######## block 1 ########
**Block 1: metal 2**

Scale: 4 px per µm.
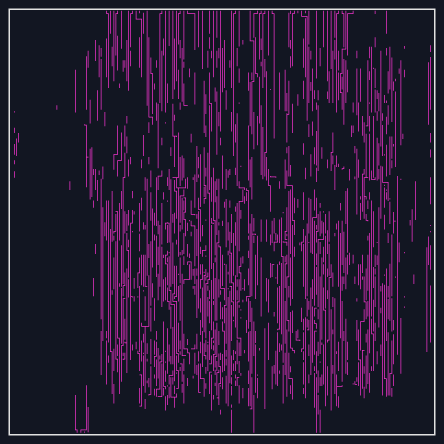

## src/rtl/cpu_pkg.sv

```systemverilog
`default_nettype none
// ============================================================================
// Module      : cpu_pkg
// Description : Shared decode definitions for the operand-fetch slice.
//               Holds the opcode values, the instruction field layout
//               helpers (opcode, rd, rs1, rs2, imm packed MSB first) and
//               the "does this opcode write rd" rule.
// Revision    : 1.0 - initial release
// ============================================================================
package cpu_pkg;

    localparam int OPCODE_SIZE = 7;

    localparam logic [OPCODE_SIZE-1:0] OP_NOP    = 7'd0;
    localparam logic [OPCODE_SIZE-1:0] OP_ALU    = 7'd1;
    localparam logic [OPCODE_SIZE-1:0] OP_ALUI   = 7'd2;
    localparam logic [OPCODE_SIZE-1:0] OP_LOAD   = 7'd3;
    localparam logic [OPCODE_SIZE-1:0] OP_STORE  = 7'd4;
    localparam logic [OPCODE_SIZE-1:0] OP_BRANCH = 7'd5;

    // Field LSB positions; the immediate occupies every bit below rs2.
    function automatic int rd_lsb(input int instr_size, input int addr_size);
        return instr_size - OPCODE_SIZE - addr_size;
    endfunction

    function automatic int rs1_lsb(input int instr_size, input int addr_size);
        return instr_size - OPCODE_SIZE - 2 * addr_size;
    endfunction

    function automatic int rs2_lsb(input int instr_size, input int addr_size);
        return instr_size - OPCODE_SIZE - 3 * addr_size;
    endfunction

    function automatic int imm_size(input int instr_size, input int addr_size);
        return instr_size - OPCODE_SIZE - 3 * addr_size;
    endfunction

    // Opcodes that produce a register result (rd != 0 is checked by the user).
    function automatic logic opcode_writes_rd(input logic [OPCODE_SIZE-1:0] op);
        return !((op == OP_NOP) || (op == OP_STORE) || (op == OP_BRANCH));
    endfunction

endpackage
`default_nettype wire

```

## src/rtl/operand_fetch_scoreboard.sv

```systemverilog
`default_nettype none
// ============================================================================
// Module      : operand_fetch_scoreboard
// Description : Per-register busy vector tracking in-flight writers.
//               Ports:
//                 clk, reset          - clock, async active-high reset
//                 set_valid/set_addr  - mark a destination busy (issue)
//                 clr_valid/clr_addr  - mark a register free (writeback)
//                 src1/src2/dst_addr  - query addresses
//                 src1/src2/dst_busy  - busy, with same-cycle clear bypass
// Revision    : 1.0 - initial release
// ============================================================================
module operand_fetch_scoreboard #(
    parameter int ADDRESS_SIZE = 5
) (
    input  logic                    clk,
    input  logic                    reset,
    input  logic                    set_valid,
    input  logic [ADDRESS_SIZE-1:0] set_addr,
    input  logic                    clr_valid,
    input  logic [ADDRESS_SIZE-1:0] clr_addr,
    input  logic [ADDRESS_SIZE-1:0] src1_addr,
    input  logic [ADDRESS_SIZE-1:0] src2_addr,
    input  logic [ADDRESS_SIZE-1:0] dst_addr,
    output logic                    src1_busy,
    output logic                    src2_busy,
    output logic                    dst_busy
);

    localparam int NUM_REGS = 2 ** ADDRESS_SIZE;

    logic [NUM_REGS-1:0] r_busy;
    logic [NUM_REGS-1:0] w_busy_next;

    // Clear first, then set: an issue to the register being written back
    // in the same cycle leaves it busy for the new writer.
    always_comb begin
        w_busy_next = r_busy;
        if (clr_valid) begin
            w_busy_next[clr_addr] = 1'b0;
        end
        if (set_valid) begin
            w_busy_next[set_addr] = 1'b1;
        end
        w_busy_next[0] = 1'b0;
    end

    always_ff @(posedge clk or posedge reset) begin
        if (reset) begin
            r_busy <= '0;
        end else begin
            r_busy <= w_busy_next;
        end
    end

    // A writeback landing this cycle already resolves the hazard.
    assign src1_busy = r_busy[src1_addr] && !(clr_valid && (clr_addr == src1_addr));
    assign src2_busy = r_busy[src2_addr] && !(clr_valid && (clr_addr == src2_addr));
    assign dst_busy  = r_busy[dst_addr]  && !(clr_valid && (clr_addr == dst_addr));

endmodule
`default_nettype wire

```

## src/rtl/operand_fetch.sv

```systemverilog
`default_nettype none
// ============================================================================
// Module      : operand_fetch
// Description : Decode / operand-fetch stage in front of register_bank.
//               Splits the instruction, drives the bank read addresses,
//               forwards same-cycle writeback data and registers the
//               result for execute. A scoreboard stalls RAW/WAW hazards.
//               Ports:
//                 clk, reset                 - clock, async active-high reset
//                 in_valid/in_ready/in_instr - instruction handshake
//                 rf_addr1/2, rf_data1/2     - register_bank read ports
//                 wb_valid/wb_addr/wb_data   - writeback (shared with bank)
//                 out_valid/out_ready        - execute handshake
//                 out_opcode/rd/op1/op2/imm  - registered decoded payload
// Revision    : 1.0 - initial release
// ============================================================================
module operand_fetch
    import cpu_pkg::*;
#(
    parameter int ADDRESS_SIZE  = 5,
    parameter int REGISTER_SIZE = 8,
    parameter int INSTR_SIZE    = 32
) (
    input  logic                                    clk,
    input  logic                                    reset,
    input  logic                                    in_valid,
    output logic                                    in_ready,
    input  logic [INSTR_SIZE-1:0]                   in_instr,
    output logic [ADDRESS_SIZE-1:0]                 rf_addr1,
    output logic [ADDRESS_SIZE-1:0]                 rf_addr2,
    input  logic [REGISTER_SIZE-1:0]                rf_data1,
    input  logic [REGISTER_SIZE-1:0]                rf_data2,
    input  logic                                    wb_valid,
    input  logic [ADDRESS_SIZE-1:0]                 wb_addr,
    input  logic [REGISTER_SIZE-1:0]                wb_data,
    output logic                                    out_valid,
    input  logic                                    out_ready,
    output logic [6:0]                              out_opcode,
    output logic [ADDRESS_SIZE-1:0]                 out_rd,
    output logic [REGISTER_SIZE-1:0]                out_op1,
    output logic [REGISTER_SIZE-1:0]                out_op2,
    output logic [INSTR_SIZE-7-3*ADDRESS_SIZE-1:0]  out_imm
);

    localparam int RD_LSB   = rd_lsb(INSTR_SIZE, ADDRESS_SIZE);
    localparam int RS1_LSB  = rs1_lsb(INSTR_SIZE, ADDRESS_SIZE);
    localparam int RS2_LSB  = rs2_lsb(INSTR_SIZE, ADDRESS_SIZE);
    localparam int IMM_SIZE = imm_size(INSTR_SIZE, ADDRESS_SIZE);

    logic [OPCODE_SIZE-1:0]   w_opcode;
    logic [ADDRESS_SIZE-1:0]  w_rd;
    logic [ADDRESS_SIZE-1:0]  w_rs1;
    logic [ADDRESS_SIZE-1:0]  w_rs2;
    logic [IMM_SIZE-1:0]      w_imm;
    logic                     w_writes_rd;
    logic                     w_src1_busy;
    logic                     w_src2_busy;
    logic                     w_dst_busy;
    logic                     w_hazard;
    logic                     w_fire;
    logic [REGISTER_SIZE-1:0] w_op1;
    logic [REGISTER_SIZE-1:0] w_op2;

    logic                     r_out_valid;
    logic [OPCODE_SIZE-1:0]   r_opcode;
    logic [ADDRESS_SIZE-1:0]  r_rd;
    logic [REGISTER_SIZE-1:0] r_op1;
    logic [REGISTER_SIZE-1:0] r_op2;
    logic [IMM_SIZE-1:0]      r_imm;

    // Field split, MSB first: opcode, rd, rs1, rs2, imm.
    assign w_opcode = in_instr[INSTR_SIZE-1 -: OPCODE_SIZE];
    assign w_rd     = in_instr[RD_LSB  +: ADDRESS_SIZE];
    assign w_rs1    = in_instr[RS1_LSB +: ADDRESS_SIZE];
    assign w_rs2    = in_instr[RS2_LSB +: ADDRESS_SIZE];
    assign w_imm    = in_instr[IMM_SIZE-1:0];

    // Bank reads are combinational and follow in_instr even when idle.
    assign rf_addr1 = w_rs1;
    assign rf_addr2 = w_rs2;

    assign w_writes_rd = opcode_writes_rd(w_opcode) && (w_rd != '0);

    operand_fetch_scoreboard #(
        .ADDRESS_SIZE (ADDRESS_SIZE)
    ) u_scoreboard (
        .clk       (clk),
        .reset     (reset),
        .set_valid (w_fire && w_writes_rd),
        .set_addr  (w_rd),
        .clr_valid (wb_valid),
        .clr_addr  (wb_addr),
        .src1_addr (w_rs1),
        .src2_addr (w_rs2),
        .dst_addr  (w_rd),
        .src1_busy (w_src1_busy),
        .src2_busy (w_src2_busy),
        .dst_busy  (w_dst_busy)
    );

    assign w_hazard = w_src1_busy || w_src2_busy || (w_writes_rd && w_dst_busy);
    assign in_ready = !w_hazard && (!r_out_valid || out_ready);
    assign w_fire   = in_valid && in_ready;

    // The bank returns the pre-write value during a writeback cycle, so the
    // writeback data is bypassed here (register 0 included).
    assign w_op1 = (wb_valid && (wb_addr == w_rs1)) ? wb_data : rf_data1;
    assign w_op2 = (wb_valid && (wb_addr == w_rs2)) ? wb_data : rf_data2;

    always_ff @(posedge clk or posedge reset) begin
        if (reset) begin
            r_out_valid <= 1'b0;
            r_opcode    <= '0;
            r_rd        <= '0;
            r_op1       <= '0;
            r_op2       <= '0;
            r_imm       <= '0;
        end else if (w_fire) begin
            r_out_valid <= 1'b1;
            r_opcode    <= w_opcode;
            r_rd        <= w_rd;
            r_op1       <= w_op1;
            r_op2       <= w_op2;
            r_imm       <= w_imm;
        end else if (out_ready) begin
            // Payload is left as-is; only the valid flag drops.
            r_out_valid <= 1'b0;
        end
    end

    assign out_valid  = r_out_valid;
    assign out_opcode = r_opcode;
    assign out_rd     = r_rd;
    assign out_op1    = r_op1;
    assign out_op2    = r_op2;
    assign out_imm    = r_imm;

endmodule
`default_nettype wire

```

## config.mk

```make
export PLATFORM = sky130hd
export DESIGN_NAME = operand_fetch
export DESIGN_NICKNAME = d
export VERILOG_FILES = /design/src/rtl/cpu_pkg.sv /design/src/rtl/operand_fetch_scoreboard.sv /design/src/rtl/operand_fetch.sv
export SDC_FILE = /design/constraint.sdc
export NUM_CORES = 1
export LEC_CHECK = 0
export CAP_MARGIN = 20
export CORE_MARGIN = 4
export CORE_UTILIZATION = 44
export DETAILED_ROUTE_END_ITERATION = 8
export MAX_ROUTING_LAYER = met4
export PLACE_DENSITY_LB_ADDON = 0.3
export SYNTH_ARGS = -nofsm -noshare
export SYNTH_HDL_FRONTEND = slang
export SYNTH_HIERARCHICAL = 1
export SYNTH_SLANG_ARGS = --single-unit
```

## constraint.sdc

```tcl
create_clock -name clk -period 3.3 [get_ports clk]
set_input_delay 0.495 -clock clk [delete_from_list [all_inputs] [get_ports clk]]
set_output_delay 0.495 -clock clk [all_outputs]
set_load 0.03 [all_outputs]
```

######## block 2 ########
## src/rtl/traffic_lamp_driver.sv

```systemverilog
// Traffic lamp driver: glitch-filtered lamp latch, illegal-pattern fault
// with yellow flashing, optional PWM dimming under LAMP_PWM_EN.
module traffic_lamp_driver #(
  parameter int FAULT_CYCLES = 4,
  parameter int FLASH_HALF   = 50,
  parameter int PWM_BITS     = 8
) (
  input  logic                clk,
  input  logic                reset_n,
  input  logic                red_in,
  input  logic                yellow_in,
  input  logic                green_in,
  input  logic [PWM_BITS-1:0] duty,
  input  logic                fault_clr,
  output logic                lamp_red,
  output logic                lamp_yellow,
  output logic                lamp_green,
  output logic                fault
);

  localparam int CW = $clog2(FAULT_CYCLES + 1);
  localparam int FW = (FLASH_HALF > 1) ? $clog2(FLASH_HALF) : 1;
  localparam logic [CW-1:0] ILL_LAST = CW'(FAULT_CYCLES - 1);
  localparam logic [CW-1:0] ILL_MAX  = CW'(FAULT_CYCLES);
  localparam logic [FW-1:0] FL_LAST  = FW'(FLASH_HALF - 1);

  typedef enum logic {
    ST_NORMAL = 1'b0,
    ST_FAULT  = 1'b1
  } state_e;

  state_e          state_q, state_d;
  logic [2:0]      held_q, held_d;
  logic [CW-1:0]   ill_q, ill_d;
  logic [FW-1:0]   flash_q, flash_d;
  logic            flash_on_q, flash_on_d;
  logic [2:0]      lamp_q, lamp_d;
  logic [2:0]      req;
  logic            legal;
  logic            pwm_on;

  assign req   = {red_in, yellow_in, green_in};
  assign legal = (req == 3'b100) | (req == 3'b010) | (req == 3'b001);

`ifdef LAMP_PWM_EN
  logic [PWM_BITS-1:0] pwm_q, pwm_d;
  logic [PWM_BITS-1:0] duty_q, duty_d;

  // Lamp flop is loaded with the gate for the counter value it will show.
  always_comb begin
    pwm_d  = pwm_q + 1'b1;
    duty_d = (pwm_q == '1) ? duty : duty_q;
    pwm_on = pwm_d < duty_d;
  end

  always_ff @(posedge clk or negedge reset_n) begin
    if (!reset_n) begin
      pwm_q  <= '0;
      duty_q <= '0;
    end else begin
      pwm_q  <= pwm_d;
      duty_q <= duty_d;
    end
  end
`else
  logic unused_duty;
  assign unused_duty = ^duty;
  assign pwm_on      = 1'b1;
`endif

  always_comb begin
    state_d    = state_q;
    held_d     = held_q;
    ill_d      = ill_q;
    flash_d    = flash_q;
    flash_on_d = flash_on_q;
    unique case (state_q)
      ST_NORMAL: begin
        if (legal) begin
          held_d = req;
          ill_d  = '0;
        end else if (ill_q == ILL_LAST) begin
          state_d    = ST_FAULT;
          ill_d      = ILL_MAX;
          flash_d    = '0;
          flash_on_d = 1'b1;
        end else if (ill_q != ILL_MAX) begin
          ill_d = ill_q + 1'b1;
        end
      end
      ST_FAULT: begin
        if (fault_clr && legal) begin
          state_d    = ST_NORMAL;
          held_d     = req;
          ill_d      = '0;
          flash_d    = '0;
          flash_on_d = 1'b0;
        end else if (flash_q == FL_LAST) begin
          flash_d    = '0;
          flash_on_d = ~flash_on_q;
        end else begin
          flash_d = flash_q + 1'b1;
        end
      end
      default: state_d = ST_NORMAL;
    endcase
  end

  // Flashing in fault ignores the PWM gate.
  always_comb begin
    lamp_d = held_d & {3{pwm_on}};
    if (state_d == ST_FAULT) begin
      lamp_d = {1'b0, flash_on_d, 1'b0};
    end
  end

  always_ff @(posedge clk or negedge reset_n) begin
    if (!reset_n) begin
      state_q    <= ST_NORMAL;
      held_q     <= '0;
      ill_q      <= '0;
      flash_q    <= '0;
      flash_on_q <= 1'b0;
      lamp_q     <= '0;
    end else begin
      state_q    <= state_d;
      held_q     <= held_d;
      ill_q      <= ill_d;
      flash_q    <= flash_d;
      flash_on_q <= flash_on_d;
      lamp_q     <= lamp_d;
    end
  end

  assign lamp_red    = lamp_q[2];
  assign lamp_yellow = lamp_q[1];
  assign lamp_green  = lamp_q[0];
  assign fault       = (state_q == ST_FAULT);

endmodule

```

## config.mk

```make
export PLATFORM = sky130hd
export DESIGN_NAME = traffic_lamp_driver
export DESIGN_NICKNAME = d
export VERILOG_FILES = /design/src/rtl/traffic_lamp_driver.sv
export SDC_FILE = /design/constraint.sdc
export NUM_CORES = 1
export LEC_CHECK = 0
export CORE_UTILIZATION = 40
export CTS_BUF_LIST = sky130_fd_sc_hd__clkbuf_4
export DETAILED_ROUTE_END_ITERATION = 10
export PLACE_DENSITY = 0.64
export SLEW_MARGIN = 40
export SYNTH_ARGS = -nofsm -noshare
export SYNTH_HDL_FRONTEND = slang
export SYNTH_SLANG_ARGS = --single-unit
```

## constraint.sdc

```tcl
create_clock -name clk -period 1.59 [get_ports clk]
set_input_delay 0.318 -clock clk [delete_from_list [all_inputs] [get_ports clk]]
set_output_delay 0.318 -clock clk [all_outputs]
set_load 0.02 [all_outputs]
```

######## block 3 ########
[config.mk]
export PLATFORM = sky130hd
export DESIGN_NAME = multicycle_adder
export DESIGN_NICKNAME = d
export VERILOG_FILES = /design/src/rtl/multicycle_adder.sv
export SDC_FILE = /design/constraint.sdc
export NUM_CORES = 1
export LEC_CHECK = 0
export ABC_AREA = 1
export CORE_ASPECT_RATIO = 0.8
export CORE_UTILIZATION = 51
export DETAILED_ROUTE_END_ITERATION = 10
export PLACE_DENSITY = 0.8
export SLEW_MARGIN = 10
export SYNTH_ARGS = -nofsm -noshare
export SYNTH_HDL_FRONTEND = slang
export SYNTH_SLANG_ARGS = --single-unit
[constraint.sdc]
create_clock -name clk -period 3.3 [get_ports clk]
set_input_delay 0.66 -clock clk [delete_from_list [all_inputs] [get_ports clk]]
set_output_delay 0.66 -clock clk [all_outputs]
set_load 0.005 [all_outputs]
[src/rtl/multicycle_adder.sv]
// WIDTH-bit adder that resolves CHUNK bits per clock through a registered inter-chunk carry.
// Define MCA_SUB_EN to add the sub port (A - B as A + ~B + 1).
module multicycle_adder #(
    parameter int WIDTH = 16,
    parameter int CHUNK = 4
) (
    input  logic             clk,
    input  logic             rst,
    input  logic             start,
    input  logic [WIDTH-1:0] a,
    input  logic [WIDTH-1:0] b,
    input  logic             cin,
`ifdef MCA_SUB_EN
    input  logic             sub,
`endif
    output logic             busy,
    output logic             done,
    output logic [WIDTH-1:0] sum,
    output logic             cout,
    output logic             ovf,
    output logic [1:0]       fsm_state
);

    localparam int N     = WIDTH / CHUNK;
    localparam int IDX_W = (N > 1) ? $clog2(N) : 1;
    localparam logic [IDX_W-1:0] LAST_IDX = IDX_W'(N - 1);

    typedef enum logic [1:0] {
        IDLE = 2'd0,
        RUN  = 2'd1,
        DONE = 2'd2
    } state_t;

    state_t           state;
    logic [WIDTH-1:0] op_a;
    logic [WIDTH-1:0] op_b;
    logic [IDX_W-1:0] idx;
    logic             carry;

    logic [WIDTH-1:0] b_eff;
    logic             cin_eff;
    logic [CHUNK-1:0] chunk_a;
    logic [CHUNK-1:0] chunk_b;
    logic [CHUNK-1:0] chunk_sum;
    logic [CHUNK:0]   chain;

`ifdef MCA_SUB_EN
    // Subtraction folds into the adder: invert B once at latch time, force carry-in high.
    assign b_eff   = sub ? ~b : b;
    assign cin_eff = sub | cin;
`else
    assign b_eff   = b;
    assign cin_eff = cin;
`endif

    assign chunk_a   = op_a[int'(idx)*CHUNK +: CHUNK];
    assign chunk_b   = op_b[int'(idx)*CHUNK +: CHUNK];
    assign fsm_state = state;

    always_comb begin
        chain     = '0;
        chunk_sum = '0;
        chain[0]  = carry;
        for (int i = 0; i < CHUNK; i++) begin
            chunk_sum[i] = chunk_a[i] ^ chunk_b[i] ^ chain[i];
            chain[i+1]   = (chunk_a[i] & chunk_b[i]) | (chunk_a[i] & chain[i]) |
                           (chunk_b[i] & chain[i]);
        end
    end

    always_ff @(posedge clk or posedge rst) begin
        if (rst) begin
            state <= IDLE;
            busy  <= 1'b0;
            done  <= 1'b0;
            sum   <= '0;
            cout  <= 1'b0;
            ovf   <= 1'b0;
            idx   <= '0;
            carry <= 1'b0;
            op_a  <= '0;
            op_b  <= '0;
        end else begin
            done <= 1'b0;
            case (state)
                IDLE, DONE: begin
                    if (start) begin
                        op_a  <= a;
                        op_b  <= b_eff;
                        carry <= cin_eff;
                        idx   <= '0;
                        sum   <= '0;
                        busy  <= 1'b1;
                        state <= RUN;
                    end else begin
                        state <= IDLE;
                    end
                end
                RUN: begin
                    sum[int'(idx)*CHUNK +: CHUNK] <= chunk_sum;
                    carry <= chain[CHUNK];
                    if (idx == LAST_IDX) begin
                        // chain[CHUNK-1] is the carry into bit WIDTH-1 on the top chunk.
                        idx   <= '0;
                        cout  <= chain[CHUNK];
                        ovf   <= chain[CHUNK] ^ chain[CHUNK-1];
                        busy  <= 1'b0;
                        done  <= 1'b1;
                        state <= DONE;
                    end else begin
                        idx <= idx + IDX_W'(1);
                    end
                end
                default: state <= IDLE;
            endcase
        end
    end

endmodule

**Block 2: metal 2**

Scale: 8 px per µm.
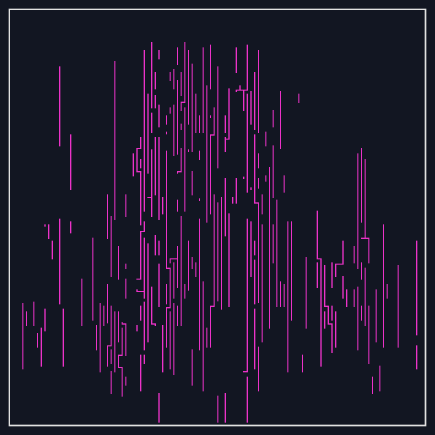
share of all routed wire	51%
nets with wire on the layer	118
longest straight run	20.1 µm

==> flow_summary.toml, block 2 <==
# yosys + openroad results
[route]
met2_length_mm = 1.106
routed_wl_mm = 2.178
route.met3.wl_um = 85

[yosys]
synth_cells = 102
adder_share = 0.06297
ys_ff = 17

[power]
combinationalPower_w = 0.000858
p_seq_w = 0.000697

[place]
hpwlAfterDp_mm = 1.505

[run_status]
status = "completed"

[critical_path]
cp.depth = 6
reg2reg_slack_ps = 100
reg2regPathDepth = 5
cp_common_cell = "buf_4"
cp-end-kind = "flip-flop"

[sta]
worst_slew_pin_slew_ps = 395.2

[clock_network]
cts-resized-gates = 6
cts-root-buf = "clkbuf_4"

[final_layout]
area_growth_pct = 28.46
combGateArea_um2 = 543.0
mostFrequentLayoutCells = "dfrtp_1, buf_4, nand3_1"

[grt]
met3_usage = 0.03509
[block 2: sequential cells by signal, indices dropped and copies added (netlist names)]
name / cells
fault: 1
flash_on_q: 1
flash_q: 6
held_q: 3
ill_q: 3
lamp_q: 3
[block 2: kinds of logic after synthesis]
kind of cell,Yosys count
buffers and inverters,13
DFF,17
AOI/OAI and AO/OA,28
xor gates and xnor gates,4
adders and majority gates,5
and+or+nand+nor,35
[block 2: layout make-up]
class | count | share of cell area
clock buffers | 4 | 0.02353
inverters | 9 | 0.02647
multi-input cells | 72 | 0.4255
flip-flops and latches | 17 | 0.3333
well taps | 28 | 0.02745
repair buffers | 23 | 0.1637
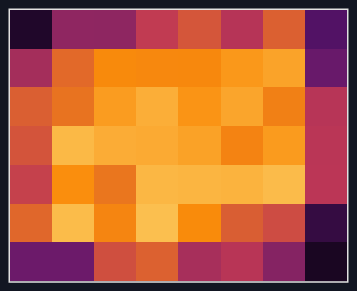
**Above:** block 3 (placement density heat map).
Scale: 4 px per µm. 8 x 7 tiles, from black (low) to pale yellow (high), 0 to 100% covered.
fullest tile	86%
emptiest ninth of the die	south-east
densest ninth of the die	center
mean over tiles	61%
tiles over 75% full	32%

**Block 3: metal 2**

Scale: 4 px per µm.
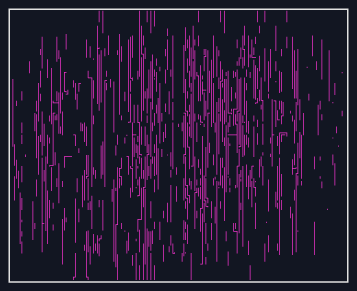
wire length on this layer	2,750 µm
nets with wire on the layer	330
main direction	vertical
share of all routed wire	46%

==> flow_summary.toml, block 3 <==
# yosys + openroad results
[run_status]
status = "finished with violations"
violations = "design-rule violations"

[final_layout]
largest_class = "flip-flops and latches"
comb_share = 0.3150
seq_cells = 57
area_growth_pct = 28.84

[route]
dr_total_vias = 2381
avgRoutedWirePerCell_um = 13.18
drc = 6

[critical_path]
critPathSlowestCell = "fa_1"
r2r_end = "sum[15]$_DFFE_PP0P_"
cp-end-kind = "flip-flop"

[sta]
fin_skew_ps = 3.793
worst_slew_pin_slew_ps = 632.7

[yosys]
ys_cells = 333
flop_cell = "dfrtp_1"
mux_share = 0

[clock_network]
cts_buffers = 9
==> block 3: per-layer routing <==
layer,wire [µm],vias to the layer above,GRT usage
li1,-,1182,-
met1,2662,1098,0.3140
met2,2745,90,0.4006
met3,482,11,0.07090
met4,104,0,0.1293
met5,0,-,0
==> block 3: stage by stage <==
step	instances	setup slack (ps)	hold WS (ps)
CTS	455	437.0	477.0
finish	455	432.6	475.4
detailed placement	439	473.7	461.7
floorplan	333	534.0	436.6
global placement	439	565.5	460.5
global route	455	276.1	504.1
**Block 1: supply network**

Scale: 4 px per µm. Pins as bars on the die edge.
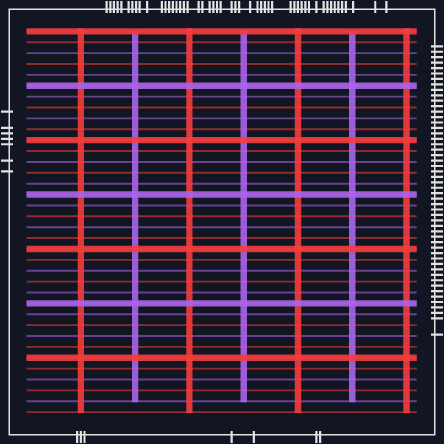
color	net
red	VSS
purple	VDD
met1 rails	36
signal pins	116
met5 straps	7
met4 straps	7
rows	35

Notes on 'metal 2' of block 1 above:
wire length on this layer	6,490 µm
main direction	vertical

==> flow_summary.toml, block 1 <==
# yosys + openroad results
[run_status]
status = "completed"

[final_layout]
inverters = 3
seq_share = 0.2880
final_util = 0.6551
nClkBuffers = 10

[clock_network]
cts_buffer_depth = 2
clk_pin_slew_ps = 80

[route]
drtIter0Drc = 466
top_layer = "met4"

[floorplan]
io_pins = 116
coreArea_mm2 = 0.009284

[yosys]
top_cell_area_share = 0.4147
ys_sh_aoi = 0.1395
postSynthSeqShare = 0.4147
yosysTopAreaCell = "dfrtp_1"
ys.warnings.count = 6
synth_cells = 386
logic_family = "multiplexers"

[power]
report.power.total_w = 0.003596
pwr-share-clk = 0.202

[grt]
grt_max_degree = 40
grt_pass1_wl_mm = 21.15
grt_pass1_vias = 3961

[critical_path]
reg2regPathDepth = 9
crit_type = "in -> out"
cpPeakStageDelay_ps = 520

[place]
hpwlAfterDp_mm = 9.926

[sta]
tns_ps = 0
block 1: registers in the layout, summed over array words and instances, names as in the netlist:
| signal | count |
|---|---|
| u_scoreboard/r_busy | 31 |
| out_imm | 10 |
| out_op2 | 8 |
| out_rd | 5 |
| out_op1 | 8 |
| out_valid | 1 |
| out_opcode | 7 |
block 1: Yosys cell counts (all sizes together), types with 5 or more instances:
cell    instances
nor2b           6
o21ai          65
nand3b         11
nor2           26
mux2i          16
xnor2          17
xor2            8
nand3           5
or3b            8
nand2          13
mux2           31
dfrtp          70
a21oi          16
nand2b          5
clkbuf          8
mux4           18
o32ai           6
buf            24

######## block 4 ########
**Block 4: sequential cells grouped by signal name**

Scale: 2 px per µm. Other sequential cells in the stronger gray, the rest of the logic in the fainter gray.
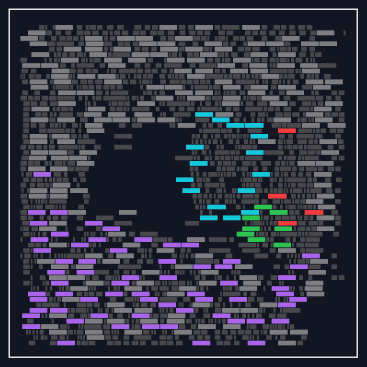

**src/rtl/factorial_host_master.sv**
```systemverilog
// Bus initiator that runs one complete factorial operation on the controller's
// register port per accepted request, by polling or by waiting on the interrupt.
module factorial_host_master #(
  parameter logic [15:0] BASE_ADDR = 16'h0000,
  parameter int          POLL_GAP  = 4,
  parameter int          MAX_WAIT  = 1024
) (
  input  logic        clk,
  input  logic        reset_n,
  input  logic        req,
  input  logic [63:0] req_operand,
  input  logic        use_intr,
  input  logic        intr,
  output logic        m_sel,
  output logic        m_wr,
  output logic [15:0] m_addr,
  output logic [63:0] m_dout,
  input  logic [63:0] m_din,
  output logic        busy,
  output logic        done,
  output logic        error,
  output logic [63:0] result_h,
  output logic [63:0] result_l
);

  localparam logic [15:0] OFF_START   = 16'h0000;
  localparam logic [15:0] OFF_CLEAR   = 16'h0008;
  localparam logic [15:0] OFF_DONE    = 16'h0010;
  localparam logic [15:0] OFF_INTR_EN = 16'h0018;
  localparam logic [15:0] OFF_OPERAND = 16'h0020;
  localparam logic [15:0] OFF_RES_H   = 16'h0028;
  localparam logic [15:0] OFF_RES_L   = 16'h0030;
  localparam logic [15:0] WAIT_LIMIT  = 16'(MAX_WAIT);
  localparam logic [7:0]  GAP_LAST    = 8'(POLL_GAP - 1);

  typedef enum logic [3:0] {
    S_IDLE, S_WR_INTR, S_WR_OPND, S_WR_START, S_RD_DONE, S_RD_DONE_W, S_GAP,
    S_WAIT_INTR, S_RD_RH, S_RD_RH_W, S_RD_RL, S_RD_RL_W, S_WR_CLR, S_CLR_W, S_FINISH
  } state_t;

  state_t      r_state, w_next;
  logic [63:0] r_operand;
  logic        r_use_intr;
  logic [15:0] r_wait_cnt;
  logic [7:0]  r_gap_cnt;
  logic        r_m_sel, r_m_wr, r_busy, r_done, r_error;
  logic [15:0] r_m_addr;
  logic [63:0] r_m_dout, r_result_h, r_result_l;

  logic        w_wait_state, w_expired, w_timeout, w_use_intr, w_accept;
  logic [15:0] w_wait_inc;
  logic        w_sel, w_wr;
  logic [15:0] w_addr;
  logic [63:0] w_dout;

  assign w_wait_state = r_state inside {S_RD_DONE, S_RD_DONE_W, S_GAP, S_WAIT_INTR};
  assign w_wait_inc   = r_wait_cnt + 16'd1;
  assign w_expired    = (w_wait_inc == WAIT_LIMIT);
  assign w_timeout    = w_wait_state && (w_next == S_WR_CLR);
  assign w_accept     = (r_state == S_IDLE) && req;
  // The intrEn write is decoded on the accepting edge, before r_use_intr is loaded.
  assign w_use_intr   = (r_state == S_IDLE) ? use_intr : r_use_intr;

  // NOTE: every variable written in an always_comb gets a default first, so no path can infer a latch.
  always_comb begin
    w_next = r_state;
    case (r_state)
      S_IDLE:      if (req) w_next = S_WR_INTR;
      S_WR_INTR:   w_next = S_WR_OPND;
      S_WR_OPND:   w_next = S_WR_START;
      S_WR_START:  w_next = r_use_intr ? S_WAIT_INTR : S_RD_DONE;
      S_RD_DONE:   w_next = w_expired ? S_WR_CLR : S_RD_DONE_W;
      S_RD_DONE_W: begin
        if (m_din[1:0] != 2'b00) w_next = S_RD_RH;
        else if (w_expired)      w_next = S_WR_CLR;
        else if (POLL_GAP == 0)  w_next = S_RD_DONE;
        else                     w_next = S_GAP;
      end
      S_GAP: begin
        if (w_expired)                  w_next = S_WR_CLR;
        else if (r_gap_cnt == GAP_LAST) w_next = S_RD_DONE;
      end
      S_WAIT_INTR: begin
        if (intr)           w_next = S_RD_RH;
        else if (w_expired) w_next = S_WR_CLR;
      end
      S_RD_RH:     w_next = S_RD_RH_W;
      S_RD_RH_W:   w_next = S_RD_RL;
      S_RD_RL:     w_next = S_RD_RL_W;
      S_RD_RL_W:   w_next = S_WR_CLR;
      S_WR_CLR:    w_next = S_CLR_W;
      S_CLR_W:     w_next = S_FINISH;
      S_FINISH:    w_next = S_IDLE;
      default:     w_next = S_IDLE;
    endcase
  end

  // Bus fields are decoded from the next state so the registered outputs line up with that state's cycle.
  always_comb begin
    w_sel  = 1'b0;
    w_wr   = 1'b0;
    w_addr = '0;
    w_dout = '0;
    case (w_next)
      S_WR_INTR:  begin w_sel = 1'b1; w_wr = 1'b1; w_addr = BASE_ADDR + OFF_INTR_EN; w_dout = {63'h0, w_use_intr}; end
      S_WR_OPND:  begin w_sel = 1'b1; w_wr = 1'b1; w_addr = BASE_ADDR + OFF_OPERAND; w_dout = r_operand; end
      S_WR_START: begin w_sel = 1'b1; w_wr = 1'b1; w_addr = BASE_ADDR + OFF_START;   w_dout = 64'h1; end
      S_WR_CLR:   begin w_sel = 1'b1; w_wr = 1'b1; w_addr = BASE_ADDR + OFF_CLEAR;   w_dout = 64'h1; end
      S_RD_DONE:  begin w_sel = 1'b1; w_addr = BASE_ADDR + OFF_DONE;  end
      S_RD_RH:    begin w_sel = 1'b1; w_addr = BASE_ADDR + OFF_RES_H; end
      S_RD_RL:    begin w_sel = 1'b1; w_addr = BASE_ADDR + OFF_RES_L; end
      default: ;
    endcase
  end

  // NOTE: sequential state uses non-blocking assignments so every flop samples pre-edge values.
  always_ff @(posedge clk or negedge reset_n) begin
    if (!reset_n) begin
      r_state    <= S_IDLE;
      r_operand  <= '0;
      r_use_intr <= 1'b0;
      r_wait_cnt <= '0;
      r_gap_cnt  <= '0;
      r_m_sel    <= 1'b0;
      r_m_wr     <= 1'b0;
      r_m_addr   <= '0;
      r_m_dout   <= '0;
      r_busy     <= 1'b0;
      r_done     <= 1'b0;
      r_error    <= 1'b0;
      r_result_h <= '0;
      r_result_l <= '0;
    end else begin
      r_state  <= w_next;
      r_m_sel  <= w_sel;
      r_m_wr   <= w_wr;
      r_m_addr <= w_addr;
      r_m_dout <= w_dout;
      r_busy   <= (w_next != S_IDLE);
      r_done   <= (w_next == S_FINISH);
      if (w_accept) begin
        r_operand  <= req_operand;
        r_use_intr <= use_intr;
        r_error    <= 1'b0;
        r_result_h <= '0;
        r_result_l <= '0;
      end
      if (w_timeout) r_error <= 1'b1;
      if (r_state == S_RD_RH_W) r_result_h <= m_din;
      if (r_state == S_RD_RL_W) r_result_l <= m_din;
      if (r_state == S_WR_START) r_wait_cnt <= '0;
      else if (w_wait_state)     r_wait_cnt <= w_wait_inc;
      r_gap_cnt <= (r_state == S_GAP) ? r_gap_cnt + 8'd1 : 8'd0;
    end
  end

  assign m_sel    = r_m_sel;
  assign m_wr     = r_m_wr;
  assign m_addr   = r_m_addr;
  assign m_dout   = r_m_dout;
  assign busy     = r_busy;
  assign done     = r_done;
  assign error    = r_error;
  assign result_h = r_result_h;
  assign result_l = r_result_l;

endmodule

```
**config.mk**
```make
export PLATFORM = sky130hd
export DESIGN_NAME = factorial_host_master
export DESIGN_NICKNAME = d
export VERILOG_FILES = /design/src/rtl/factorial_host_master.sv
export SDC_FILE = /design/constraint.sdc
export NUM_CORES = 1
export LEC_CHECK = 0
export CORE_MARGIN = 5
export CORE_UTILIZATION = 43
export CTS_CLUSTER_DIAMETER = 120
export DETAILED_ROUTE_END_ITERATION = 6
export PLACE_DENSITY = 0.77
export SLEW_MARGIN = 5
export SYNTH_ARGS = -nofsm -noshare
export SYNTH_HDL_FRONTEND = slang
export SYNTH_SLANG_ARGS = --single-unit
```
**constraint.sdc**
```tcl
create_clock -name clk -period 1.8 [get_ports clk]
set_clock_uncertainty 0.1 [all_clocks]
set_input_delay 0.36 -clock clk [delete_from_list [all_inputs] [get_ports clk]]
set_output_delay 0.36 -clock clk [all_outputs]
set_load 0.03 [all_outputs]
```
######## block 5 ########
## src/rtl/acc_demo_trim_sched.sv

```systemverilog
// acc_demo_trim_sched: run-level sequencer for the ACC demo flag trim path.
// Arms PMT scanning on a clean flag boundary, counts flag periods, owns trim values.
module acc_demo_trim_sched #(
    parameter int CNT_W = 16
) (
    input  logic             clk_i,
    input  logic             rst_n_i,
    input  logic             cfg_start_i,
    input  logic             cfg_abort_i,
    input  logic [CNT_W-1:0] cfg_period_num_i,
    input  logic [31:0]      cfg_timeout_i,
    input  logic [15:0]      cfg_trim_pose_i,
    input  logic [15:0]      cfg_trim_nege_i,
    input  logic             cfg_trim_update_i,
    input  logic             acc_demo_flag_i,
    output logic             pmt_scan_en_o,
    output logic [15:0]      acc_demo_trim_time_pose_o,
    output logic [15:0]      acc_demo_trim_time_nege_o,
    output logic             sched_busy_o,
    output logic             sched_done_o,
    output logic             sched_timeout_o,
    output logic [CNT_W-1:0] flag_cnt_o,
    output logic [31:0]      flag_period_o
);

    typedef enum logic [2:0] {
        S_IDLE,
        S_ARM,
        S_RUN,
        S_DRAIN,
        S_DONE
    } state_e;

    state_e             state_q, state_d;
    logic               flag_prev_q, flag_prev_d;
    logic [15:0]        pose_q, pose_d;
    logic [15:0]        nege_q, nege_d;
    logic [15:0]        pend_pose_q, pend_pose_d;
    logic [15:0]        pend_nege_q, pend_nege_d;
    logic               pend_vld_q, pend_vld_d;
    logic [CNT_W-1:0]   num_q, num_d;
    logic [31:0]        tmo_q, tmo_d;
    logic [CNT_W-1:0]   flag_cnt_q, flag_cnt_d;
    logic [31:0]        flag_period_q, flag_period_d;
    logic [31:0]        per_cnt_q, per_cnt_d;
    logic [31:0]        gap_q, gap_d;
    logic               timeout_q, timeout_d;

    logic               rise;
    logic               live;
    logic               tmo_hit;
    logic               apply;
    logic [CNT_W-1:0]   cnt_inc;

    always_comb begin
        rise    = acc_demo_flag_i & ~flag_prev_q;
        live    = (state_q == S_ARM) || (state_q == S_RUN);
        tmo_hit = (tmo_q != 32'd0) && (gap_q >= tmo_q);
        apply   = pend_vld_q && live && !acc_demo_flag_i && !cfg_abort_i;
        cnt_inc = flag_cnt_q + CNT_W'(1);

        state_d       = state_q;
        flag_prev_d   = acc_demo_flag_i;
        pose_d        = pose_q;
        nege_d        = nege_q;
        pend_pose_d   = pend_pose_q;
        pend_nege_d   = pend_nege_q;
        pend_vld_d    = pend_vld_q;
        num_d         = num_q;
        tmo_d         = tmo_q;
        flag_cnt_d    = flag_cnt_q;
        flag_period_d = flag_period_q;
        timeout_d     = 1'b0;
        per_cnt_d     = (per_cnt_q == '1) ? per_cnt_q : per_cnt_q + 32'd1;
        gap_d         = gap_q;

        if (live && gap_q != '1) begin
            gap_d = gap_q + 32'd1;
        end

        if (apply) begin
            pose_d     = pend_pose_q;
            nege_d     = pend_nege_q;
            pend_vld_d = 1'b0;
        end

        // A newer request always wins over one still waiting for a low flag
        if (cfg_trim_update_i) begin
            if (state_q == S_IDLE) begin
                pose_d = cfg_trim_pose_i;
                nege_d = cfg_trim_nege_i;
            end else begin
                pend_pose_d = cfg_trim_pose_i;
                pend_nege_d = cfg_trim_nege_i;
                pend_vld_d  = 1'b1;
            end
        end

        unique case (state_q)
            S_IDLE: begin
                pend_vld_d = 1'b0;
                if (cfg_start_i) begin
                    pose_d        = cfg_trim_pose_i;
                    nege_d        = cfg_trim_nege_i;
                    num_d         = cfg_period_num_i;
                    tmo_d         = cfg_timeout_i;
                    flag_cnt_d    = '0;
                    flag_period_d = '0;
                    gap_d         = 32'd1;
                    state_d       = (cfg_period_num_i == '0) ? S_DONE : S_ARM;
                end
            end
            S_ARM: begin
                if (tmo_hit) begin
                    timeout_d = 1'b1;
                    state_d   = S_IDLE;
                end else if (!acc_demo_flag_i) begin
                    state_d = S_RUN;
                end
            end
            S_RUN: begin
                if (rise) begin
                    flag_cnt_d = cnt_inc;
                    if (flag_cnt_q != '0) begin
                        flag_period_d = per_cnt_q;
                    end
                    per_cnt_d = 32'd1;
                    gap_d     = 32'd1;
                    if (cnt_inc == num_q) begin
                        state_d = S_DRAIN;
                    end
                end else if (tmo_hit) begin
                    timeout_d = 1'b1;
                    state_d   = S_IDLE;
                end
            end
            S_DRAIN: begin
                if (!acc_demo_flag_i) begin
                    state_d = S_DONE;
                end
            end
            S_DONE: begin
                state_d = S_IDLE;
            end
            default: begin
                state_d = S_IDLE;
            end
        endcase

        if (cfg_abort_i && state_q != S_IDLE) begin
            state_d       = S_IDLE;
            timeout_d     = 1'b0;
            pend_vld_d    = 1'b0;
            flag_cnt_d    = flag_cnt_q;
            flag_period_d = flag_period_q;
        end
    end

    always_ff @(posedge clk_i) begin
        if (!rst_n_i) begin
            state_q       <= S_IDLE;
            flag_prev_q   <= 1'b0;
            pose_q        <= '0;
            nege_q        <= '0;
            pend_pose_q   <= '0;
            pend_nege_q   <= '0;
            pend_vld_q    <= 1'b0;
            num_q         <= '0;
            tmo_q         <= '0;
            flag_cnt_q    <= '0;
            flag_period_q <= '0;
            per_cnt_q     <= '0;
            gap_q         <= '0;
            timeout_q     <= 1'b0;
        end else begin
            state_q       <= state_d;
            flag_prev_q   <= flag_prev_d;
            pose_q        <= pose_d;
            nege_q        <= nege_d;
            pend_pose_q   <= pend_pose_d;
            pend_nege_q   <= pend_nege_d;
            pend_vld_q    <= pend_vld_d;
            num_q         <= num_d;
            tmo_q         <= tmo_d;
            flag_cnt_q    <= flag_cnt_d;
            flag_period_q <= flag_period_d;
            per_cnt_q     <= per_cnt_d;
            gap_q         <= gap_d;
            timeout_q     <= timeout_d;
        end
    end

    // Pending trim shows on the outputs in the very cycle the flag is seen low
    assign acc_demo_trim_time_pose_o = apply ? pend_pose_q : pose_q;
    assign acc_demo_trim_time_nege_o = apply ? pend_nege_q : nege_q;

    assign pmt_scan_en_o   = (state_q == S_ARM) || (state_q == S_RUN) ||
                             (state_q == S_DRAIN);
    assign sched_busy_o    = (state_q != S_IDLE);
    assign sched_done_o    = (state_q == S_DONE);
    assign sched_timeout_o = timeout_q;
    assign flag_cnt_o      = flag_cnt_q;
    assign flag_period_o   = flag_period_q;

endmodule
```

## config.mk

```make
export PLATFORM = sky130hd
export DESIGN_NAME = acc_demo_trim_sched
export DESIGN_NICKNAME = d
export VERILOG_FILES = /design/src/rtl/acc_demo_trim_sched.sv
export SDC_FILE = /design/constraint.sdc
export NUM_CORES = 1
export LEC_CHECK = 0
export CAP_MARGIN = 20
export CORE_ASPECT_RATIO = 0.5
export CORE_MARGIN = 2
export CORE_UTILIZATION = 35
export CTS_BUF_LIST = sky130_fd_sc_hd__clkbuf_8
export DETAILED_ROUTE_END_ITERATION = 6
export MAX_ROUTING_LAYER = met4
export PLACE_DENSITY = 0.58
export SLEW_MARGIN = 20
export SYNTH_ARGS = -nofsm -noshare
export SYNTH_HDL_FRONTEND = slang
export SYNTH_SLANG_ARGS = --single-unit
```

## constraint.sdc

```tcl
create_clock -name clk_i -period 2.55 [get_ports clk_i]
set_input_delay 0.51 -clock clk_i [delete_from_list [all_inputs] [get_ports clk_i]]
set_output_delay 0.51 -clock clk_i [all_outputs]
set_load 0.02 [all_outputs]
```

######## block 6 ########
[src/rtl/mem_arbiter.sv]
// mem_arbiter: merges the core's instruction and data ports onto one memory port, one transaction outstanding
module mem_arbiter #(
  parameter logic fixed_priority = 1'b0
) (
  input  logic        clock,
  input  logic        reset,
  input  logic        imemory_valid,
  input  logic        imemory_instr,
  input  logic [31:0] imemory_addr,
  input  logic [31:0] imemory_wdata,
  input  logic [3:0]  imemory_wstrb,
  output logic        imemory_ready,
  output logic [31:0] imemory_rdata,
  input  logic        dmemory_valid,
  input  logic        dmemory_instr,
  input  logic [31:0] dmemory_addr,
  input  logic [31:0] dmemory_wdata,
  input  logic [3:0]  dmemory_wstrb,
  output logic        dmemory_ready,
  output logic [31:0] dmemory_rdata,
  output logic        memory_valid,
  output logic        memory_instr,
  output logic [31:0] memory_addr,
  output logic [31:0] memory_wdata,
  output logic [3:0]  memory_wstrb,
  input  logic        memory_ready,
  input  logic [31:0] memory_rdata
);
  typedef enum logic {IDLE, BUSY} state_t;
  state_t state, state_nxt;
  logic pend_i_v, pend_d_v, pend_i_v_nxt, pend_d_v_nxt;
  logic [68:0] pend_i, pend_d, pend_i_nxt, pend_d_nxt, req, req_nxt;
  logic last_d, last_d_nxt;
  logic accept_i, accept_d, issue, win_d, issue_nxt, win_d_nxt;
  // last_d doubles as the owner of the outstanding transaction, since the owner is always the last grant
  always_comb begin
    accept_i = imemory_valid && !(pend_i_v || (state == BUSY && !last_d && !memory_ready));
    accept_d = dmemory_valid && !(pend_d_v || (state == BUSY && last_d && !memory_ready));
    issue = state == IDLE && (pend_i_v || pend_d_v);
    win_d = pend_d_v && (!pend_i_v || fixed_priority || !last_d);
  end
  // state register
  always_ff @(posedge clock or negedge reset)
    if (!reset) state <= IDLE;
    else state <= state_nxt;
  // next state: issue from IDLE, return on the memory response
  always_comb state_nxt = issue ? BUSY : (state == BUSY && memory_ready) ? IDLE : state;
  // next buffer contents, and the request the memory port will carry next cycle
  always_comb begin
    pend_i_v_nxt = accept_i || (pend_i_v && !(issue && !win_d));
    pend_d_v_nxt = accept_d || (pend_d_v && !(issue && win_d));
    pend_i_nxt = accept_i ? {imemory_instr, imemory_addr, imemory_wdata, imemory_wstrb} : pend_i;
    pend_d_nxt = accept_d ? {dmemory_instr, dmemory_addr, dmemory_wdata, dmemory_wstrb} : pend_d;
    last_d_nxt = issue ? win_d : last_d;
    issue_nxt = state_nxt == IDLE && (pend_i_v_nxt || pend_d_v_nxt);
    win_d_nxt = pend_d_v_nxt && (!pend_i_v_nxt || fixed_priority || !last_d_nxt);
    req_nxt = !issue_nxt ? '0 : win_d_nxt ? pend_d_nxt : pend_i_nxt;
  end
  // pending buffers, grant history and the registered memory request
  always_ff @(posedge clock or negedge reset)
    if (!reset) begin
      pend_i_v <= 1'b0;
      pend_d_v <= 1'b0;
      pend_i <= '0;
      pend_d <= '0;
      last_d <= 1'b0;
      memory_valid <= 1'b0;
      req <= '0;
    end else begin
      pend_i_v <= pend_i_v_nxt;
      pend_d_v <= pend_d_v_nxt;
      pend_i <= pend_i_nxt;
      pend_d <= pend_d_nxt;
      last_d <= last_d_nxt;
      memory_valid <= issue_nxt;
      req <= req_nxt;
    end
  // outputs: response steered to the owner, read data broadcast
  always_comb begin
    imemory_ready = state == BUSY && !last_d && memory_ready;
    dmemory_ready = state == BUSY && last_d && memory_ready;
    imemory_rdata = memory_rdata;
    dmemory_rdata = memory_rdata;
    {memory_instr, memory_addr, memory_wdata, memory_wstrb} = req;
  end
  // protocol checks: requests while busy are dropped, responses in IDLE are spurious
  always_ff @(posedge clock)
    if (reset) begin
      assert (!(imemory_valid && !accept_i)) else $warning("mem_arbiter: instruction request while pending ignored");
      assert (!(dmemory_valid && !accept_d)) else $warning("mem_arbiter: data request while pending ignored");
      assert (!(state == IDLE && memory_ready)) else $warning("mem_arbiter: spurious memory ready in IDLE");
    end
endmodule
[config.mk]
export PLATFORM = sky130hd
export DESIGN_NAME = mem_arbiter
export DESIGN_NICKNAME = d
export VERILOG_FILES = /design/src/rtl/mem_arbiter.sv
export SDC_FILE = /design/constraint.sdc
export NUM_CORES = 1
export LEC_CHECK = 0
export CAP_MARGIN = 15
export CORE_MARGIN = 3
export CORE_UTILIZATION = 43
export CTS_BUF_LIST = sky130_fd_sc_hd__clkbuf_4 sky130_fd_sc_hd__clkbuf_8
export CTS_CLUSTER_SIZE = 28
export DETAILED_ROUTE_END_ITERATION = 8
export GPL_TIMING_DRIVEN = 1
export HOLD_SLACK_MARGIN = 0.12
export PLACE_DENSITY = 0.79
export SYNTH_ARGS = -nofsm -noshare
export SYNTH_HDL_FRONTEND = slang
export SYNTH_SLANG_ARGS = --single-unit
export TNS_END_PERCENT = 20
[constraint.sdc]
create_clock -name clock -period 1.61 [get_ports clock]
set_input_delay 0.161 -clock clock [delete_from_list [all_inputs] [get_ports clock]]
set_output_delay 0.161 -clock clock [all_outputs]
set_load 0.01 [all_outputs]
######## block 7 ########
## config.mk

```make
export PLATFORM = sky130hd
export DESIGN_NAME = fetch_prefetch_queue
export DESIGN_NICKNAME = d
export VERILOG_FILES = /design/src/rtl/fetch_pkg.sv /design/src/rtl/fetch_fifo.sv /design/src/rtl/fetch_prefetch_queue.sv
export SDC_FILE = /design/constraint.sdc
export NUM_CORES = 1
export LEC_CHECK = 0
export CAP_MARGIN = 10
export CORE_MARGIN = 2
export CORE_UTILIZATION = 45
export DETAILED_ROUTE_END_ITERATION = 8
export GPL_TIMING_DRIVEN = 1
export PLACE_DENSITY = 0.69
export SLEW_MARGIN = 40
export SYNTH_ARGS = -nofsm -noshare
export SYNTH_HDL_FRONTEND = slang
export SYNTH_HIERARCHICAL = 1
export SYNTH_SLANG_ARGS = --single-unit
```

## constraint.sdc

```tcl
create_clock -name clk -period 3.9 [get_ports clk]
set_input_delay 0.585 -clock clk [delete_from_list [all_inputs] [get_ports clk]]
set_output_delay 0.585 -clock clk [all_outputs]
set_load 0.02 [all_outputs]
```

## src/rtl/fetch_pkg.sv

```systemverilog
// Shared types and constants for the instruction-fetch front end.
package fetch_pkg;

  localparam int unsigned WORD_BYTES = 4;

  typedef enum logic [1:0] {
    F_IDLE  = 2'd0,
    F_REQ   = 2'd1,
    F_DRAIN = 2'd2
  } fetch_state_t;

  typedef struct packed {
    logic [31:0] instr;
    logic [31:0] pcplus4;
  } fetch_entry_t;

endpackage

```

## src/rtl/fetch_fifo.sv

```systemverilog
// Synchronous FIFO of fetched instructions; flush beats push and pop.
module fetch_fifo
  import fetch_pkg::*;
#(
  parameter int unsigned DEPTH = 4,
  localparam int unsigned CW = $clog2(DEPTH + 1)
) (
  input  logic          clk,
  input  logic          reset,
  input  logic          push,
  input  logic          pop,
  input  logic          flush,
  input  fetch_entry_t  wdata,
  output fetch_entry_t  rdata,
  output logic [CW-1:0] count,
  output logic          empty,
  output logic          full
);

  localparam int unsigned PW = $clog2(DEPTH);

  fetch_entry_t  mem [DEPTH];
  logic [PW-1:0] rd_ptr;
  logic [PW-1:0] wr_ptr;
  logic          do_push;
  logic          do_pop;

  assign empty   = (count == '0);
  assign full    = (count == CW'(DEPTH));
  assign do_push = push & ~flush & ~full;
  assign do_pop  = pop & ~flush & ~empty;
  assign rdata   = mem[rd_ptr];

  // Pointers and occupancy; DEPTH is a power of two so pointers wrap naturally.
  always_ff @(posedge clk or posedge reset) begin
    if (reset) begin
      rd_ptr <= '0;
      wr_ptr <= '0;
      count  <= '0;
    end else if (flush) begin
      rd_ptr <= '0;
      wr_ptr <= '0;
      count  <= '0;
    end else begin
      if (do_push) wr_ptr <= wr_ptr + PW'(1);
      if (do_pop)  rd_ptr <= rd_ptr + PW'(1);
      count <= count + CW'(do_push) - CW'(do_pop);
    end
  end

  // Entry storage; contents are only observed behind a non-empty count.
  always_ff @(posedge clk) begin
    if (do_push) mem[wr_ptr] <= wdata;
  end

endmodule

```

## src/rtl/fetch_prefetch_queue.sv

```systemverilog
// Fetch front end: owns the PC, reads instruction memory one word at a time,
// and queues {instr, pc+4} for decode. Redirects flush the queue and drop any
// response that belongs to the abandoned stream.
// Optional feature macro: FETCH_PERF_CNT_EN adds fetch_cnt / flush_cnt.
module fetch_prefetch_queue
  import fetch_pkg::*;
#(
  parameter int unsigned DEPTH    = 4,
  parameter logic [31:0] RESET_PC = 32'h0000_0000
) (
  input  logic        clk,
  input  logic        reset,
  output logic        imem_req,
  output logic [31:0] imem_addr,
  input  logic        imem_ack,
  input  logic [31:0] imem_rdata,
  input  logic        PCSrc,
  input  logic [31:0] BranchAdd,
  output logic [31:0] Instr,
  output logic [31:0] PCPLUS4,
  output logic        instr_valid,
  input  logic        instr_ready
`ifdef FETCH_PERF_CNT_EN
  ,
  output logic [31:0] fetch_cnt,
  output logic [31:0] flush_cnt
`endif
);

  localparam int unsigned CW   = $clog2(DEPTH + 1);
  localparam logic [31:0] STEP = 32'(WORD_BYTES);

  fetch_state_t  state;
  fetch_state_t  state_nxt;
  logic [31:0]   fetch_pc;
  logic [31:0]   fetch_pc_nxt;
  logic [31:0]   addr_nxt;
  logic [CW-1:0] count;
  logic [CW:0]   cnt_after;
  logic          empty;
  logic          full;
  logic          ack_v;
  logic          push;
  logic          pop;
  fetch_entry_t  wentry;
  fetch_entry_t  head;

  // An ack only counts while a request is actually outstanding.
  assign ack_v     = imem_ack & (state != F_IDLE);
  assign push      = ack_v & (state == F_REQ) & ~PCSrc & ~full;
  assign pop       = instr_valid & instr_ready & ~PCSrc;
  assign cnt_after = {1'b0, count} + (CW+1)'(push) - (CW+1)'(pop);

  assign wentry.instr   = imem_rdata;
  assign wentry.pcplus4 = fetch_pc + STEP;

  assign instr_valid = ~empty;
  assign Instr       = empty ? 32'h0 : head.instr;
  assign PCPLUS4     = empty ? 32'h0 : head.pcplus4;

  fetch_fifo #(.DEPTH(DEPTH)) u_fifo (
    .clk   (clk),
    .reset (reset),
    .push  (push),
    .pop   (pop),
    .flush (PCSrc),
    .wdata (wentry),
    .rdata (head),
    .count (count),
    .empty (empty),
    .full  (full)
  );

  // Next state, next fetch PC and next request address.
  always_comb begin
    state_nxt    = state;
    fetch_pc_nxt = fetch_pc;
    addr_nxt     = imem_addr;

    if (PCSrc)     fetch_pc_nxt = BranchAdd & ~32'h3;
    else if (push) fetch_pc_nxt = fetch_pc + STEP;

    case (state)
      F_IDLE: begin
        if (PCSrc || (count < CW'(DEPTH))) state_nxt = F_REQ;
      end
      F_REQ: begin
        if (PCSrc)      state_nxt = ack_v ? F_REQ : F_DRAIN;
        else if (ack_v) state_nxt = (cnt_after < (CW+1)'(DEPTH)) ? F_REQ : F_IDLE;
      end
      F_DRAIN: begin
        if (ack_v) state_nxt = F_REQ;
      end
      default: state_nxt = F_IDLE;
    endcase

    // A draining request keeps its abandoned address until the ack retires it.
    if (state_nxt != F_DRAIN) addr_nxt = fetch_pc_nxt;
  end

  // FSM, fetch PC and registered memory request outputs.
  always_ff @(posedge clk or posedge reset) begin
    if (reset) begin
      state     <= F_IDLE;
      fetch_pc  <= RESET_PC;
      imem_req  <= 1'b0;
      imem_addr <= RESET_PC;
    end else begin
      state     <= state_nxt;
      fetch_pc  <= fetch_pc_nxt;
      imem_req  <= (state_nxt != F_IDLE);
      imem_addr <= addr_nxt;
    end
  end

`ifdef FETCH_PERF_CNT_EN
  // Delivered-instruction and redirect event counters, free-running.
  always_ff @(posedge clk or posedge reset) begin
    if (reset) begin
      fetch_cnt <= 32'h0;
      flush_cnt <= 32'h0;
    end else begin
      if (pop)   fetch_cnt <= fetch_cnt + 32'd1;
      if (PCSrc) flush_cnt <= flush_cnt + 32'd1;
    end
  end
`endif

endmodule
```

**Block 7: supply network**

Scale: 2 px per µm. Pins as bars on the die edge.
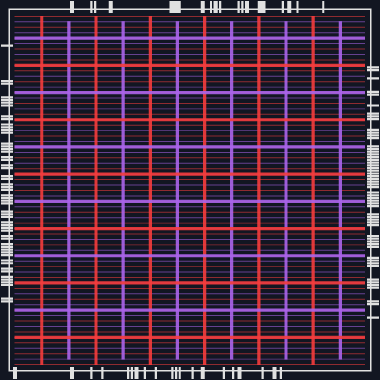
color	net
red	VSS
purple	VDD
rows	64
signal pins	167
met5 straps	12
met1 rails	65

==> flow_summary.toml, block 7 <==
# yosys + openroad results
[power]
p_seq_w = 0.00403
power_density_mw_per_mm2 = 461.1
power.internal_w = 0.006118

[sta]
setup_ws_ps = 611.2

[place]
hpwlAfterDp_mm = 17.08
gp_congestion = 0.7903

[clock_network]
h-tree-depth = 2

[yosys]
simple_gate_area_frac = 0.08940
ys_sh_aoi = 0.02890
postSynthSeqShare = 0.6843
ys_cells = 849

[run_status]
status = "completed"

[grt]
grt_max_degree = 65
antenna_found_initial = 0

[critical_path]
critPathMaxFanout = 22
[block 7: registers in the layout, indices dropped and copies added, names as in the netlist]
name / cells
imem_req: 1
fetch_pc: 32
state: 2
u_fifo/mem: 256
u_fifo/wr_ptr: 2
u_fifo/rd_ptr: 2
imem_addr: 32
u_fifo/count: 3
[block 7: final timing paths]
check,to
min in group clk,u_fifo/rd_ptr[1]$_DFFE_PP0P_
max,Instr[26]
max reg2reg,u_fifo/count[2]$_DFF_PP0_
min reg2reg,imem_addr[4]$_DFFE_PP0P_
min,u_fifo/count[2]$_DFF_PP0_
max in group asynchronous,imem_addr[27]$_DFFE_PP0P_
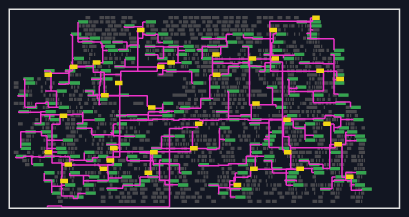
**Above:** block 5 (routed clock nets over the placement).
Scale: 1.5 px per µm.
[green] flip-flops | count: 230
[yellow] clock drivers | count: 37
[magenta] clock wires | length: 3,490 µm
routed clock nets	38

**Block 5: placement density heat map**

Scale: 2 px per µm. 26 x 13 tiles, from black (low) to pale yellow (high), 0 to 100% covered.
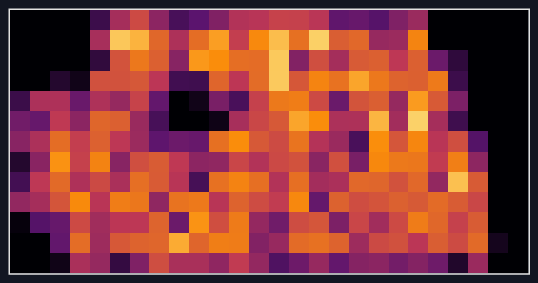
nearly empty tiles	17%
densest ninth of the die	north
tiles over 75% full	6.2%
mean over tiles	42%
fullest tile	90%

==> flow_summary.toml, block 5 <==
# yosys + openroad results
[final_layout]
comb_share = 0.4327
regArea_mm2 = 0.004612

[critical_path]
reg2regPathDepth = 9
r2r_end = "state_q[1]$_SDFFE_PP0P_"

[power]
peakVddDrop_mv = 0.4007

[yosys]
common_cells = "nand2_1, dfxtp_1, a21boi_0"

[sta]
setup_ws_ps = -375.5
setup_violations = 32

[floorplan]
coreArea_mm2 = 0.03189
fp_util = 0.3576
row_count = 46
die-area_mm2 = 0.03412

[run_status]
status = "finished with violations"
violations = "negative setup slack"

[route]
dr_total_vias = 9845

[worst_hold_path]
hold_end = "flag_period_o[0]$_SDFFE_PN0P_"

[grt]
grt_max_degree = 59
[block 5: worst max-delay path: stages (launching register included)]
cell and delay [ps]:
dfxtp_4 360, inv_2 70, nand2_2 60, a21o_4 230
nor4b_4 230, buf_4 190, buf_16 140, buf_12 130
mux2_4 310, buf_6 130
[block 5: layer usage]
layer | up-vias | GRT usage | routed length, µm
met4 | 0 | 0.05651 | 688
met3 | 51 | 0.03144 | 985
met5 | - | - | 0
met1 | 4699 | 0.2225 | 13910
met2 | 154 | 0.3298 | 15570
li1 | 4941 | - | -
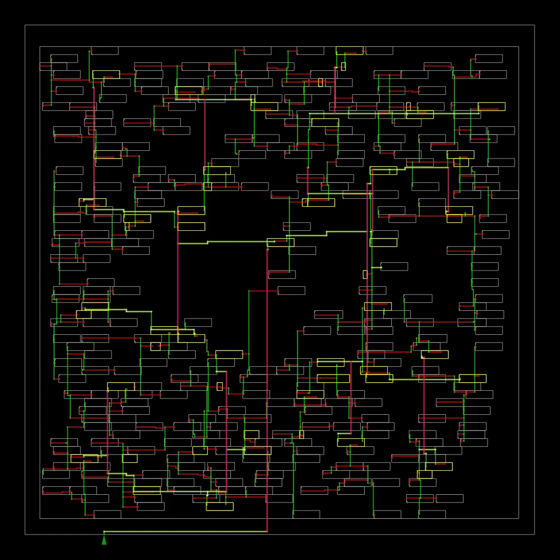
**Above:** block 4 (the clock network).
clk ins delay skew pair: 500 ps
Clock Sinks: 293
flop count: 293
clock buffers: 51
CTS buffer count: 34

About 'sequential cells grouped by signal name' of block 4:
color	signal	sequential cells
red	r_state	4
cyan	r_wait_cnt	16
green	r_gap_cnt	8
purple	r_operand	64

==> flow_summary.toml, block 4 <==
# yosys + openroad results
[final_layout]
layout-drive-gt1-share = 0.1928
mostFrequentLayoutCells = "dfrtp_1, nand2_1, dlygate4sd2_1"
fin_nets = 1645

[route]
met2_length_mm = 19.07

[grt]
met3_usage = 0.04951
met1_usage = 0.2784
grt_max_degree = 67

[critical_path]
crit_type = "reg -> reg"
cp_common_cell = "buf_6"

[run_status]
violations = "negative setup slack"
status = "finished with violations"

[place]
placed_cells = 1781

[sta]
fin_hold_ws_ps = 238.8
period_used_share = 1.110
setup_ws_ps = -197.8
setup_violations = 153

[clock_network]
cts_hold_buf = 1
cts-root-buf = "clkbuf_16"

[power]
p_sw_w = 0.01144
p_seq_w = 0.00967
p_seq_frac = 0.331

[job]
drv_cap = 0

[yosys]
flop_cell = "dfrtp_1"
[block 4: flip-flops by register name (all words and copies together) (netlist names)]
register and flops:
m_addr 3, m_sel 1, r_state 4, result_h 64, r_use_intr 1, r_wait_cnt 16, error 1, busy 1
m_wr 1, m_dout 64, r_operand 64, result_l 64, r_gap_cnt 8, done 1
[block 4: logic make-up after synthesis]
kind of cell | synth area share
simple gates | 0.2193
other cells | 0.0003271
compound gates | 0.08819
buf+inv | 0.04268
flops | 0.6396
xor+xnor | 0.006876
fa+ha+maj | 0.002183
mux | 0.0008732
**Block 6: placement density heat map**

Scale: 2 px per µm. 15 x 15 tiles, from black (low) to pale yellow (high), 0 to 100% covered.
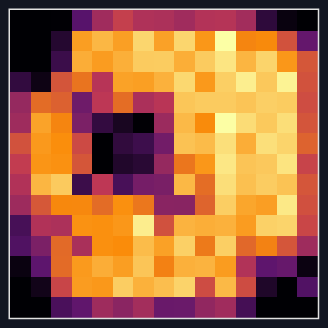
fullest tile	100%
nearly empty tiles	8.0%
emptiest ninth of the die	north-west

**Block 6: metal 2**

Scale: 2 px per µm.
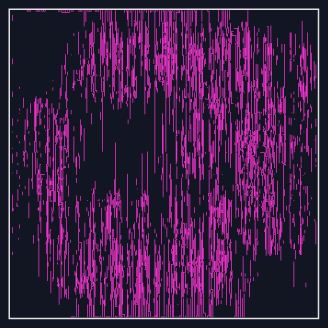
wire length on this layer	13,600 µm
main direction	vertical
nets with wire on the layer	1,071
longest straight run	57.3 µm
share of all routed wire	51%

==> flow_summary.toml, block 6 <==
# yosys + openroad results
[power]
report.power.total_w = 0.02819
p_clk_w = 0.00494
peakVddDrop_mv = 1.000

[critical_path]
reg2reg_slack_ps = -250
critPathBufInv = 2

[yosys]
syn_area_mm2 = 0.009407
synth_cells = 781
yosysTopAreaCell = "dfrtp_1"
yosys_area_mm2 = 0.009407

[sta]
setup_ws_ps = -245.3
setup_violations = 138
fin_crit_ps = 1855
hold_viol = 0

[route]
met1_length_mm = 10.86
route.met3.wl_mm = 1.810
firstDrtPassIters = 4

[job]
drv_cap = 0
tool_warnings = 29

[final_layout]
antennaDiodeCount = 0
layout-drive-gt1-share = 0.3210
seq_share = 0.3790

[clock_network]
cts_tree = "done"
clk_pin_slew_ps = 60

[grt]
grt_pass1_wl_mm = 41.01
grt.busiest_layer = "met2"
grt-ovfl-total = 0
met3_usage = 0.04925

[run_status]
violations = "negative setup slack"
status = "finished with violations"

[place]
placed_cells = 1228
## block 6: cells by family after synthesis
family,synth area share
compound gates,0.1895
mux,0.07449
buf+inv,0.1137
simple gates,0.05826
flops,0.5640
## block 6: worst max-delay path by stage
stage	endpoint	slack (ps)	cells past startpoint
floorplan	req[57]$_DFF_PN0_	-110	8
global placement	req[21]$_DFF_PN0_	-460	7
detailed placement	req[11]$_DFF_PN0_	-510	7
CTS	req[39]$_DFF_PN0_	-200	6
global route	req[30]$_DFF_PN0_	-310	6
finish	req[20]$_DFF_PN0_	-250	6

######## block 8 ########
**Block 8: placement density heat map**

Scale: 3 px per µm. 13 x 12 tiles, from black (low) to pale yellow (high), 0 to 100% covered.
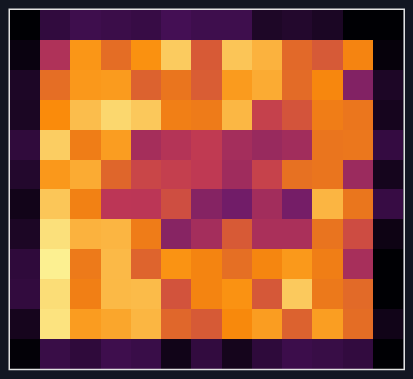

## config.mk

```make
export PLATFORM = sky130hd
export DESIGN_NAME = radix4_seq_mult
export DESIGN_NICKNAME = d
export VERILOG_FILES = /design/src/rtl/radix4_seq_mult_pkg.sv /design/src/rtl/radix4_seq_mult_gen_product.sv /design/src/rtl/radix4_seq_mult.sv
export SDC_FILE = /design/constraint.sdc
export NUM_CORES = 1
export LEC_CHECK = 0
export CAP_MARGIN = 5
export CORE_ASPECT_RATIO = 0.9
export CORE_MARGIN = 8
export CORE_UTILIZATION = 57
export CTS_CLUSTER_SIZE = 40
export DETAILED_ROUTE_END_ITERATION = 8
export GPL_TIMING_DRIVEN = 0
export HOLD_SLACK_MARGIN = 0.05
export PLACE_DENSITY = 0.8
export SLEW_MARGIN = 20
export SYNTH_ARGS = -nofsm -noshare
export SYNTH_HDL_FRONTEND = slang
export SYNTH_HIERARCHICAL = 1
export SYNTH_SLANG_ARGS = --single-unit
```

## constraint.sdc

```tcl
create_clock -name clk_i -period 9.4 [get_ports clk_i]
set_clock_uncertainty 0.1 [all_clocks]
set_input_delay 1.88 -clock clk_i [delete_from_list [all_inputs] [get_ports clk_i]]
set_output_delay 1.88 -clock clk_i [all_outputs]
set_load 0.01 [all_outputs]
```

## src/rtl/radix4_seq_mult_pkg.sv

```systemverilog
// rtl/radix4_seq_mult_pkg.sv - shared types and helpers for the radix-4 sequential multiplier
//
// Purpose : FSM state encoding and the Booth digit-count helper shared by the
//           multiplier top and its testbench.
// Contents: state_t    - IDLE / BUSY / DONE
//           num_digits - number of radix-4 Booth digits for a given operand width
package radix4_seq_mult_pkg;

  typedef enum logic [1:0] {
    IDLE = 2'd0,
    BUSY = 2'd1,
    DONE = 2'd2
  } state_t;

  // An unsigned WIDTH-bit multiplier is zero-extended by two bits so the top
  // Booth digit is never negative; that gives WIDTH/2+1 digits.
  function automatic int num_digits(input int width);
    return width / 2 + 1;
  endfunction

endpackage

```

## src/rtl/radix4_seq_mult_gen_product.sv

```systemverilog
// rtl/radix4_seq_mult_gen_product.sv - radix-4 Booth partial-product generator
//
// Purpose : Decode one 3-bit Booth code into a 0 / 1x / 2x multiple of the
//           multiplicand, one's-complemented for negative digits.
// Ports   : booth_code   [2:0]     - {m[2i+1], m[2i], m[2i-1]}
//           multiplicand [WIDTH-1:0]
//           partial_prod [WIDTH:0] - magnitude, inverted when sign=1
//           sign                   - digit is negative; the caller adds it back
//                                    as the +1 of the two's complement
module gen_product #(
  parameter int WIDTH = 16
) (
  input  logic [2:0]       booth_code,
  input  logic [WIDTH-1:0] multiplicand,
  output logic [WIDTH:0]   partial_prod,
  output logic             sign
);

  logic [WIDTH:0] magnitude;
  logic           neg;

  always_comb begin
    magnitude = '0;
    neg       = 1'b0;
    unique case (booth_code)
      3'b001, 3'b010: magnitude = {1'b0, multiplicand};
      3'b011:         magnitude = {multiplicand, 1'b0};
      3'b100: begin
        magnitude = {multiplicand, 1'b0};
        neg       = 1'b1;
      end
      3'b101, 3'b110: begin
        magnitude = {1'b0, multiplicand};
        neg       = 1'b1;
      end
      // 000 and 111 are both a zero digit; 111 is treated as +0 so it never
      // produces an all-ones word plus carry.
      default: begin
        magnitude = '0;
        neg       = 1'b0;
      end
    endcase
  end

  assign partial_prod = neg ? ~magnitude : magnitude;
  assign sign         = neg;

endmodule

```

## src/rtl/radix4_seq_mult.sv

```systemverilog
// rtl/radix4_seq_mult.sv - unsigned radix-4 Booth sequential multiplier
//
// Purpose : Multiplies two unsigned WIDTH-bit operands, one Booth digit per
//           clock, with a valid/ready handshake on both sides. Fixed latency
//           of NUM_DIGITS edges from acceptance to valid_o.
// Ports   : clk_i, rst_ni                - clock, async active-low reset
//           valid_i, ready_o             - operand handshake
//           multiplicand_i, multiplier_i - unsigned operands, WIDTH bits
//           valid_o, ready_i             - product handshake
//           product_o                    - exact product, 2*WIDTH bits
module radix4_seq_mult
  import radix4_seq_mult_pkg::*;
#(
  parameter int WIDTH = 16
) (
  input  logic                 clk_i,
  input  logic                 rst_ni,
  input  logic                 valid_i,
  output logic                 ready_o,
  input  logic [WIDTH-1:0]     multiplicand_i,
  input  logic [WIDTH-1:0]     multiplier_i,
  output logic                 valid_o,
  input  logic                 ready_i,
  output logic [2*WIDTH-1:0]   product_o
);

  localparam int NUM_DIGITS = num_digits(WIDTH);
  localparam int CNT_W      = $clog2(NUM_DIGITS);
  localparam int ACC_W      = 2 * WIDTH + 2;
  localparam int MPX_W      = WIDTH + 3;
  localparam logic [CNT_W-1:0] LAST_DIGIT = CNT_W'(NUM_DIGITS - 1);

  state_t             state_q;
  logic [WIDTH-1:0]   mcand_q;
  logic [WIDTH+1:0]   mplier_q;
  logic [ACC_W-1:0]   acc_q;
  logic [CNT_W-1:0]   cnt_q;

  logic [MPX_W-1:0]   mplier_ext;
  logic [2:0]         booth_code;
  logic [WIDTH:0]     pp_word;
  logic               pp_sign;
  logic [ACC_W-1:0]   pp_ext;
  logic [ACC_W-1:0]   addend;

  // Appending m[-1]=0 below bit 0 turns digit i's code into a plain 3-bit
  // slice starting at bit 2i.
  assign mplier_ext = {mplier_q, 1'b0};
  assign booth_code = mplier_ext[{cnt_q, 1'b0} +: 3];

  gen_product #(
    .WIDTH (WIDTH)
  ) u_gen_product (
    .booth_code   (booth_code),
    .multiplicand (mcand_q),
    .partial_prod (pp_word),
    .sign         (pp_sign)
  );

  // Sign-extend the one's-complement word and add the sign bit to complete
  // the two's complement, then weight by 4^i.
  assign pp_ext = {{(ACC_W - WIDTH - 2){pp_sign}}, pp_sign, pp_word};
  assign addend = (pp_ext + ACC_W'(pp_sign)) << {cnt_q, 1'b0};

  always_ff @(posedge clk_i or negedge rst_ni) begin
    if (!rst_ni) begin
      state_q  <= IDLE;
      mcand_q  <= '0;
      mplier_q <= '0;
      acc_q    <= '0;
      cnt_q    <= '0;
      ready_o  <= 1'b1;
      valid_o  <= 1'b0;
    end else begin
      unique case (state_q)
        IDLE: begin
          if (valid_i) begin
            mcand_q  <= multiplicand_i;
            mplier_q <= {2'b00, multiplier_i};
            acc_q    <= '0;
            cnt_q    <= '0;
            state_q  <= BUSY;
            ready_o  <= 1'b0;
          end
        end
        BUSY: begin
          acc_q <= acc_q + addend;
          cnt_q <= cnt_q + 1'b1;
          if (cnt_q == LAST_DIGIT) begin
            state_q <= DONE;
            valid_o <= 1'b1;
          end
        end
        DONE: begin
          // ready_o only rises after this edge, so ready_i never reaches
          // ready_o combinationally.
          if (ready_i) begin
            state_q <= IDLE;
            valid_o <= 1'b0;
            ready_o <= 1'b1;
          end
        end
        default: begin
          state_q <= IDLE;
          ready_o <= 1'b1;
          valid_o <= 1'b0;
        end
      endcase
    end
  end

  assign product_o = acc_q[2*WIDTH-1:0];

  // The two guard bits only absorb intermediate carries/borrows.
  logic unused_acc_guard;
  assign unused_acc_guard = ^acc_q[ACC_W-1:2*WIDTH];

endmodule

```

######## block 9 ########
`src/rtl/serial_paralelo_if.sv`:
```
// Serial receive link: one serial bit in, recovered byte plus link status out.
interface serial_paralelo_if;
  logic       data_in;
  logic [7:0] data_out;
  logic       valid_out;
  logic       active;
  logic       byte_strobe;

  modport master (
    output data_in,
    input  data_out,
    input  valid_out,
    input  active,
    input  byte_strobe
  );

  modport slave (
    input  data_in,
    output data_out,
    output valid_out,
    output active,
    output byte_strobe
  );
endinterface

```
`src/rtl/serial_paralelo.sv`:
```
// Serial-to-parallel receiver: comma-locked byte alignment, rebuilds 8-bit words.
// Latency: data_out updates on the edge sampling a byte's LSB; no backpressure (free-running bit stream).
module serial_paralelo #(
  parameter logic [7:0] COMMA       = 8'hBC,
  parameter int         COMMA_COUNT = 4
) (
  input  logic           clk_32f,
  input  logic           reset,
  serial_paralelo_if.slave bus
);

  localparam int BCW = $clog2(COMMA_COUNT + 1);

  typedef enum logic [1:0] {
    HUNT,
    ALIGN,
    ACTIVE
  } state_t;

  state_t           state, state_nx;
  logic [6:0]       shift;
  logic [7:0]       word;
  logic [2:0]       bit_cnt, bit_cnt_nx;
  logic [BCW-1:0]   bc_cnt, bc_cnt_nx, bc_inc;
  logic [7:0]       data_q, data_nx;
  logic             valid_q, valid_nx;
  logic             strobe_q, strobe_nx;
  logic             boundary;
  logic             is_comma;

  // The word under test always includes the bit being sampled this edge.
  assign word     = {shift, bus.data_in};
  assign is_comma = (word == COMMA);
  assign boundary = (bit_cnt == 3'd7);
  assign bc_inc   = bc_cnt + BCW'(1);

  always_ff @(posedge clk_32f) begin
    if (!reset) begin
      state    <= HUNT;
      shift    <= '0;
      bit_cnt  <= '0;
      bc_cnt   <= '0;
      data_q   <= '0;
      valid_q  <= 1'b0;
      strobe_q <= 1'b0;
    end else begin
      state    <= state_nx;
      shift    <= word[6:0];
      bit_cnt  <= bit_cnt_nx;
      bc_cnt   <= bc_cnt_nx;
      data_q   <= data_nx;
      valid_q  <= valid_nx;
      strobe_q <= strobe_nx;
    end
  end

  always_comb begin
    state_nx   = state;
    bit_cnt_nx = bit_cnt + 3'd1;
    bc_cnt_nx  = bc_cnt;
    data_nx    = data_q;
    valid_nx   = valid_q;
    strobe_nx  = 1'b0;

    unique case (state)
      HUNT: begin
        // Slide bit by bit; a comma fixes the byte phase with the next bit as MSB.
        bit_cnt_nx = '0;
        if (is_comma) begin
          strobe_nx = 1'b1;
          bc_cnt_nx = BCW'(1);
          state_nx  = (COMMA_COUNT <= 1) ? ACTIVE : ALIGN;
        end
      end

      ALIGN: begin
        if (boundary) begin
          strobe_nx = 1'b1;
          if (is_comma) begin
            bc_cnt_nx = bc_inc;
            if (bc_inc == BCW'(COMMA_COUNT)) begin
              state_nx = ACTIVE;
            end
          end else begin
            // Lock was on a false comma image; resume hunting from the current bits.
            state_nx   = HUNT;
            bc_cnt_nx  = '0;
            bit_cnt_nx = '0;
          end
        end
      end

      ACTIVE: begin
        if (boundary) begin
          strobe_nx = 1'b1;
          if (is_comma) begin
            valid_nx = 1'b0;
          end else begin
            data_nx  = word;
            valid_nx = 1'b1;
          end
        end
      end

      default: begin
        state_nx   = HUNT;
        bit_cnt_nx = '0;
        bc_cnt_nx  = '0;
      end
    endcase
  end

  assign bus.data_out    = data_q;
  assign bus.valid_out   = valid_q;
  assign bus.active      = (state == ACTIVE);
  assign bus.byte_strobe = strobe_q;

endmodule

```
`src/flat_wrapper.sv`:
```
// flat-port wrapper written by rule: the top's interface ports become plain ports
module serial_paralelo_flat 
#(
  parameter logic [7:0] COMMA       = 8'hBC,
  parameter int         COMMA_COUNT = 4
)
  (clk_32f, reset, bus_data_in, bus_data_out, bus_valid_out, bus_active, bus_byte_strobe);
  serial_paralelo_if bus_i ();
  input  logic clk_32f;
  input  logic reset;
  input wire logic [$bits(bus_i.data_in)-1:0] bus_data_in;
  output wire logic [$bits(bus_i.data_out)-1:0] bus_data_out;
  output wire logic [$bits(bus_i.valid_out)-1:0] bus_valid_out;
  output wire logic [$bits(bus_i.active)-1:0] bus_active;
  output wire logic [$bits(bus_i.byte_strobe)-1:0] bus_byte_strobe;
  assign bus_i.data_in = bus_data_in;
  assign bus_data_out = bus_i.data_out;
  assign bus_valid_out = bus_i.valid_out;
  assign bus_active = bus_i.active;
  assign bus_byte_strobe = bus_i.byte_strobe;
  serial_paralelo #(.COMMA(COMMA), .COMMA_COUNT(COMMA_COUNT)) u_core (.clk_32f(clk_32f), .reset(reset), .bus(bus_i));
endmodule
```
`config.mk`:
```
export PLATFORM = sky130hd
export DESIGN_NAME = serial_paralelo_flat
export DESIGN_NICKNAME = d
export VERILOG_FILES = /design/src/rtl/serial_paralelo_if.sv /design/src/rtl/serial_paralelo.sv /design/src/flat_wrapper.sv
export SDC_FILE = /design/constraint.sdc
export NUM_CORES = 1
export LEC_CHECK = 0
export CAP_MARGIN = 10
export CELL_PAD_IN_SITES_DETAIL_PLACEMENT = 0
export CELL_PAD_IN_SITES_GLOBAL_PLACEMENT = 1
export CORE_MARGIN = 8
export CORE_UTILIZATION = 40
export DETAILED_ROUTE_END_ITERATION = 8
export PLACE_DENSITY = 0.79
export SLEW_MARGIN = 20
export SYNTH_ARGS = -nofsm -noshare
export SYNTH_HDL_FRONTEND = slang
export SYNTH_SLANG_ARGS = --single-unit
```
`constraint.sdc`:
```
create_clock -name clk_32f -period 1.9 [get_ports clk_32f]
set_input_delay 0.38 -clock clk_32f [delete_from_list [all_inputs] [get_ports clk_32f]]
set_output_delay 0.38 -clock clk_32f [all_outputs]
set_load 0.01 [all_outputs]
```
######## block 10 ########
==> src/rtl/kirby_pkg.sv <==
// Shared types and constants for the Kirby action controller: action encoding,
// HID keycodes and per-action animation lengths.
package kirby_pkg;

  typedef enum logic [2:0] {
    IDLE   = 3'd0,
    WALK   = 3'd1,
    JUMP   = 3'd2,
    FALL   = 3'd3,
    INHALE = 3'd4
  } action_t;

  localparam logic [7:0] KEY_LEFT   = 8'h04;
  localparam logic [7:0] KEY_RIGHT  = 8'h07;
  localparam logic [7:0] KEY_JUMP   = 8'h1A;
  localparam logic [7:0] KEY_INHALE = 8'h0D;

  localparam logic [3:0] FRAMES_IDLE   = 4'd2;
  localparam logic [3:0] FRAMES_WALK   = 4'd8;
  localparam logic [3:0] FRAMES_JUMP   = 4'd4;
  localparam logic [3:0] FRAMES_FALL   = 4'd2;
  localparam logic [3:0] FRAMES_INHALE = 4'd6;

  function automatic logic [3:0] frame_count(action_t a);
    case (a)
      IDLE:    return FRAMES_IDLE;
      WALK:    return FRAMES_WALK;
      JUMP:    return FRAMES_JUMP;
      FALL:    return FRAMES_FALL;
      INHALE:  return FRAMES_INHALE;
      default: return FRAMES_IDLE;
    endcase
  endfunction

endpackage

==> src/rtl/kirby_action_ctrl_if.sv <==
// Bundle between the keyboard/frame source and the Kirby sprite consumer.
interface kirby_action_ctrl_if;
  logic       frame_clk;
  logic [7:0] keycode;
  logic [9:0] KirbyX;
  logic [9:0] KirbyY;
  logic [2:0] character_action_idx;
  logic [3:0] character_action_frame_idx;
  logic       facing_left;
  logic       frame_tick;

  modport master (
    output frame_clk, keycode,
    input  KirbyX, KirbyY, character_action_idx, character_action_frame_idx,
           facing_left, frame_tick
  );

  modport slave (
    input  frame_clk, keycode,
    output KirbyX, KirbyY, character_action_idx, character_action_frame_idx,
           facing_left, frame_tick
  );
endinterface

==> src/rtl/kirby_frame_tick.sv <==
// Brings the asynchronous frame strobe into the clk domain and emits a single
// clk-wide pulse three edges after each frame_clk rising edge.
module kirby_frame_tick (
  input  logic clk,
  input  logic rst,
  input  logic frame_clk,
  output logic frame_tick
);

  // sync[1:0] form the synchroniser, sync[2] holds the previous level for edge detect
  logic [2:0] sync;

  always_ff @(posedge clk or posedge rst) begin
    if (rst) begin
      sync       <= '0;
      frame_tick <= 1'b0;
    end else begin
      sync       <= {sync[1:0], frame_clk};
      frame_tick <= sync[1] & ~sync[2];
    end
  end

endmodule

==> src/rtl/kirby_action_ctrl.sv <==
// Per-frame action FSM, gravity/position integration and animation sequencing
// for the Kirby sprite; everything advances only on frame_tick.
module kirby_action_ctrl
  import kirby_pkg::*;
#(
  parameter logic [9:0] X_START   = 10'd210,
  parameter logic [9:0] Y_START   = 10'd240,
  parameter logic [9:0] X_MIN     = 10'd203,
  parameter logic [9:0] X_MAX     = 10'd436,
  parameter logic [9:0] Y_MIN     = 10'd152,
  parameter logic [9:0] Y_MAX     = 10'd327,
  parameter logic [9:0] MOVE_STEP = 10'd2,
  parameter logic [3:0] JUMP_V0   = 4'd8,
  parameter logic [3:0] FALL_VMAX = 4'd8,
  parameter logic [2:0] FRAME_DIV = 3'd4
) (
  input logic                Clk,
  input logic                Reset,
  kirby_action_ctrl_if.slave bus
);

  action_t    state, state_n;
  logic [9:0] x, x_n, y, y_n;
  logic [3:0] vy, vy_n, vf, vf_n;
  logic [3:0] frame, frame_n, cnt;
  logic [2:0] div, div_n;
  logic       facing, facing_n;
  logic       tick;
  logic       k_left, k_right, k_jump, k_inhale, k_horiz;
  logic [10:0] x_r, y_dn;

  kirby_frame_tick u_tick (
    .clk       (Clk),
    .rst       (Reset),
    .frame_clk (bus.frame_clk),
    .frame_tick(tick)
  );

  assign k_left   = (bus.keycode == KEY_LEFT);
  assign k_right  = (bus.keycode == KEY_RIGHT);
  assign k_jump   = (bus.keycode == KEY_JUMP);
  assign k_inhale = (bus.keycode == KEY_INHALE);
  assign k_horiz  = k_left | k_right;

  assign x_r  = {1'b0, x} + {1'b0, MOVE_STEP};
  assign y_dn = {1'b0, y} + {7'd0, vf};
  assign cnt  = frame_count(state);

  always_ff @(posedge Clk or posedge Reset) begin
    if (Reset) begin
      state  <= IDLE;
      x      <= X_START;
      y      <= Y_START;
      vy     <= '0;
      vf     <= '0;
      frame  <= '0;
      div    <= '0;
      facing <= 1'b0;
    end else if (tick) begin
      state  <= state_n;
      x      <= x_n;
      y      <= y_n;
      vy     <= vy_n;
      vf     <= vf_n;
      frame  <= frame_n;
      div    <= div_n;
      facing <= facing_n;
    end
  end

  always_comb begin
    state_n  = state;
    x_n      = x;
    y_n      = y;
    vy_n     = vy;
    vf_n     = vf;
    facing_n = facing;
    frame_n  = frame;
    div_n    = div;

    if (state != INHALE) begin
      if (k_left) begin
        // compare before subtracting so the left clamp never sees a wrapped value
        if ({1'b0, x} < ({1'b0, X_MIN} + {1'b0, MOVE_STEP})) x_n = X_MIN;
        else x_n = x - MOVE_STEP;
        facing_n = 1'b1;
      end else if (k_right) begin
        if (x_r > {1'b0, X_MAX}) x_n = X_MAX;
        else x_n = x_r[9:0];
        facing_n = 1'b0;
      end
    end

    case (state)
      IDLE, WALK: begin
        if (y < Y_MAX) begin
          state_n = FALL;
          vf_n    = 4'd1;
        end else if (k_jump) begin
          state_n = JUMP;
          vy_n    = JUMP_V0;
        end else if (k_inhale) begin
          state_n = INHALE;
        end else if (k_horiz) begin
          state_n = WALK;
        end else begin
          state_n = IDLE;
        end
      end
      JUMP: begin
        if ({1'b0, y} < ({1'b0, Y_MIN} + {7'd0, vy})) begin
          y_n     = Y_MIN;
          vy_n    = '0;
          state_n = FALL;
          vf_n    = 4'd1;
        end else begin
          y_n  = y - {6'd0, vy};
          vy_n = vy - 4'd1;
          if (vy == 4'd1) begin
            state_n = FALL;
            vf_n    = 4'd1;
          end
        end
      end
      FALL: begin
        if (y_dn >= {1'b0, Y_MAX}) begin
          y_n     = Y_MAX;
          vf_n    = '0;
          state_n = k_horiz ? WALK : IDLE;
        end else begin
          y_n  = y_dn[9:0];
          vf_n = (vf >= FALL_VMAX) ? FALL_VMAX : vf + 4'd1;
        end
      end
      INHALE: begin
        if (!k_inhale) state_n = IDLE;
      end
      default: state_n = IDLE;
    endcase

    if (state_n != state) begin
      frame_n = '0;
      div_n   = '0;
    end else if (div == FRAME_DIV - 3'd1) begin
      div_n = '0;
      if (frame == cnt - 4'd1) frame_n = (state == INHALE) ? frame : '0;
      else frame_n = frame + 4'd1;
    end else begin
      div_n = div + 3'd1;
    end
  end

  assign bus.KirbyX                     = x;
  assign bus.KirbyY                     = y;
  assign bus.character_action_idx       = state;
  assign bus.character_action_frame_idx = frame;
  assign bus.facing_left                = facing;
  assign bus.frame_tick                 = tick;

endmodule

==> src/flat_wrapper.sv <==
// flat-port wrapper written by rule: the top's interface ports become plain ports
module kirby_action_ctrl_flat import kirby_pkg::*;
#(
  parameter logic [9:0] X_START   = 10'd210,
  parameter logic [9:0] Y_START   = 10'd240,
  parameter logic [9:0] X_MIN     = 10'd203,
  parameter logic [9:0] X_MAX     = 10'd436,
  parameter logic [9:0] Y_MIN     = 10'd152,
  parameter logic [9:0] Y_MAX     = 10'd327,
  parameter logic [9:0] MOVE_STEP = 10'd2,
  parameter logic [3:0] JUMP_V0   = 4'd8,
  parameter logic [3:0] FALL_VMAX = 4'd8,
  parameter logic [2:0] FRAME_DIV = 3'd4
)
  (Clk, Reset, bus_frame_clk, bus_keycode, bus_KirbyX, bus_KirbyY, bus_character_action_idx, bus_character_action_frame_idx, bus_facing_left, bus_frame_tick);
  kirby_action_ctrl_if bus_i ();
  input logic Clk;
  input logic Reset;
  input wire logic [$bits(bus_i.frame_clk)-1:0] bus_frame_clk;
  input wire logic [$bits(bus_i.keycode)-1:0] bus_keycode;
  output wire logic [$bits(bus_i.KirbyX)-1:0] bus_KirbyX;
  output wire logic [$bits(bus_i.KirbyY)-1:0] bus_KirbyY;
  output wire logic [$bits(bus_i.character_action_idx)-1:0] bus_character_action_idx;
  output wire logic [$bits(bus_i.character_action_frame_idx)-1:0] bus_character_action_frame_idx;
  output wire logic [$bits(bus_i.facing_left)-1:0] bus_facing_left;
  output wire logic [$bits(bus_i.frame_tick)-1:0] bus_frame_tick;
  assign bus_i.frame_clk = bus_frame_clk;
  assign bus_i.keycode = bus_keycode;
  assign bus_KirbyX = bus_i.KirbyX;
  assign bus_KirbyY = bus_i.KirbyY;
  assign bus_character_action_idx = bus_i.character_action_idx;
  assign bus_character_action_frame_idx = bus_i.character_action_frame_idx;
  assign bus_facing_left = bus_i.facing_left;
  assign bus_frame_tick = bus_i.frame_tick;
  kirby_action_ctrl #(.X_START(X_START), .Y_START(Y_START), .X_MIN(X_MIN), .X_MAX(X_MAX), .Y_MIN(Y_MIN), .Y_MAX(Y_MAX), .MOVE_STEP(MOVE_STEP), .JUMP_V0(JUMP_V0), .FALL_VMAX(FALL_VMAX), .FRAME_DIV(FRAME_DIV)) u_core (.Clk(Clk), .Reset(Reset), .bus(bus_i));
endmodule
==> config.mk <==
export PLATFORM = sky130hd
export DESIGN_NAME = kirby_action_ctrl_flat
export DESIGN_NICKNAME = d
export VERILOG_FILES = /design/src/rtl/kirby_pkg.sv /design/src/rtl/kirby_action_ctrl_if.sv /design/src/rtl/kirby_frame_tick.sv /design/src/rtl/kirby_action_ctrl.sv /design/src/flat_wrapper.sv
export SDC_FILE = /design/constraint.sdc
export NUM_CORES = 1
export LEC_CHECK = 0
export CAP_MARGIN = 20
export CORE_MARGIN = 1.5
export CORE_UTILIZATION = 58
export DETAILED_ROUTE_END_ITERATION = 10
export PLACE_DENSITY_LB_ADDON = 0.05
export RECOVER_POWER = 25
export SETUP_SLACK_MARGIN = 0.02
export SYNTH_ARGS = -nofsm -noshare
export SYNTH_HDL_FRONTEND = slang
export SYNTH_SLANG_ARGS = --single-unit
==> constraint.sdc <==
create_clock -name Clk -period 3.5 [get_ports Clk]
set_input_delay 0.35 -clock Clk [delete_from_list [all_inputs] [get_ports Clk]]
set_output_delay 0.35 -clock Clk [all_outputs]
set_load 0.01 [all_outputs]
######## block 11 ########
### config.mk
export PLATFORM = sky130hd
export DESIGN_NAME = lsu_mem
export DESIGN_NICKNAME = d
export VERILOG_FILES = /design/src/rtl/riscv_mem_pkg.sv /design/src/rtl/lsu_format.sv /design/src/rtl/lsu_mem.sv
export SDC_FILE = /design/constraint.sdc
export NUM_CORES = 1
export LEC_CHECK = 0
export CELL_PAD_IN_SITES_DETAIL_PLACEMENT = 0
export CELL_PAD_IN_SITES_GLOBAL_PLACEMENT = 2
export CORE_MARGIN = 2
export CORE_UTILIZATION = 27
export DETAILED_ROUTE_END_ITERATION = 16
export PLACE_DENSITY = 0.92
export SLEW_MARGIN = 20
export SYNTH_ARGS = -nofsm -noshare
export SYNTH_HDL_FRONTEND = slang
export SYNTH_SLANG_ARGS = --single-unit
### constraint.sdc
create_clock -name clk -period 5.9 [get_ports clk]
set_input_delay 0.59 -clock clk [delete_from_list [all_inputs] [get_ports clk]]
set_output_delay 0.59 -clock clk [all_outputs]
set_load 0.05 [all_outputs]
### src/rtl/riscv_mem_pkg.sv
// Shared encodings for the load/store unit: access size/sign codes, FSM states, bus widths.
package riscv_mem_pkg;

  localparam int unsigned XLEN  = 32;
  localparam int unsigned BE_W  = XLEN / 8;
  localparam int unsigned CNT_W = 8;

  localparam logic [2:0] F3_B  = 3'b000;
  localparam logic [2:0] F3_H  = 3'b001;
  localparam logic [2:0] F3_W  = 3'b010;
  localparam logic [2:0] F3_BU = 3'b100;
  localparam logic [2:0] F3_HU = 3'b101;

  typedef enum logic [1:0] {
    ST_IDLE = 2'b00,
    ST_BUSY = 2'b01,
    ST_DONE = 2'b10
  } lsu_state_e;

  typedef struct packed {
    logic [XLEN-1:0] wdata;
    logic [BE_W-1:0] be;
  } store_lane_t;

  function automatic logic f3_legal(input logic [2:0] f3);
    return !((f3 == 3'b011) || (f3 == 3'b110) || (f3 == 3'b111));
  endfunction

  // size is Funct3[1:0]: halfwords need addr[0]=0, words need addr[1:0]=0
  function automatic logic is_misaligned(input logic [1:0] size, input logic [1:0] offset);
    logic mis;
    case (size)
      2'b01:   mis = offset[0];
      2'b10:   mis = (offset != 2'b00);
      default: mis = 1'b0;
    endcase
    return mis;
  endfunction

endpackage

### src/rtl/lsu_format.sv
// Combinational data formatting: load lane extraction/extension and store lane replication/byte enables.
module lsu_format
  import riscv_mem_pkg::*;
(
  input  logic [2:0]      ld_funct3,
  input  logic [1:0]      ld_offset,
  input  logic [XLEN-1:0] ld_word,
  output logic [XLEN-1:0] ld_data,
  input  logic [1:0]      st_size,
  input  logic [1:0]      st_offset,
  input  logic [XLEN-1:0] st_value,
  output logic [XLEN-1:0] st_wdata,
  output logic [BE_W-1:0] st_be
);

  logic [7:0]  ld_byte;
  logic [15:0] ld_half;
  store_lane_t lane;

  // load: pick the addressed lane, then sign- or zero-extend
  always_comb begin
    case (ld_offset)
      2'd0:    ld_byte = ld_word[7:0];
      2'd1:    ld_byte = ld_word[15:8];
      2'd2:    ld_byte = ld_word[23:16];
      default: ld_byte = ld_word[31:24];
    endcase
    ld_half = ld_offset[1] ? ld_word[31:16] : ld_word[15:0];
    ld_data = '0;
    case (ld_funct3)
      F3_B:    ld_data = {{(XLEN-8){ld_byte[7]}}, ld_byte};
      F3_H:    ld_data = {{(XLEN-16){ld_half[15]}}, ld_half};
      F3_W:    ld_data = ld_word;
      F3_BU:   ld_data = {{(XLEN-8){1'b0}}, ld_byte};
      F3_HU:   ld_data = {{(XLEN-16){1'b0}}, ld_half};
      default: ld_data = '0;
    endcase
  end

  // store: replicate the datum across every lane it could occupy
  always_comb begin
    lane = '0;
    case (st_size)
      2'b00: begin
        lane.wdata = {4{st_value[7:0]}};
        lane.be    = BE_W'(4'b0001 << st_offset);
      end
      2'b01: begin
        lane.wdata = {2{st_value[15:0]}};
        lane.be    = st_offset[1] ? 4'b1100 : 4'b0011;
      end
      2'b10: begin
        lane.wdata = st_value;
        lane.be    = 4'b1111;
      end
      default: lane = '0;
    endcase
  end

  assign st_wdata = lane.wdata;
  assign st_be    = lane.be;

endmodule

### src/rtl/lsu_mem.sv
// Memory-stage load/store unit: stalls the pipeline while a single data-bus transaction completes or times out.
module lsu_mem
  import riscv_mem_pkg::*;
#(
  parameter int unsigned MAX_WAIT = 15
) (
  input  logic            clk,
  input  logic            reset,
  input  logic            MemReadM,
  input  logic            MemWriteM,
  input  logic [2:0]      Funct3M,
  input  logic [XLEN-1:0] ALUResultM,
  input  logic [XLEN-1:0] WriteDataM,
  output logic [XLEN-1:0] ReadDataM,
  output logic            StallM,
  output logic            MisalignM,
  output logic            BusErrM,
  output logic            dmem_req,
  output logic            dmem_we,
  output logic [XLEN-1:0] dmem_addr,
  output logic [XLEN-1:0] dmem_wdata,
  output logic [BE_W-1:0] dmem_be,
  input  logic            dmem_ack,
  input  logic [XLEN-1:0] dmem_rdata
);

  lsu_state_e       state;
  logic [CNT_W-1:0] wait_cnt;
  logic [XLEN-1:0]  rdata_q;
  logic [2:0]       op_funct3;
  logic [1:0]       op_offset;
  logic             op_load;
  logic             bus_err_q;

  logic            legal;
  logic            misal;
  logic            issue;
  logic            timeout;
  logic [XLEN-1:0] ld_data;
  logic [XLEN-1:0] st_wdata;
  logic [BE_W-1:0] st_be;

  assign legal   = (MemReadM || MemWriteM) && f3_legal(Funct3M);
  assign misal   = legal && is_misaligned(Funct3M[1:0], ALUResultM[1:0]);
  assign issue   = (state == ST_IDLE) && legal && !misal;
  assign timeout = (state == ST_BUSY) && !dmem_ack && (wait_cnt == CNT_W'(MAX_WAIT));

  lsu_format u_format (
    .ld_funct3 (op_funct3),
    .ld_offset (op_offset),
    .ld_word   (rdata_q),
    .ld_data   (ld_data),
    .st_size   (Funct3M[1:0]),
    .st_offset (ALUResultM[1:0]),
    .st_value  (WriteDataM),
    .st_wdata  (st_wdata),
    .st_be     (st_be)
  );

  // status outputs are forced low while reset is held
  assign StallM    = !reset && (issue || (state == ST_BUSY));
  assign MisalignM = !reset && (state == ST_IDLE) && misal;
  assign BusErrM   = !reset && (state == ST_DONE) && bus_err_q;
  assign ReadDataM = (!reset && (state == ST_DONE) && op_load && !bus_err_q) ? ld_data : '0;

  always_ff @(posedge clk) begin
    if (reset) begin
      state      <= ST_IDLE;
      wait_cnt   <= '0;
      rdata_q    <= '0;
      op_funct3  <= '0;
      op_offset  <= '0;
      op_load    <= 1'b0;
      bus_err_q  <= 1'b0;
      dmem_req   <= 1'b0;
      dmem_we    <= 1'b0;
      dmem_addr  <= '0;
      dmem_wdata <= '0;
      dmem_be    <= '0;
    end else begin
      case (state)
        ST_IDLE: begin
          bus_err_q <= 1'b0;
          if (issue) begin
            state      <= ST_BUSY;
            wait_cnt   <= '0;
            rdata_q    <= '0;
            op_funct3  <= Funct3M;
            op_offset  <= ALUResultM[1:0];
            op_load    <= !MemWriteM;
            dmem_req   <= 1'b1;
            dmem_we    <= MemWriteM;
            dmem_addr  <= {ALUResultM[XLEN-1:2], 2'b00};
            dmem_wdata <= MemWriteM ? st_wdata : '0;
            dmem_be    <= MemWriteM ? st_be : '0;
          end
        end
        ST_BUSY: begin
          // an ack arriving in the timeout cycle takes precedence
          if (dmem_ack || timeout) begin
            state      <= ST_DONE;
            bus_err_q  <= !dmem_ack;
            dmem_req   <= 1'b0;
            dmem_we    <= 1'b0;
            dmem_addr  <= '0;
            dmem_wdata <= '0;
            dmem_be    <= '0;
            if (dmem_ack) begin
              rdata_q <= dmem_rdata;
            end
          end else begin
            wait_cnt <= wait_cnt + CNT_W'(1);
          end
        end
        ST_DONE: begin
          state     <= ST_IDLE;
          bus_err_q <= 1'b0;
        end
        default: state <= ST_IDLE;
      endcase
    end
  end

endmodule

**Block 8: supply network**

Scale: 3 px per µm. Pins as bars on the die edge.
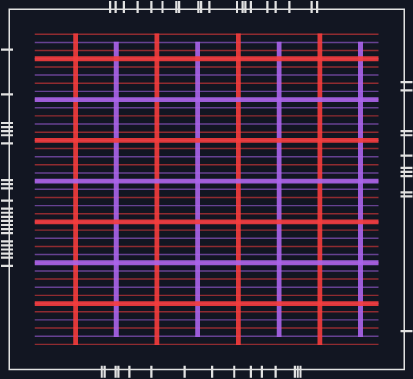
color	net
red	VSS
purple	VDD
met1 rails	39
rows	38
met4 straps	8
met5 straps	7
signal pins	70

## Picture notes: 'placement density heat map' of block 8
mean over tiles	50%
tiles over 75% full	24%
fullest tile	97%
nearly empty tiles	5.1%

==> flow_summary.toml, block 8 <==
# yosys + openroad results
[run_status]
status = "completed"

[critical_path]
r2r_end = "acc_q[31]$_DFFE_PN0P_"
critPathLaunch = "cnt_q[0]$_DFFE_PN0P_"
crit_type = "reg -> reg"
critPathArrivalTime_ps = 8820

[final_layout]
fin_nets = 960
top_register = "acc_q"
antennaDiodeCount = 0
comb_share = 0.5857
design_area_mm2 = 0.008054
area_growth_pct = 18.46

[yosys]
adder_share = 0.07840
ys_sh_aoi = 0.2492
xor_area_frac = 0.05006

[clock_network]
cts_buffers = 9

[floorplan]
io_pins = 70

[route]
met1_length_mm = 9.562
drtAntennaViolNets = 0

[sta]
max_slew_margin = 0.4245
fmax_mhz = 115.1
hold_viol = 0

[worst_hold_path]
hp-start = "mplier_q[6]$_DFFE_PN0P_"

[place]
placed_cells = 1031
-- block 8: critical path: cells and delay by family, from the launching register on --
kind	cells	cell delay [ps]
compound gates	11	3030
simple gates	8	1840
buf+inv	6	1660
fa+ha+maj	3	720
xor+xnor	2	440
mux	2	400
flops	1	350
-- block 8: cell usage after synthesis (17+ instances only) --
cell       n
nand2_1   87
o22ai_1   24
xnor2_1   22
ha_1      41
mux2_2    39
mux2i_1   33
clkbuf_1  36
o21ai_0   58
nor2_1    61
a21oi_1   58
and2_1    17
o21ai_1   17
dfrtp_1   71
**Block 10: the clock network**

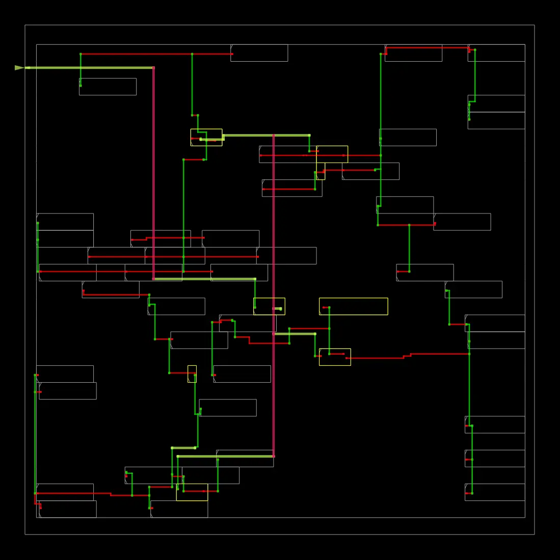
clk ins delay skew pair: 310 ps
flop count: 43
clock buffers: 7
Setup Skew: 5.298 ps

==> flow_summary.toml, block 10 <==
# yosys + openroad results
[run_status]
status = "finished with violations"
violations = "max-capacitance violations, max-slew violations"

[sta]
drv_slew = 44
setup_violations = 0
period_used_share = 0.8904

[grt]
grt_pass1_wl_mm = 15.39

[critical_path]
critPathMaxFanout = 7
crit_family = "AND-OR/OR-AND gates"

[place]
gp_congestion = 0.9648

[route]
avgRoutedWirePerCell_um = 17.61
dr_total_vias = 3576

[clock_network]
h-tree-depth = 2
cts_hold_buf = 0

[job]
drv_cap = 1

[final_layout]
combGateArea_mm2 = 0.002327

[yosys]
ys_cells = 447
ys_sh_aoi = 0.2884
-- block 10: routing by layer --
layer / wire, µm / vias to the layer above
li1: - / 1703
met1: 4338 / 1717
met2: 4443 / 138
met3: 744 / 18
met4: 158 / 0
met5: 0 / -
-- block 10: area by class of cell --
class,instances,share of cell area
well taps,75,0.02261
flip-flops and latches,43,0.2617
inverters,28,0.02532
repair buffers,45,0.1040
multi-input cells,351,0.5607
clock inverters,1,0.007235
clock buffers,7,0.01839
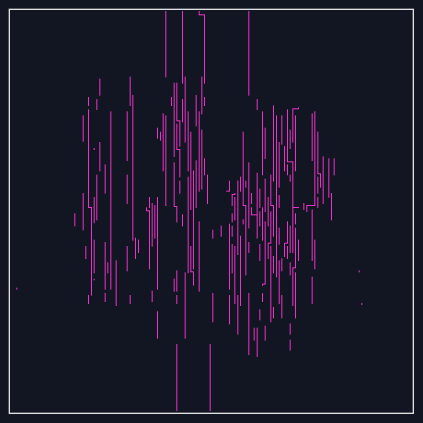
**Above:** block 9 (metal 2).
Scale: 6 px per µm.
nets with wire on the layer	108
longest straight run	29.6 µm

==> flow_summary.toml, block 9 <==
# yosys + openroad results
[run_status]
status = "completed"

[sta]
fin_crit_ps = 1808
setup_ws_ps = 91.60

[place]
hpwlAfterDp_mm = 1.434
post-place-ws_ps = -375.8

[route]
firstDrtPassIters = 3
avgRoutedWirePerCell_um = 13.50
met2_length_mm = 1.022

[clock_network]
cts-root-buf = "clkbuf_4"
insertion_delay_ps = 310

[final_layout]
layout-drive-gt1-share = 0.1333
final_common_cell = "dfxtp_1"
nClkBuffers = 3
logic_gates = 70
inverters = 4

[critical_path]
cp-end-kind = "flip-flop"
critPathSlowestCell = "or4b_4"
r2r_end = "u_core.state[1]$_SDFFE_PN0P_"
endpoint = "u_core.state[1]$_SDFFE_PN0P_"

[floorplan]
fp_util = 0.4217

[yosys]
avgSynthCellArea_um2 = 10.14
yosysTopAreaCell = "dfxtp_1"
ys_cells = 103

[worst_hold_path]
worstHoldPathCells = 1
block 9: cells by family (layout without fill, tap and decap cells):
logic type / after synthesis / after routing / share of synthesized area
xor+xnor: 1 / 1 / 0.008385
buf+inv: 8 / 25 / 0.02873
fa+ha+maj: 8 / 8 / 0.09581
mux: 8 / 8 / 0.07665
compound gates: 20 / 20 / 0.1497
flops: 25 / 25 / 0.4790
simple gates: 33 / 33 / 0.1617
block 9: what timing repair did:
action	4_1_cts	5_1_grt
setup endpoints to repair	2	1
gates resized	3	1
pin swaps	0	0
**Block 11: the clock network**

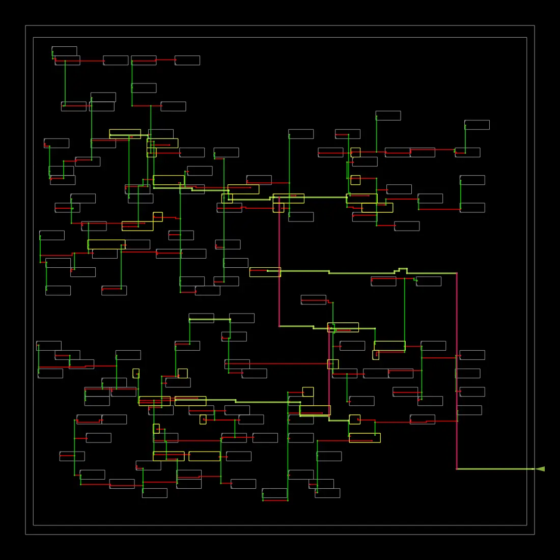
Clock Sinks: 117
flop count: 117
clk ins delay skew pair: 410 ps

==> flow_summary.toml, block 11 <==
# yosys + openroad results
[grt]
met3_usage = 0.07273
met1_usage = 0.2396
grt.busiest_layer = "met2"
grt_pass1_vias = 5722

[final_layout]
fin_nets = 979
buf_share = 0.2503
layout-drive-gt1-share = 0.07361
combGateArea_mm2 = 0.003020
inverters = 41
nNonClkBuffers = 217
fill_cells = 2119

[yosys]
logic_family = "AND-OR/OR-AND gates"
ys_ff = 117
ys_sh_aoi = 0.3284

[clock_network]
clk_pin_slew_ps = 60

[floorplan]
chipWidth_um = 150.4
die-area_mm2 = 0.02262

[run_status]
status = "completed"
[block 11: cells in the mapped netlist, types with 5 or more instances]
library cell,instances,area [µm²]
inv_1,41,153.9
o41ai_1,32,280.3
nand3_1,37,185.2
a222oi_1,8,80.08
clkbuf_1,57,214.0
nand2_1,55,206.5
a22oi_1,30,225.2
o211ai_1,6,45.04
o21ai_0,41,205.2
dfxtp_1,117,2342
nor2_1,41,153.9
a21oi_1,105,525.5
o311ai_0,7,61.31
ha_1,5,62.56
a22o_1,8,70.07
buf_1,8,30.03
mux4_2,7,157.7
nor3_1,13,65.06
o2bb2ai_1,29,254.0


==> gallery <==
Metal 2.
panel A
Scale: 2 px per µm.
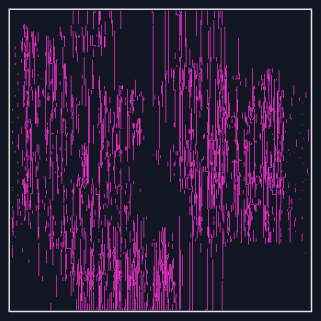
panel B
Scale: 3 px per µm.
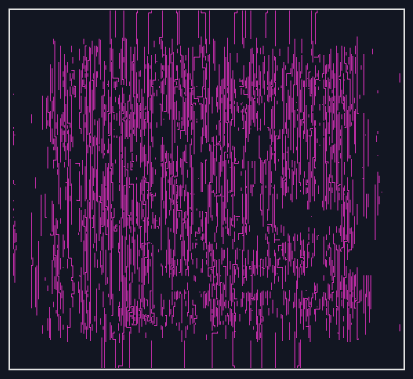
panel C
Scale: 2 px per µm.
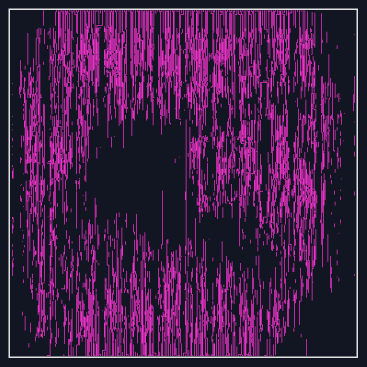
panel D
Scale: 4 px per µm.
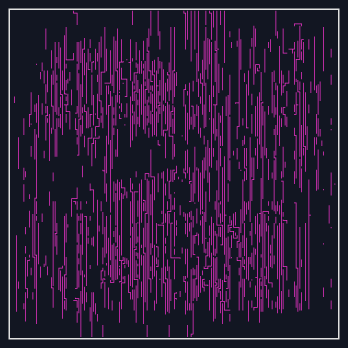
panel E
Scale: 2 px per µm.
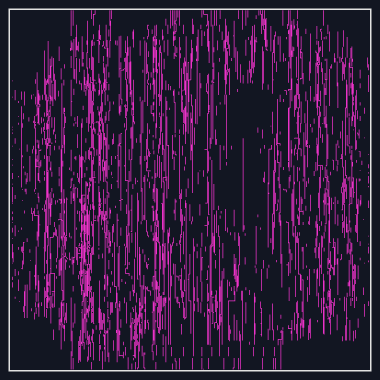
panel F
Scale: 2 px per µm.
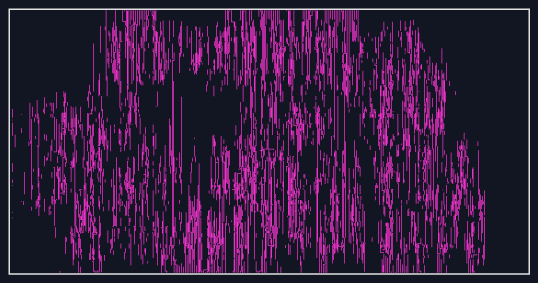
Panel E is block 7.
Panel D is block 10.
Panel F is block 5.
Panel B is block 8.
Panel A is block 11.
Panel C is block 4.
- smallest die: panel D

Key to panel F:
wire length on this layer	15,600 µm
nets with wire on the layer	1,421
main direction	vertical


==> screenshots <==
Supply network.
picture 1
Scale: 6 px per µm. Pins as bars on the die edge.
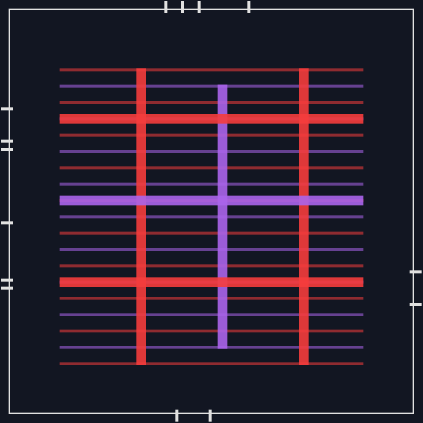
picture 2
Scale: 4 px per µm. Pins as bars on the die edge.
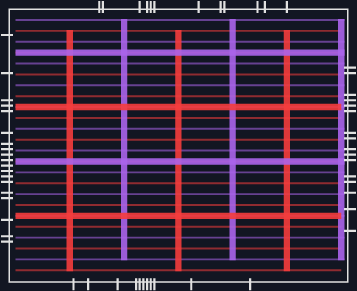
picture 3
Scale: 4 px per µm. Pins as bars on the die edge.
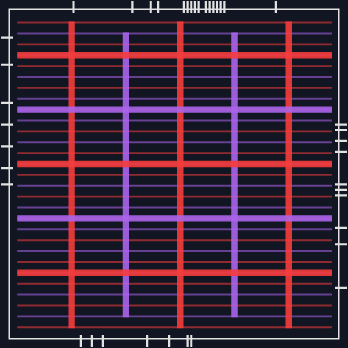
picture 4
Scale: 2 px per µm. Pins as bars on the die edge.
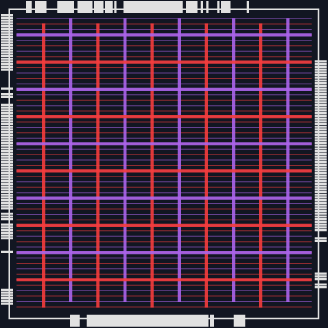
picture 5
Scale: 2 px per µm. Pins as bars on the die edge.
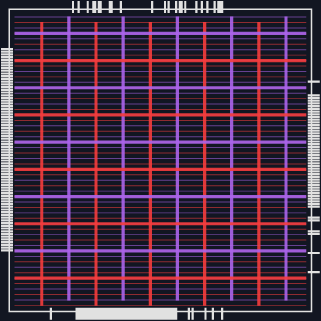
picture 6
Scale: 2 px per µm. Pins as bars on the die edge.
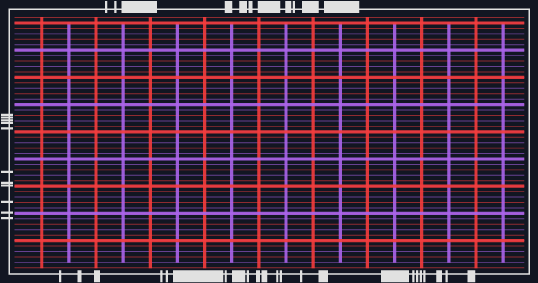
For block 5, see picture 6.
For block 10, see picture 3.
For block 11, see picture 5.
For block 3, see picture 2.
For block 9, see picture 1.
For block 6, see picture 4.
The one with the smallest die is picture 1.
The one with the fewest pins is picture 1.

Power is estimated from default activity; no workload was simulated.
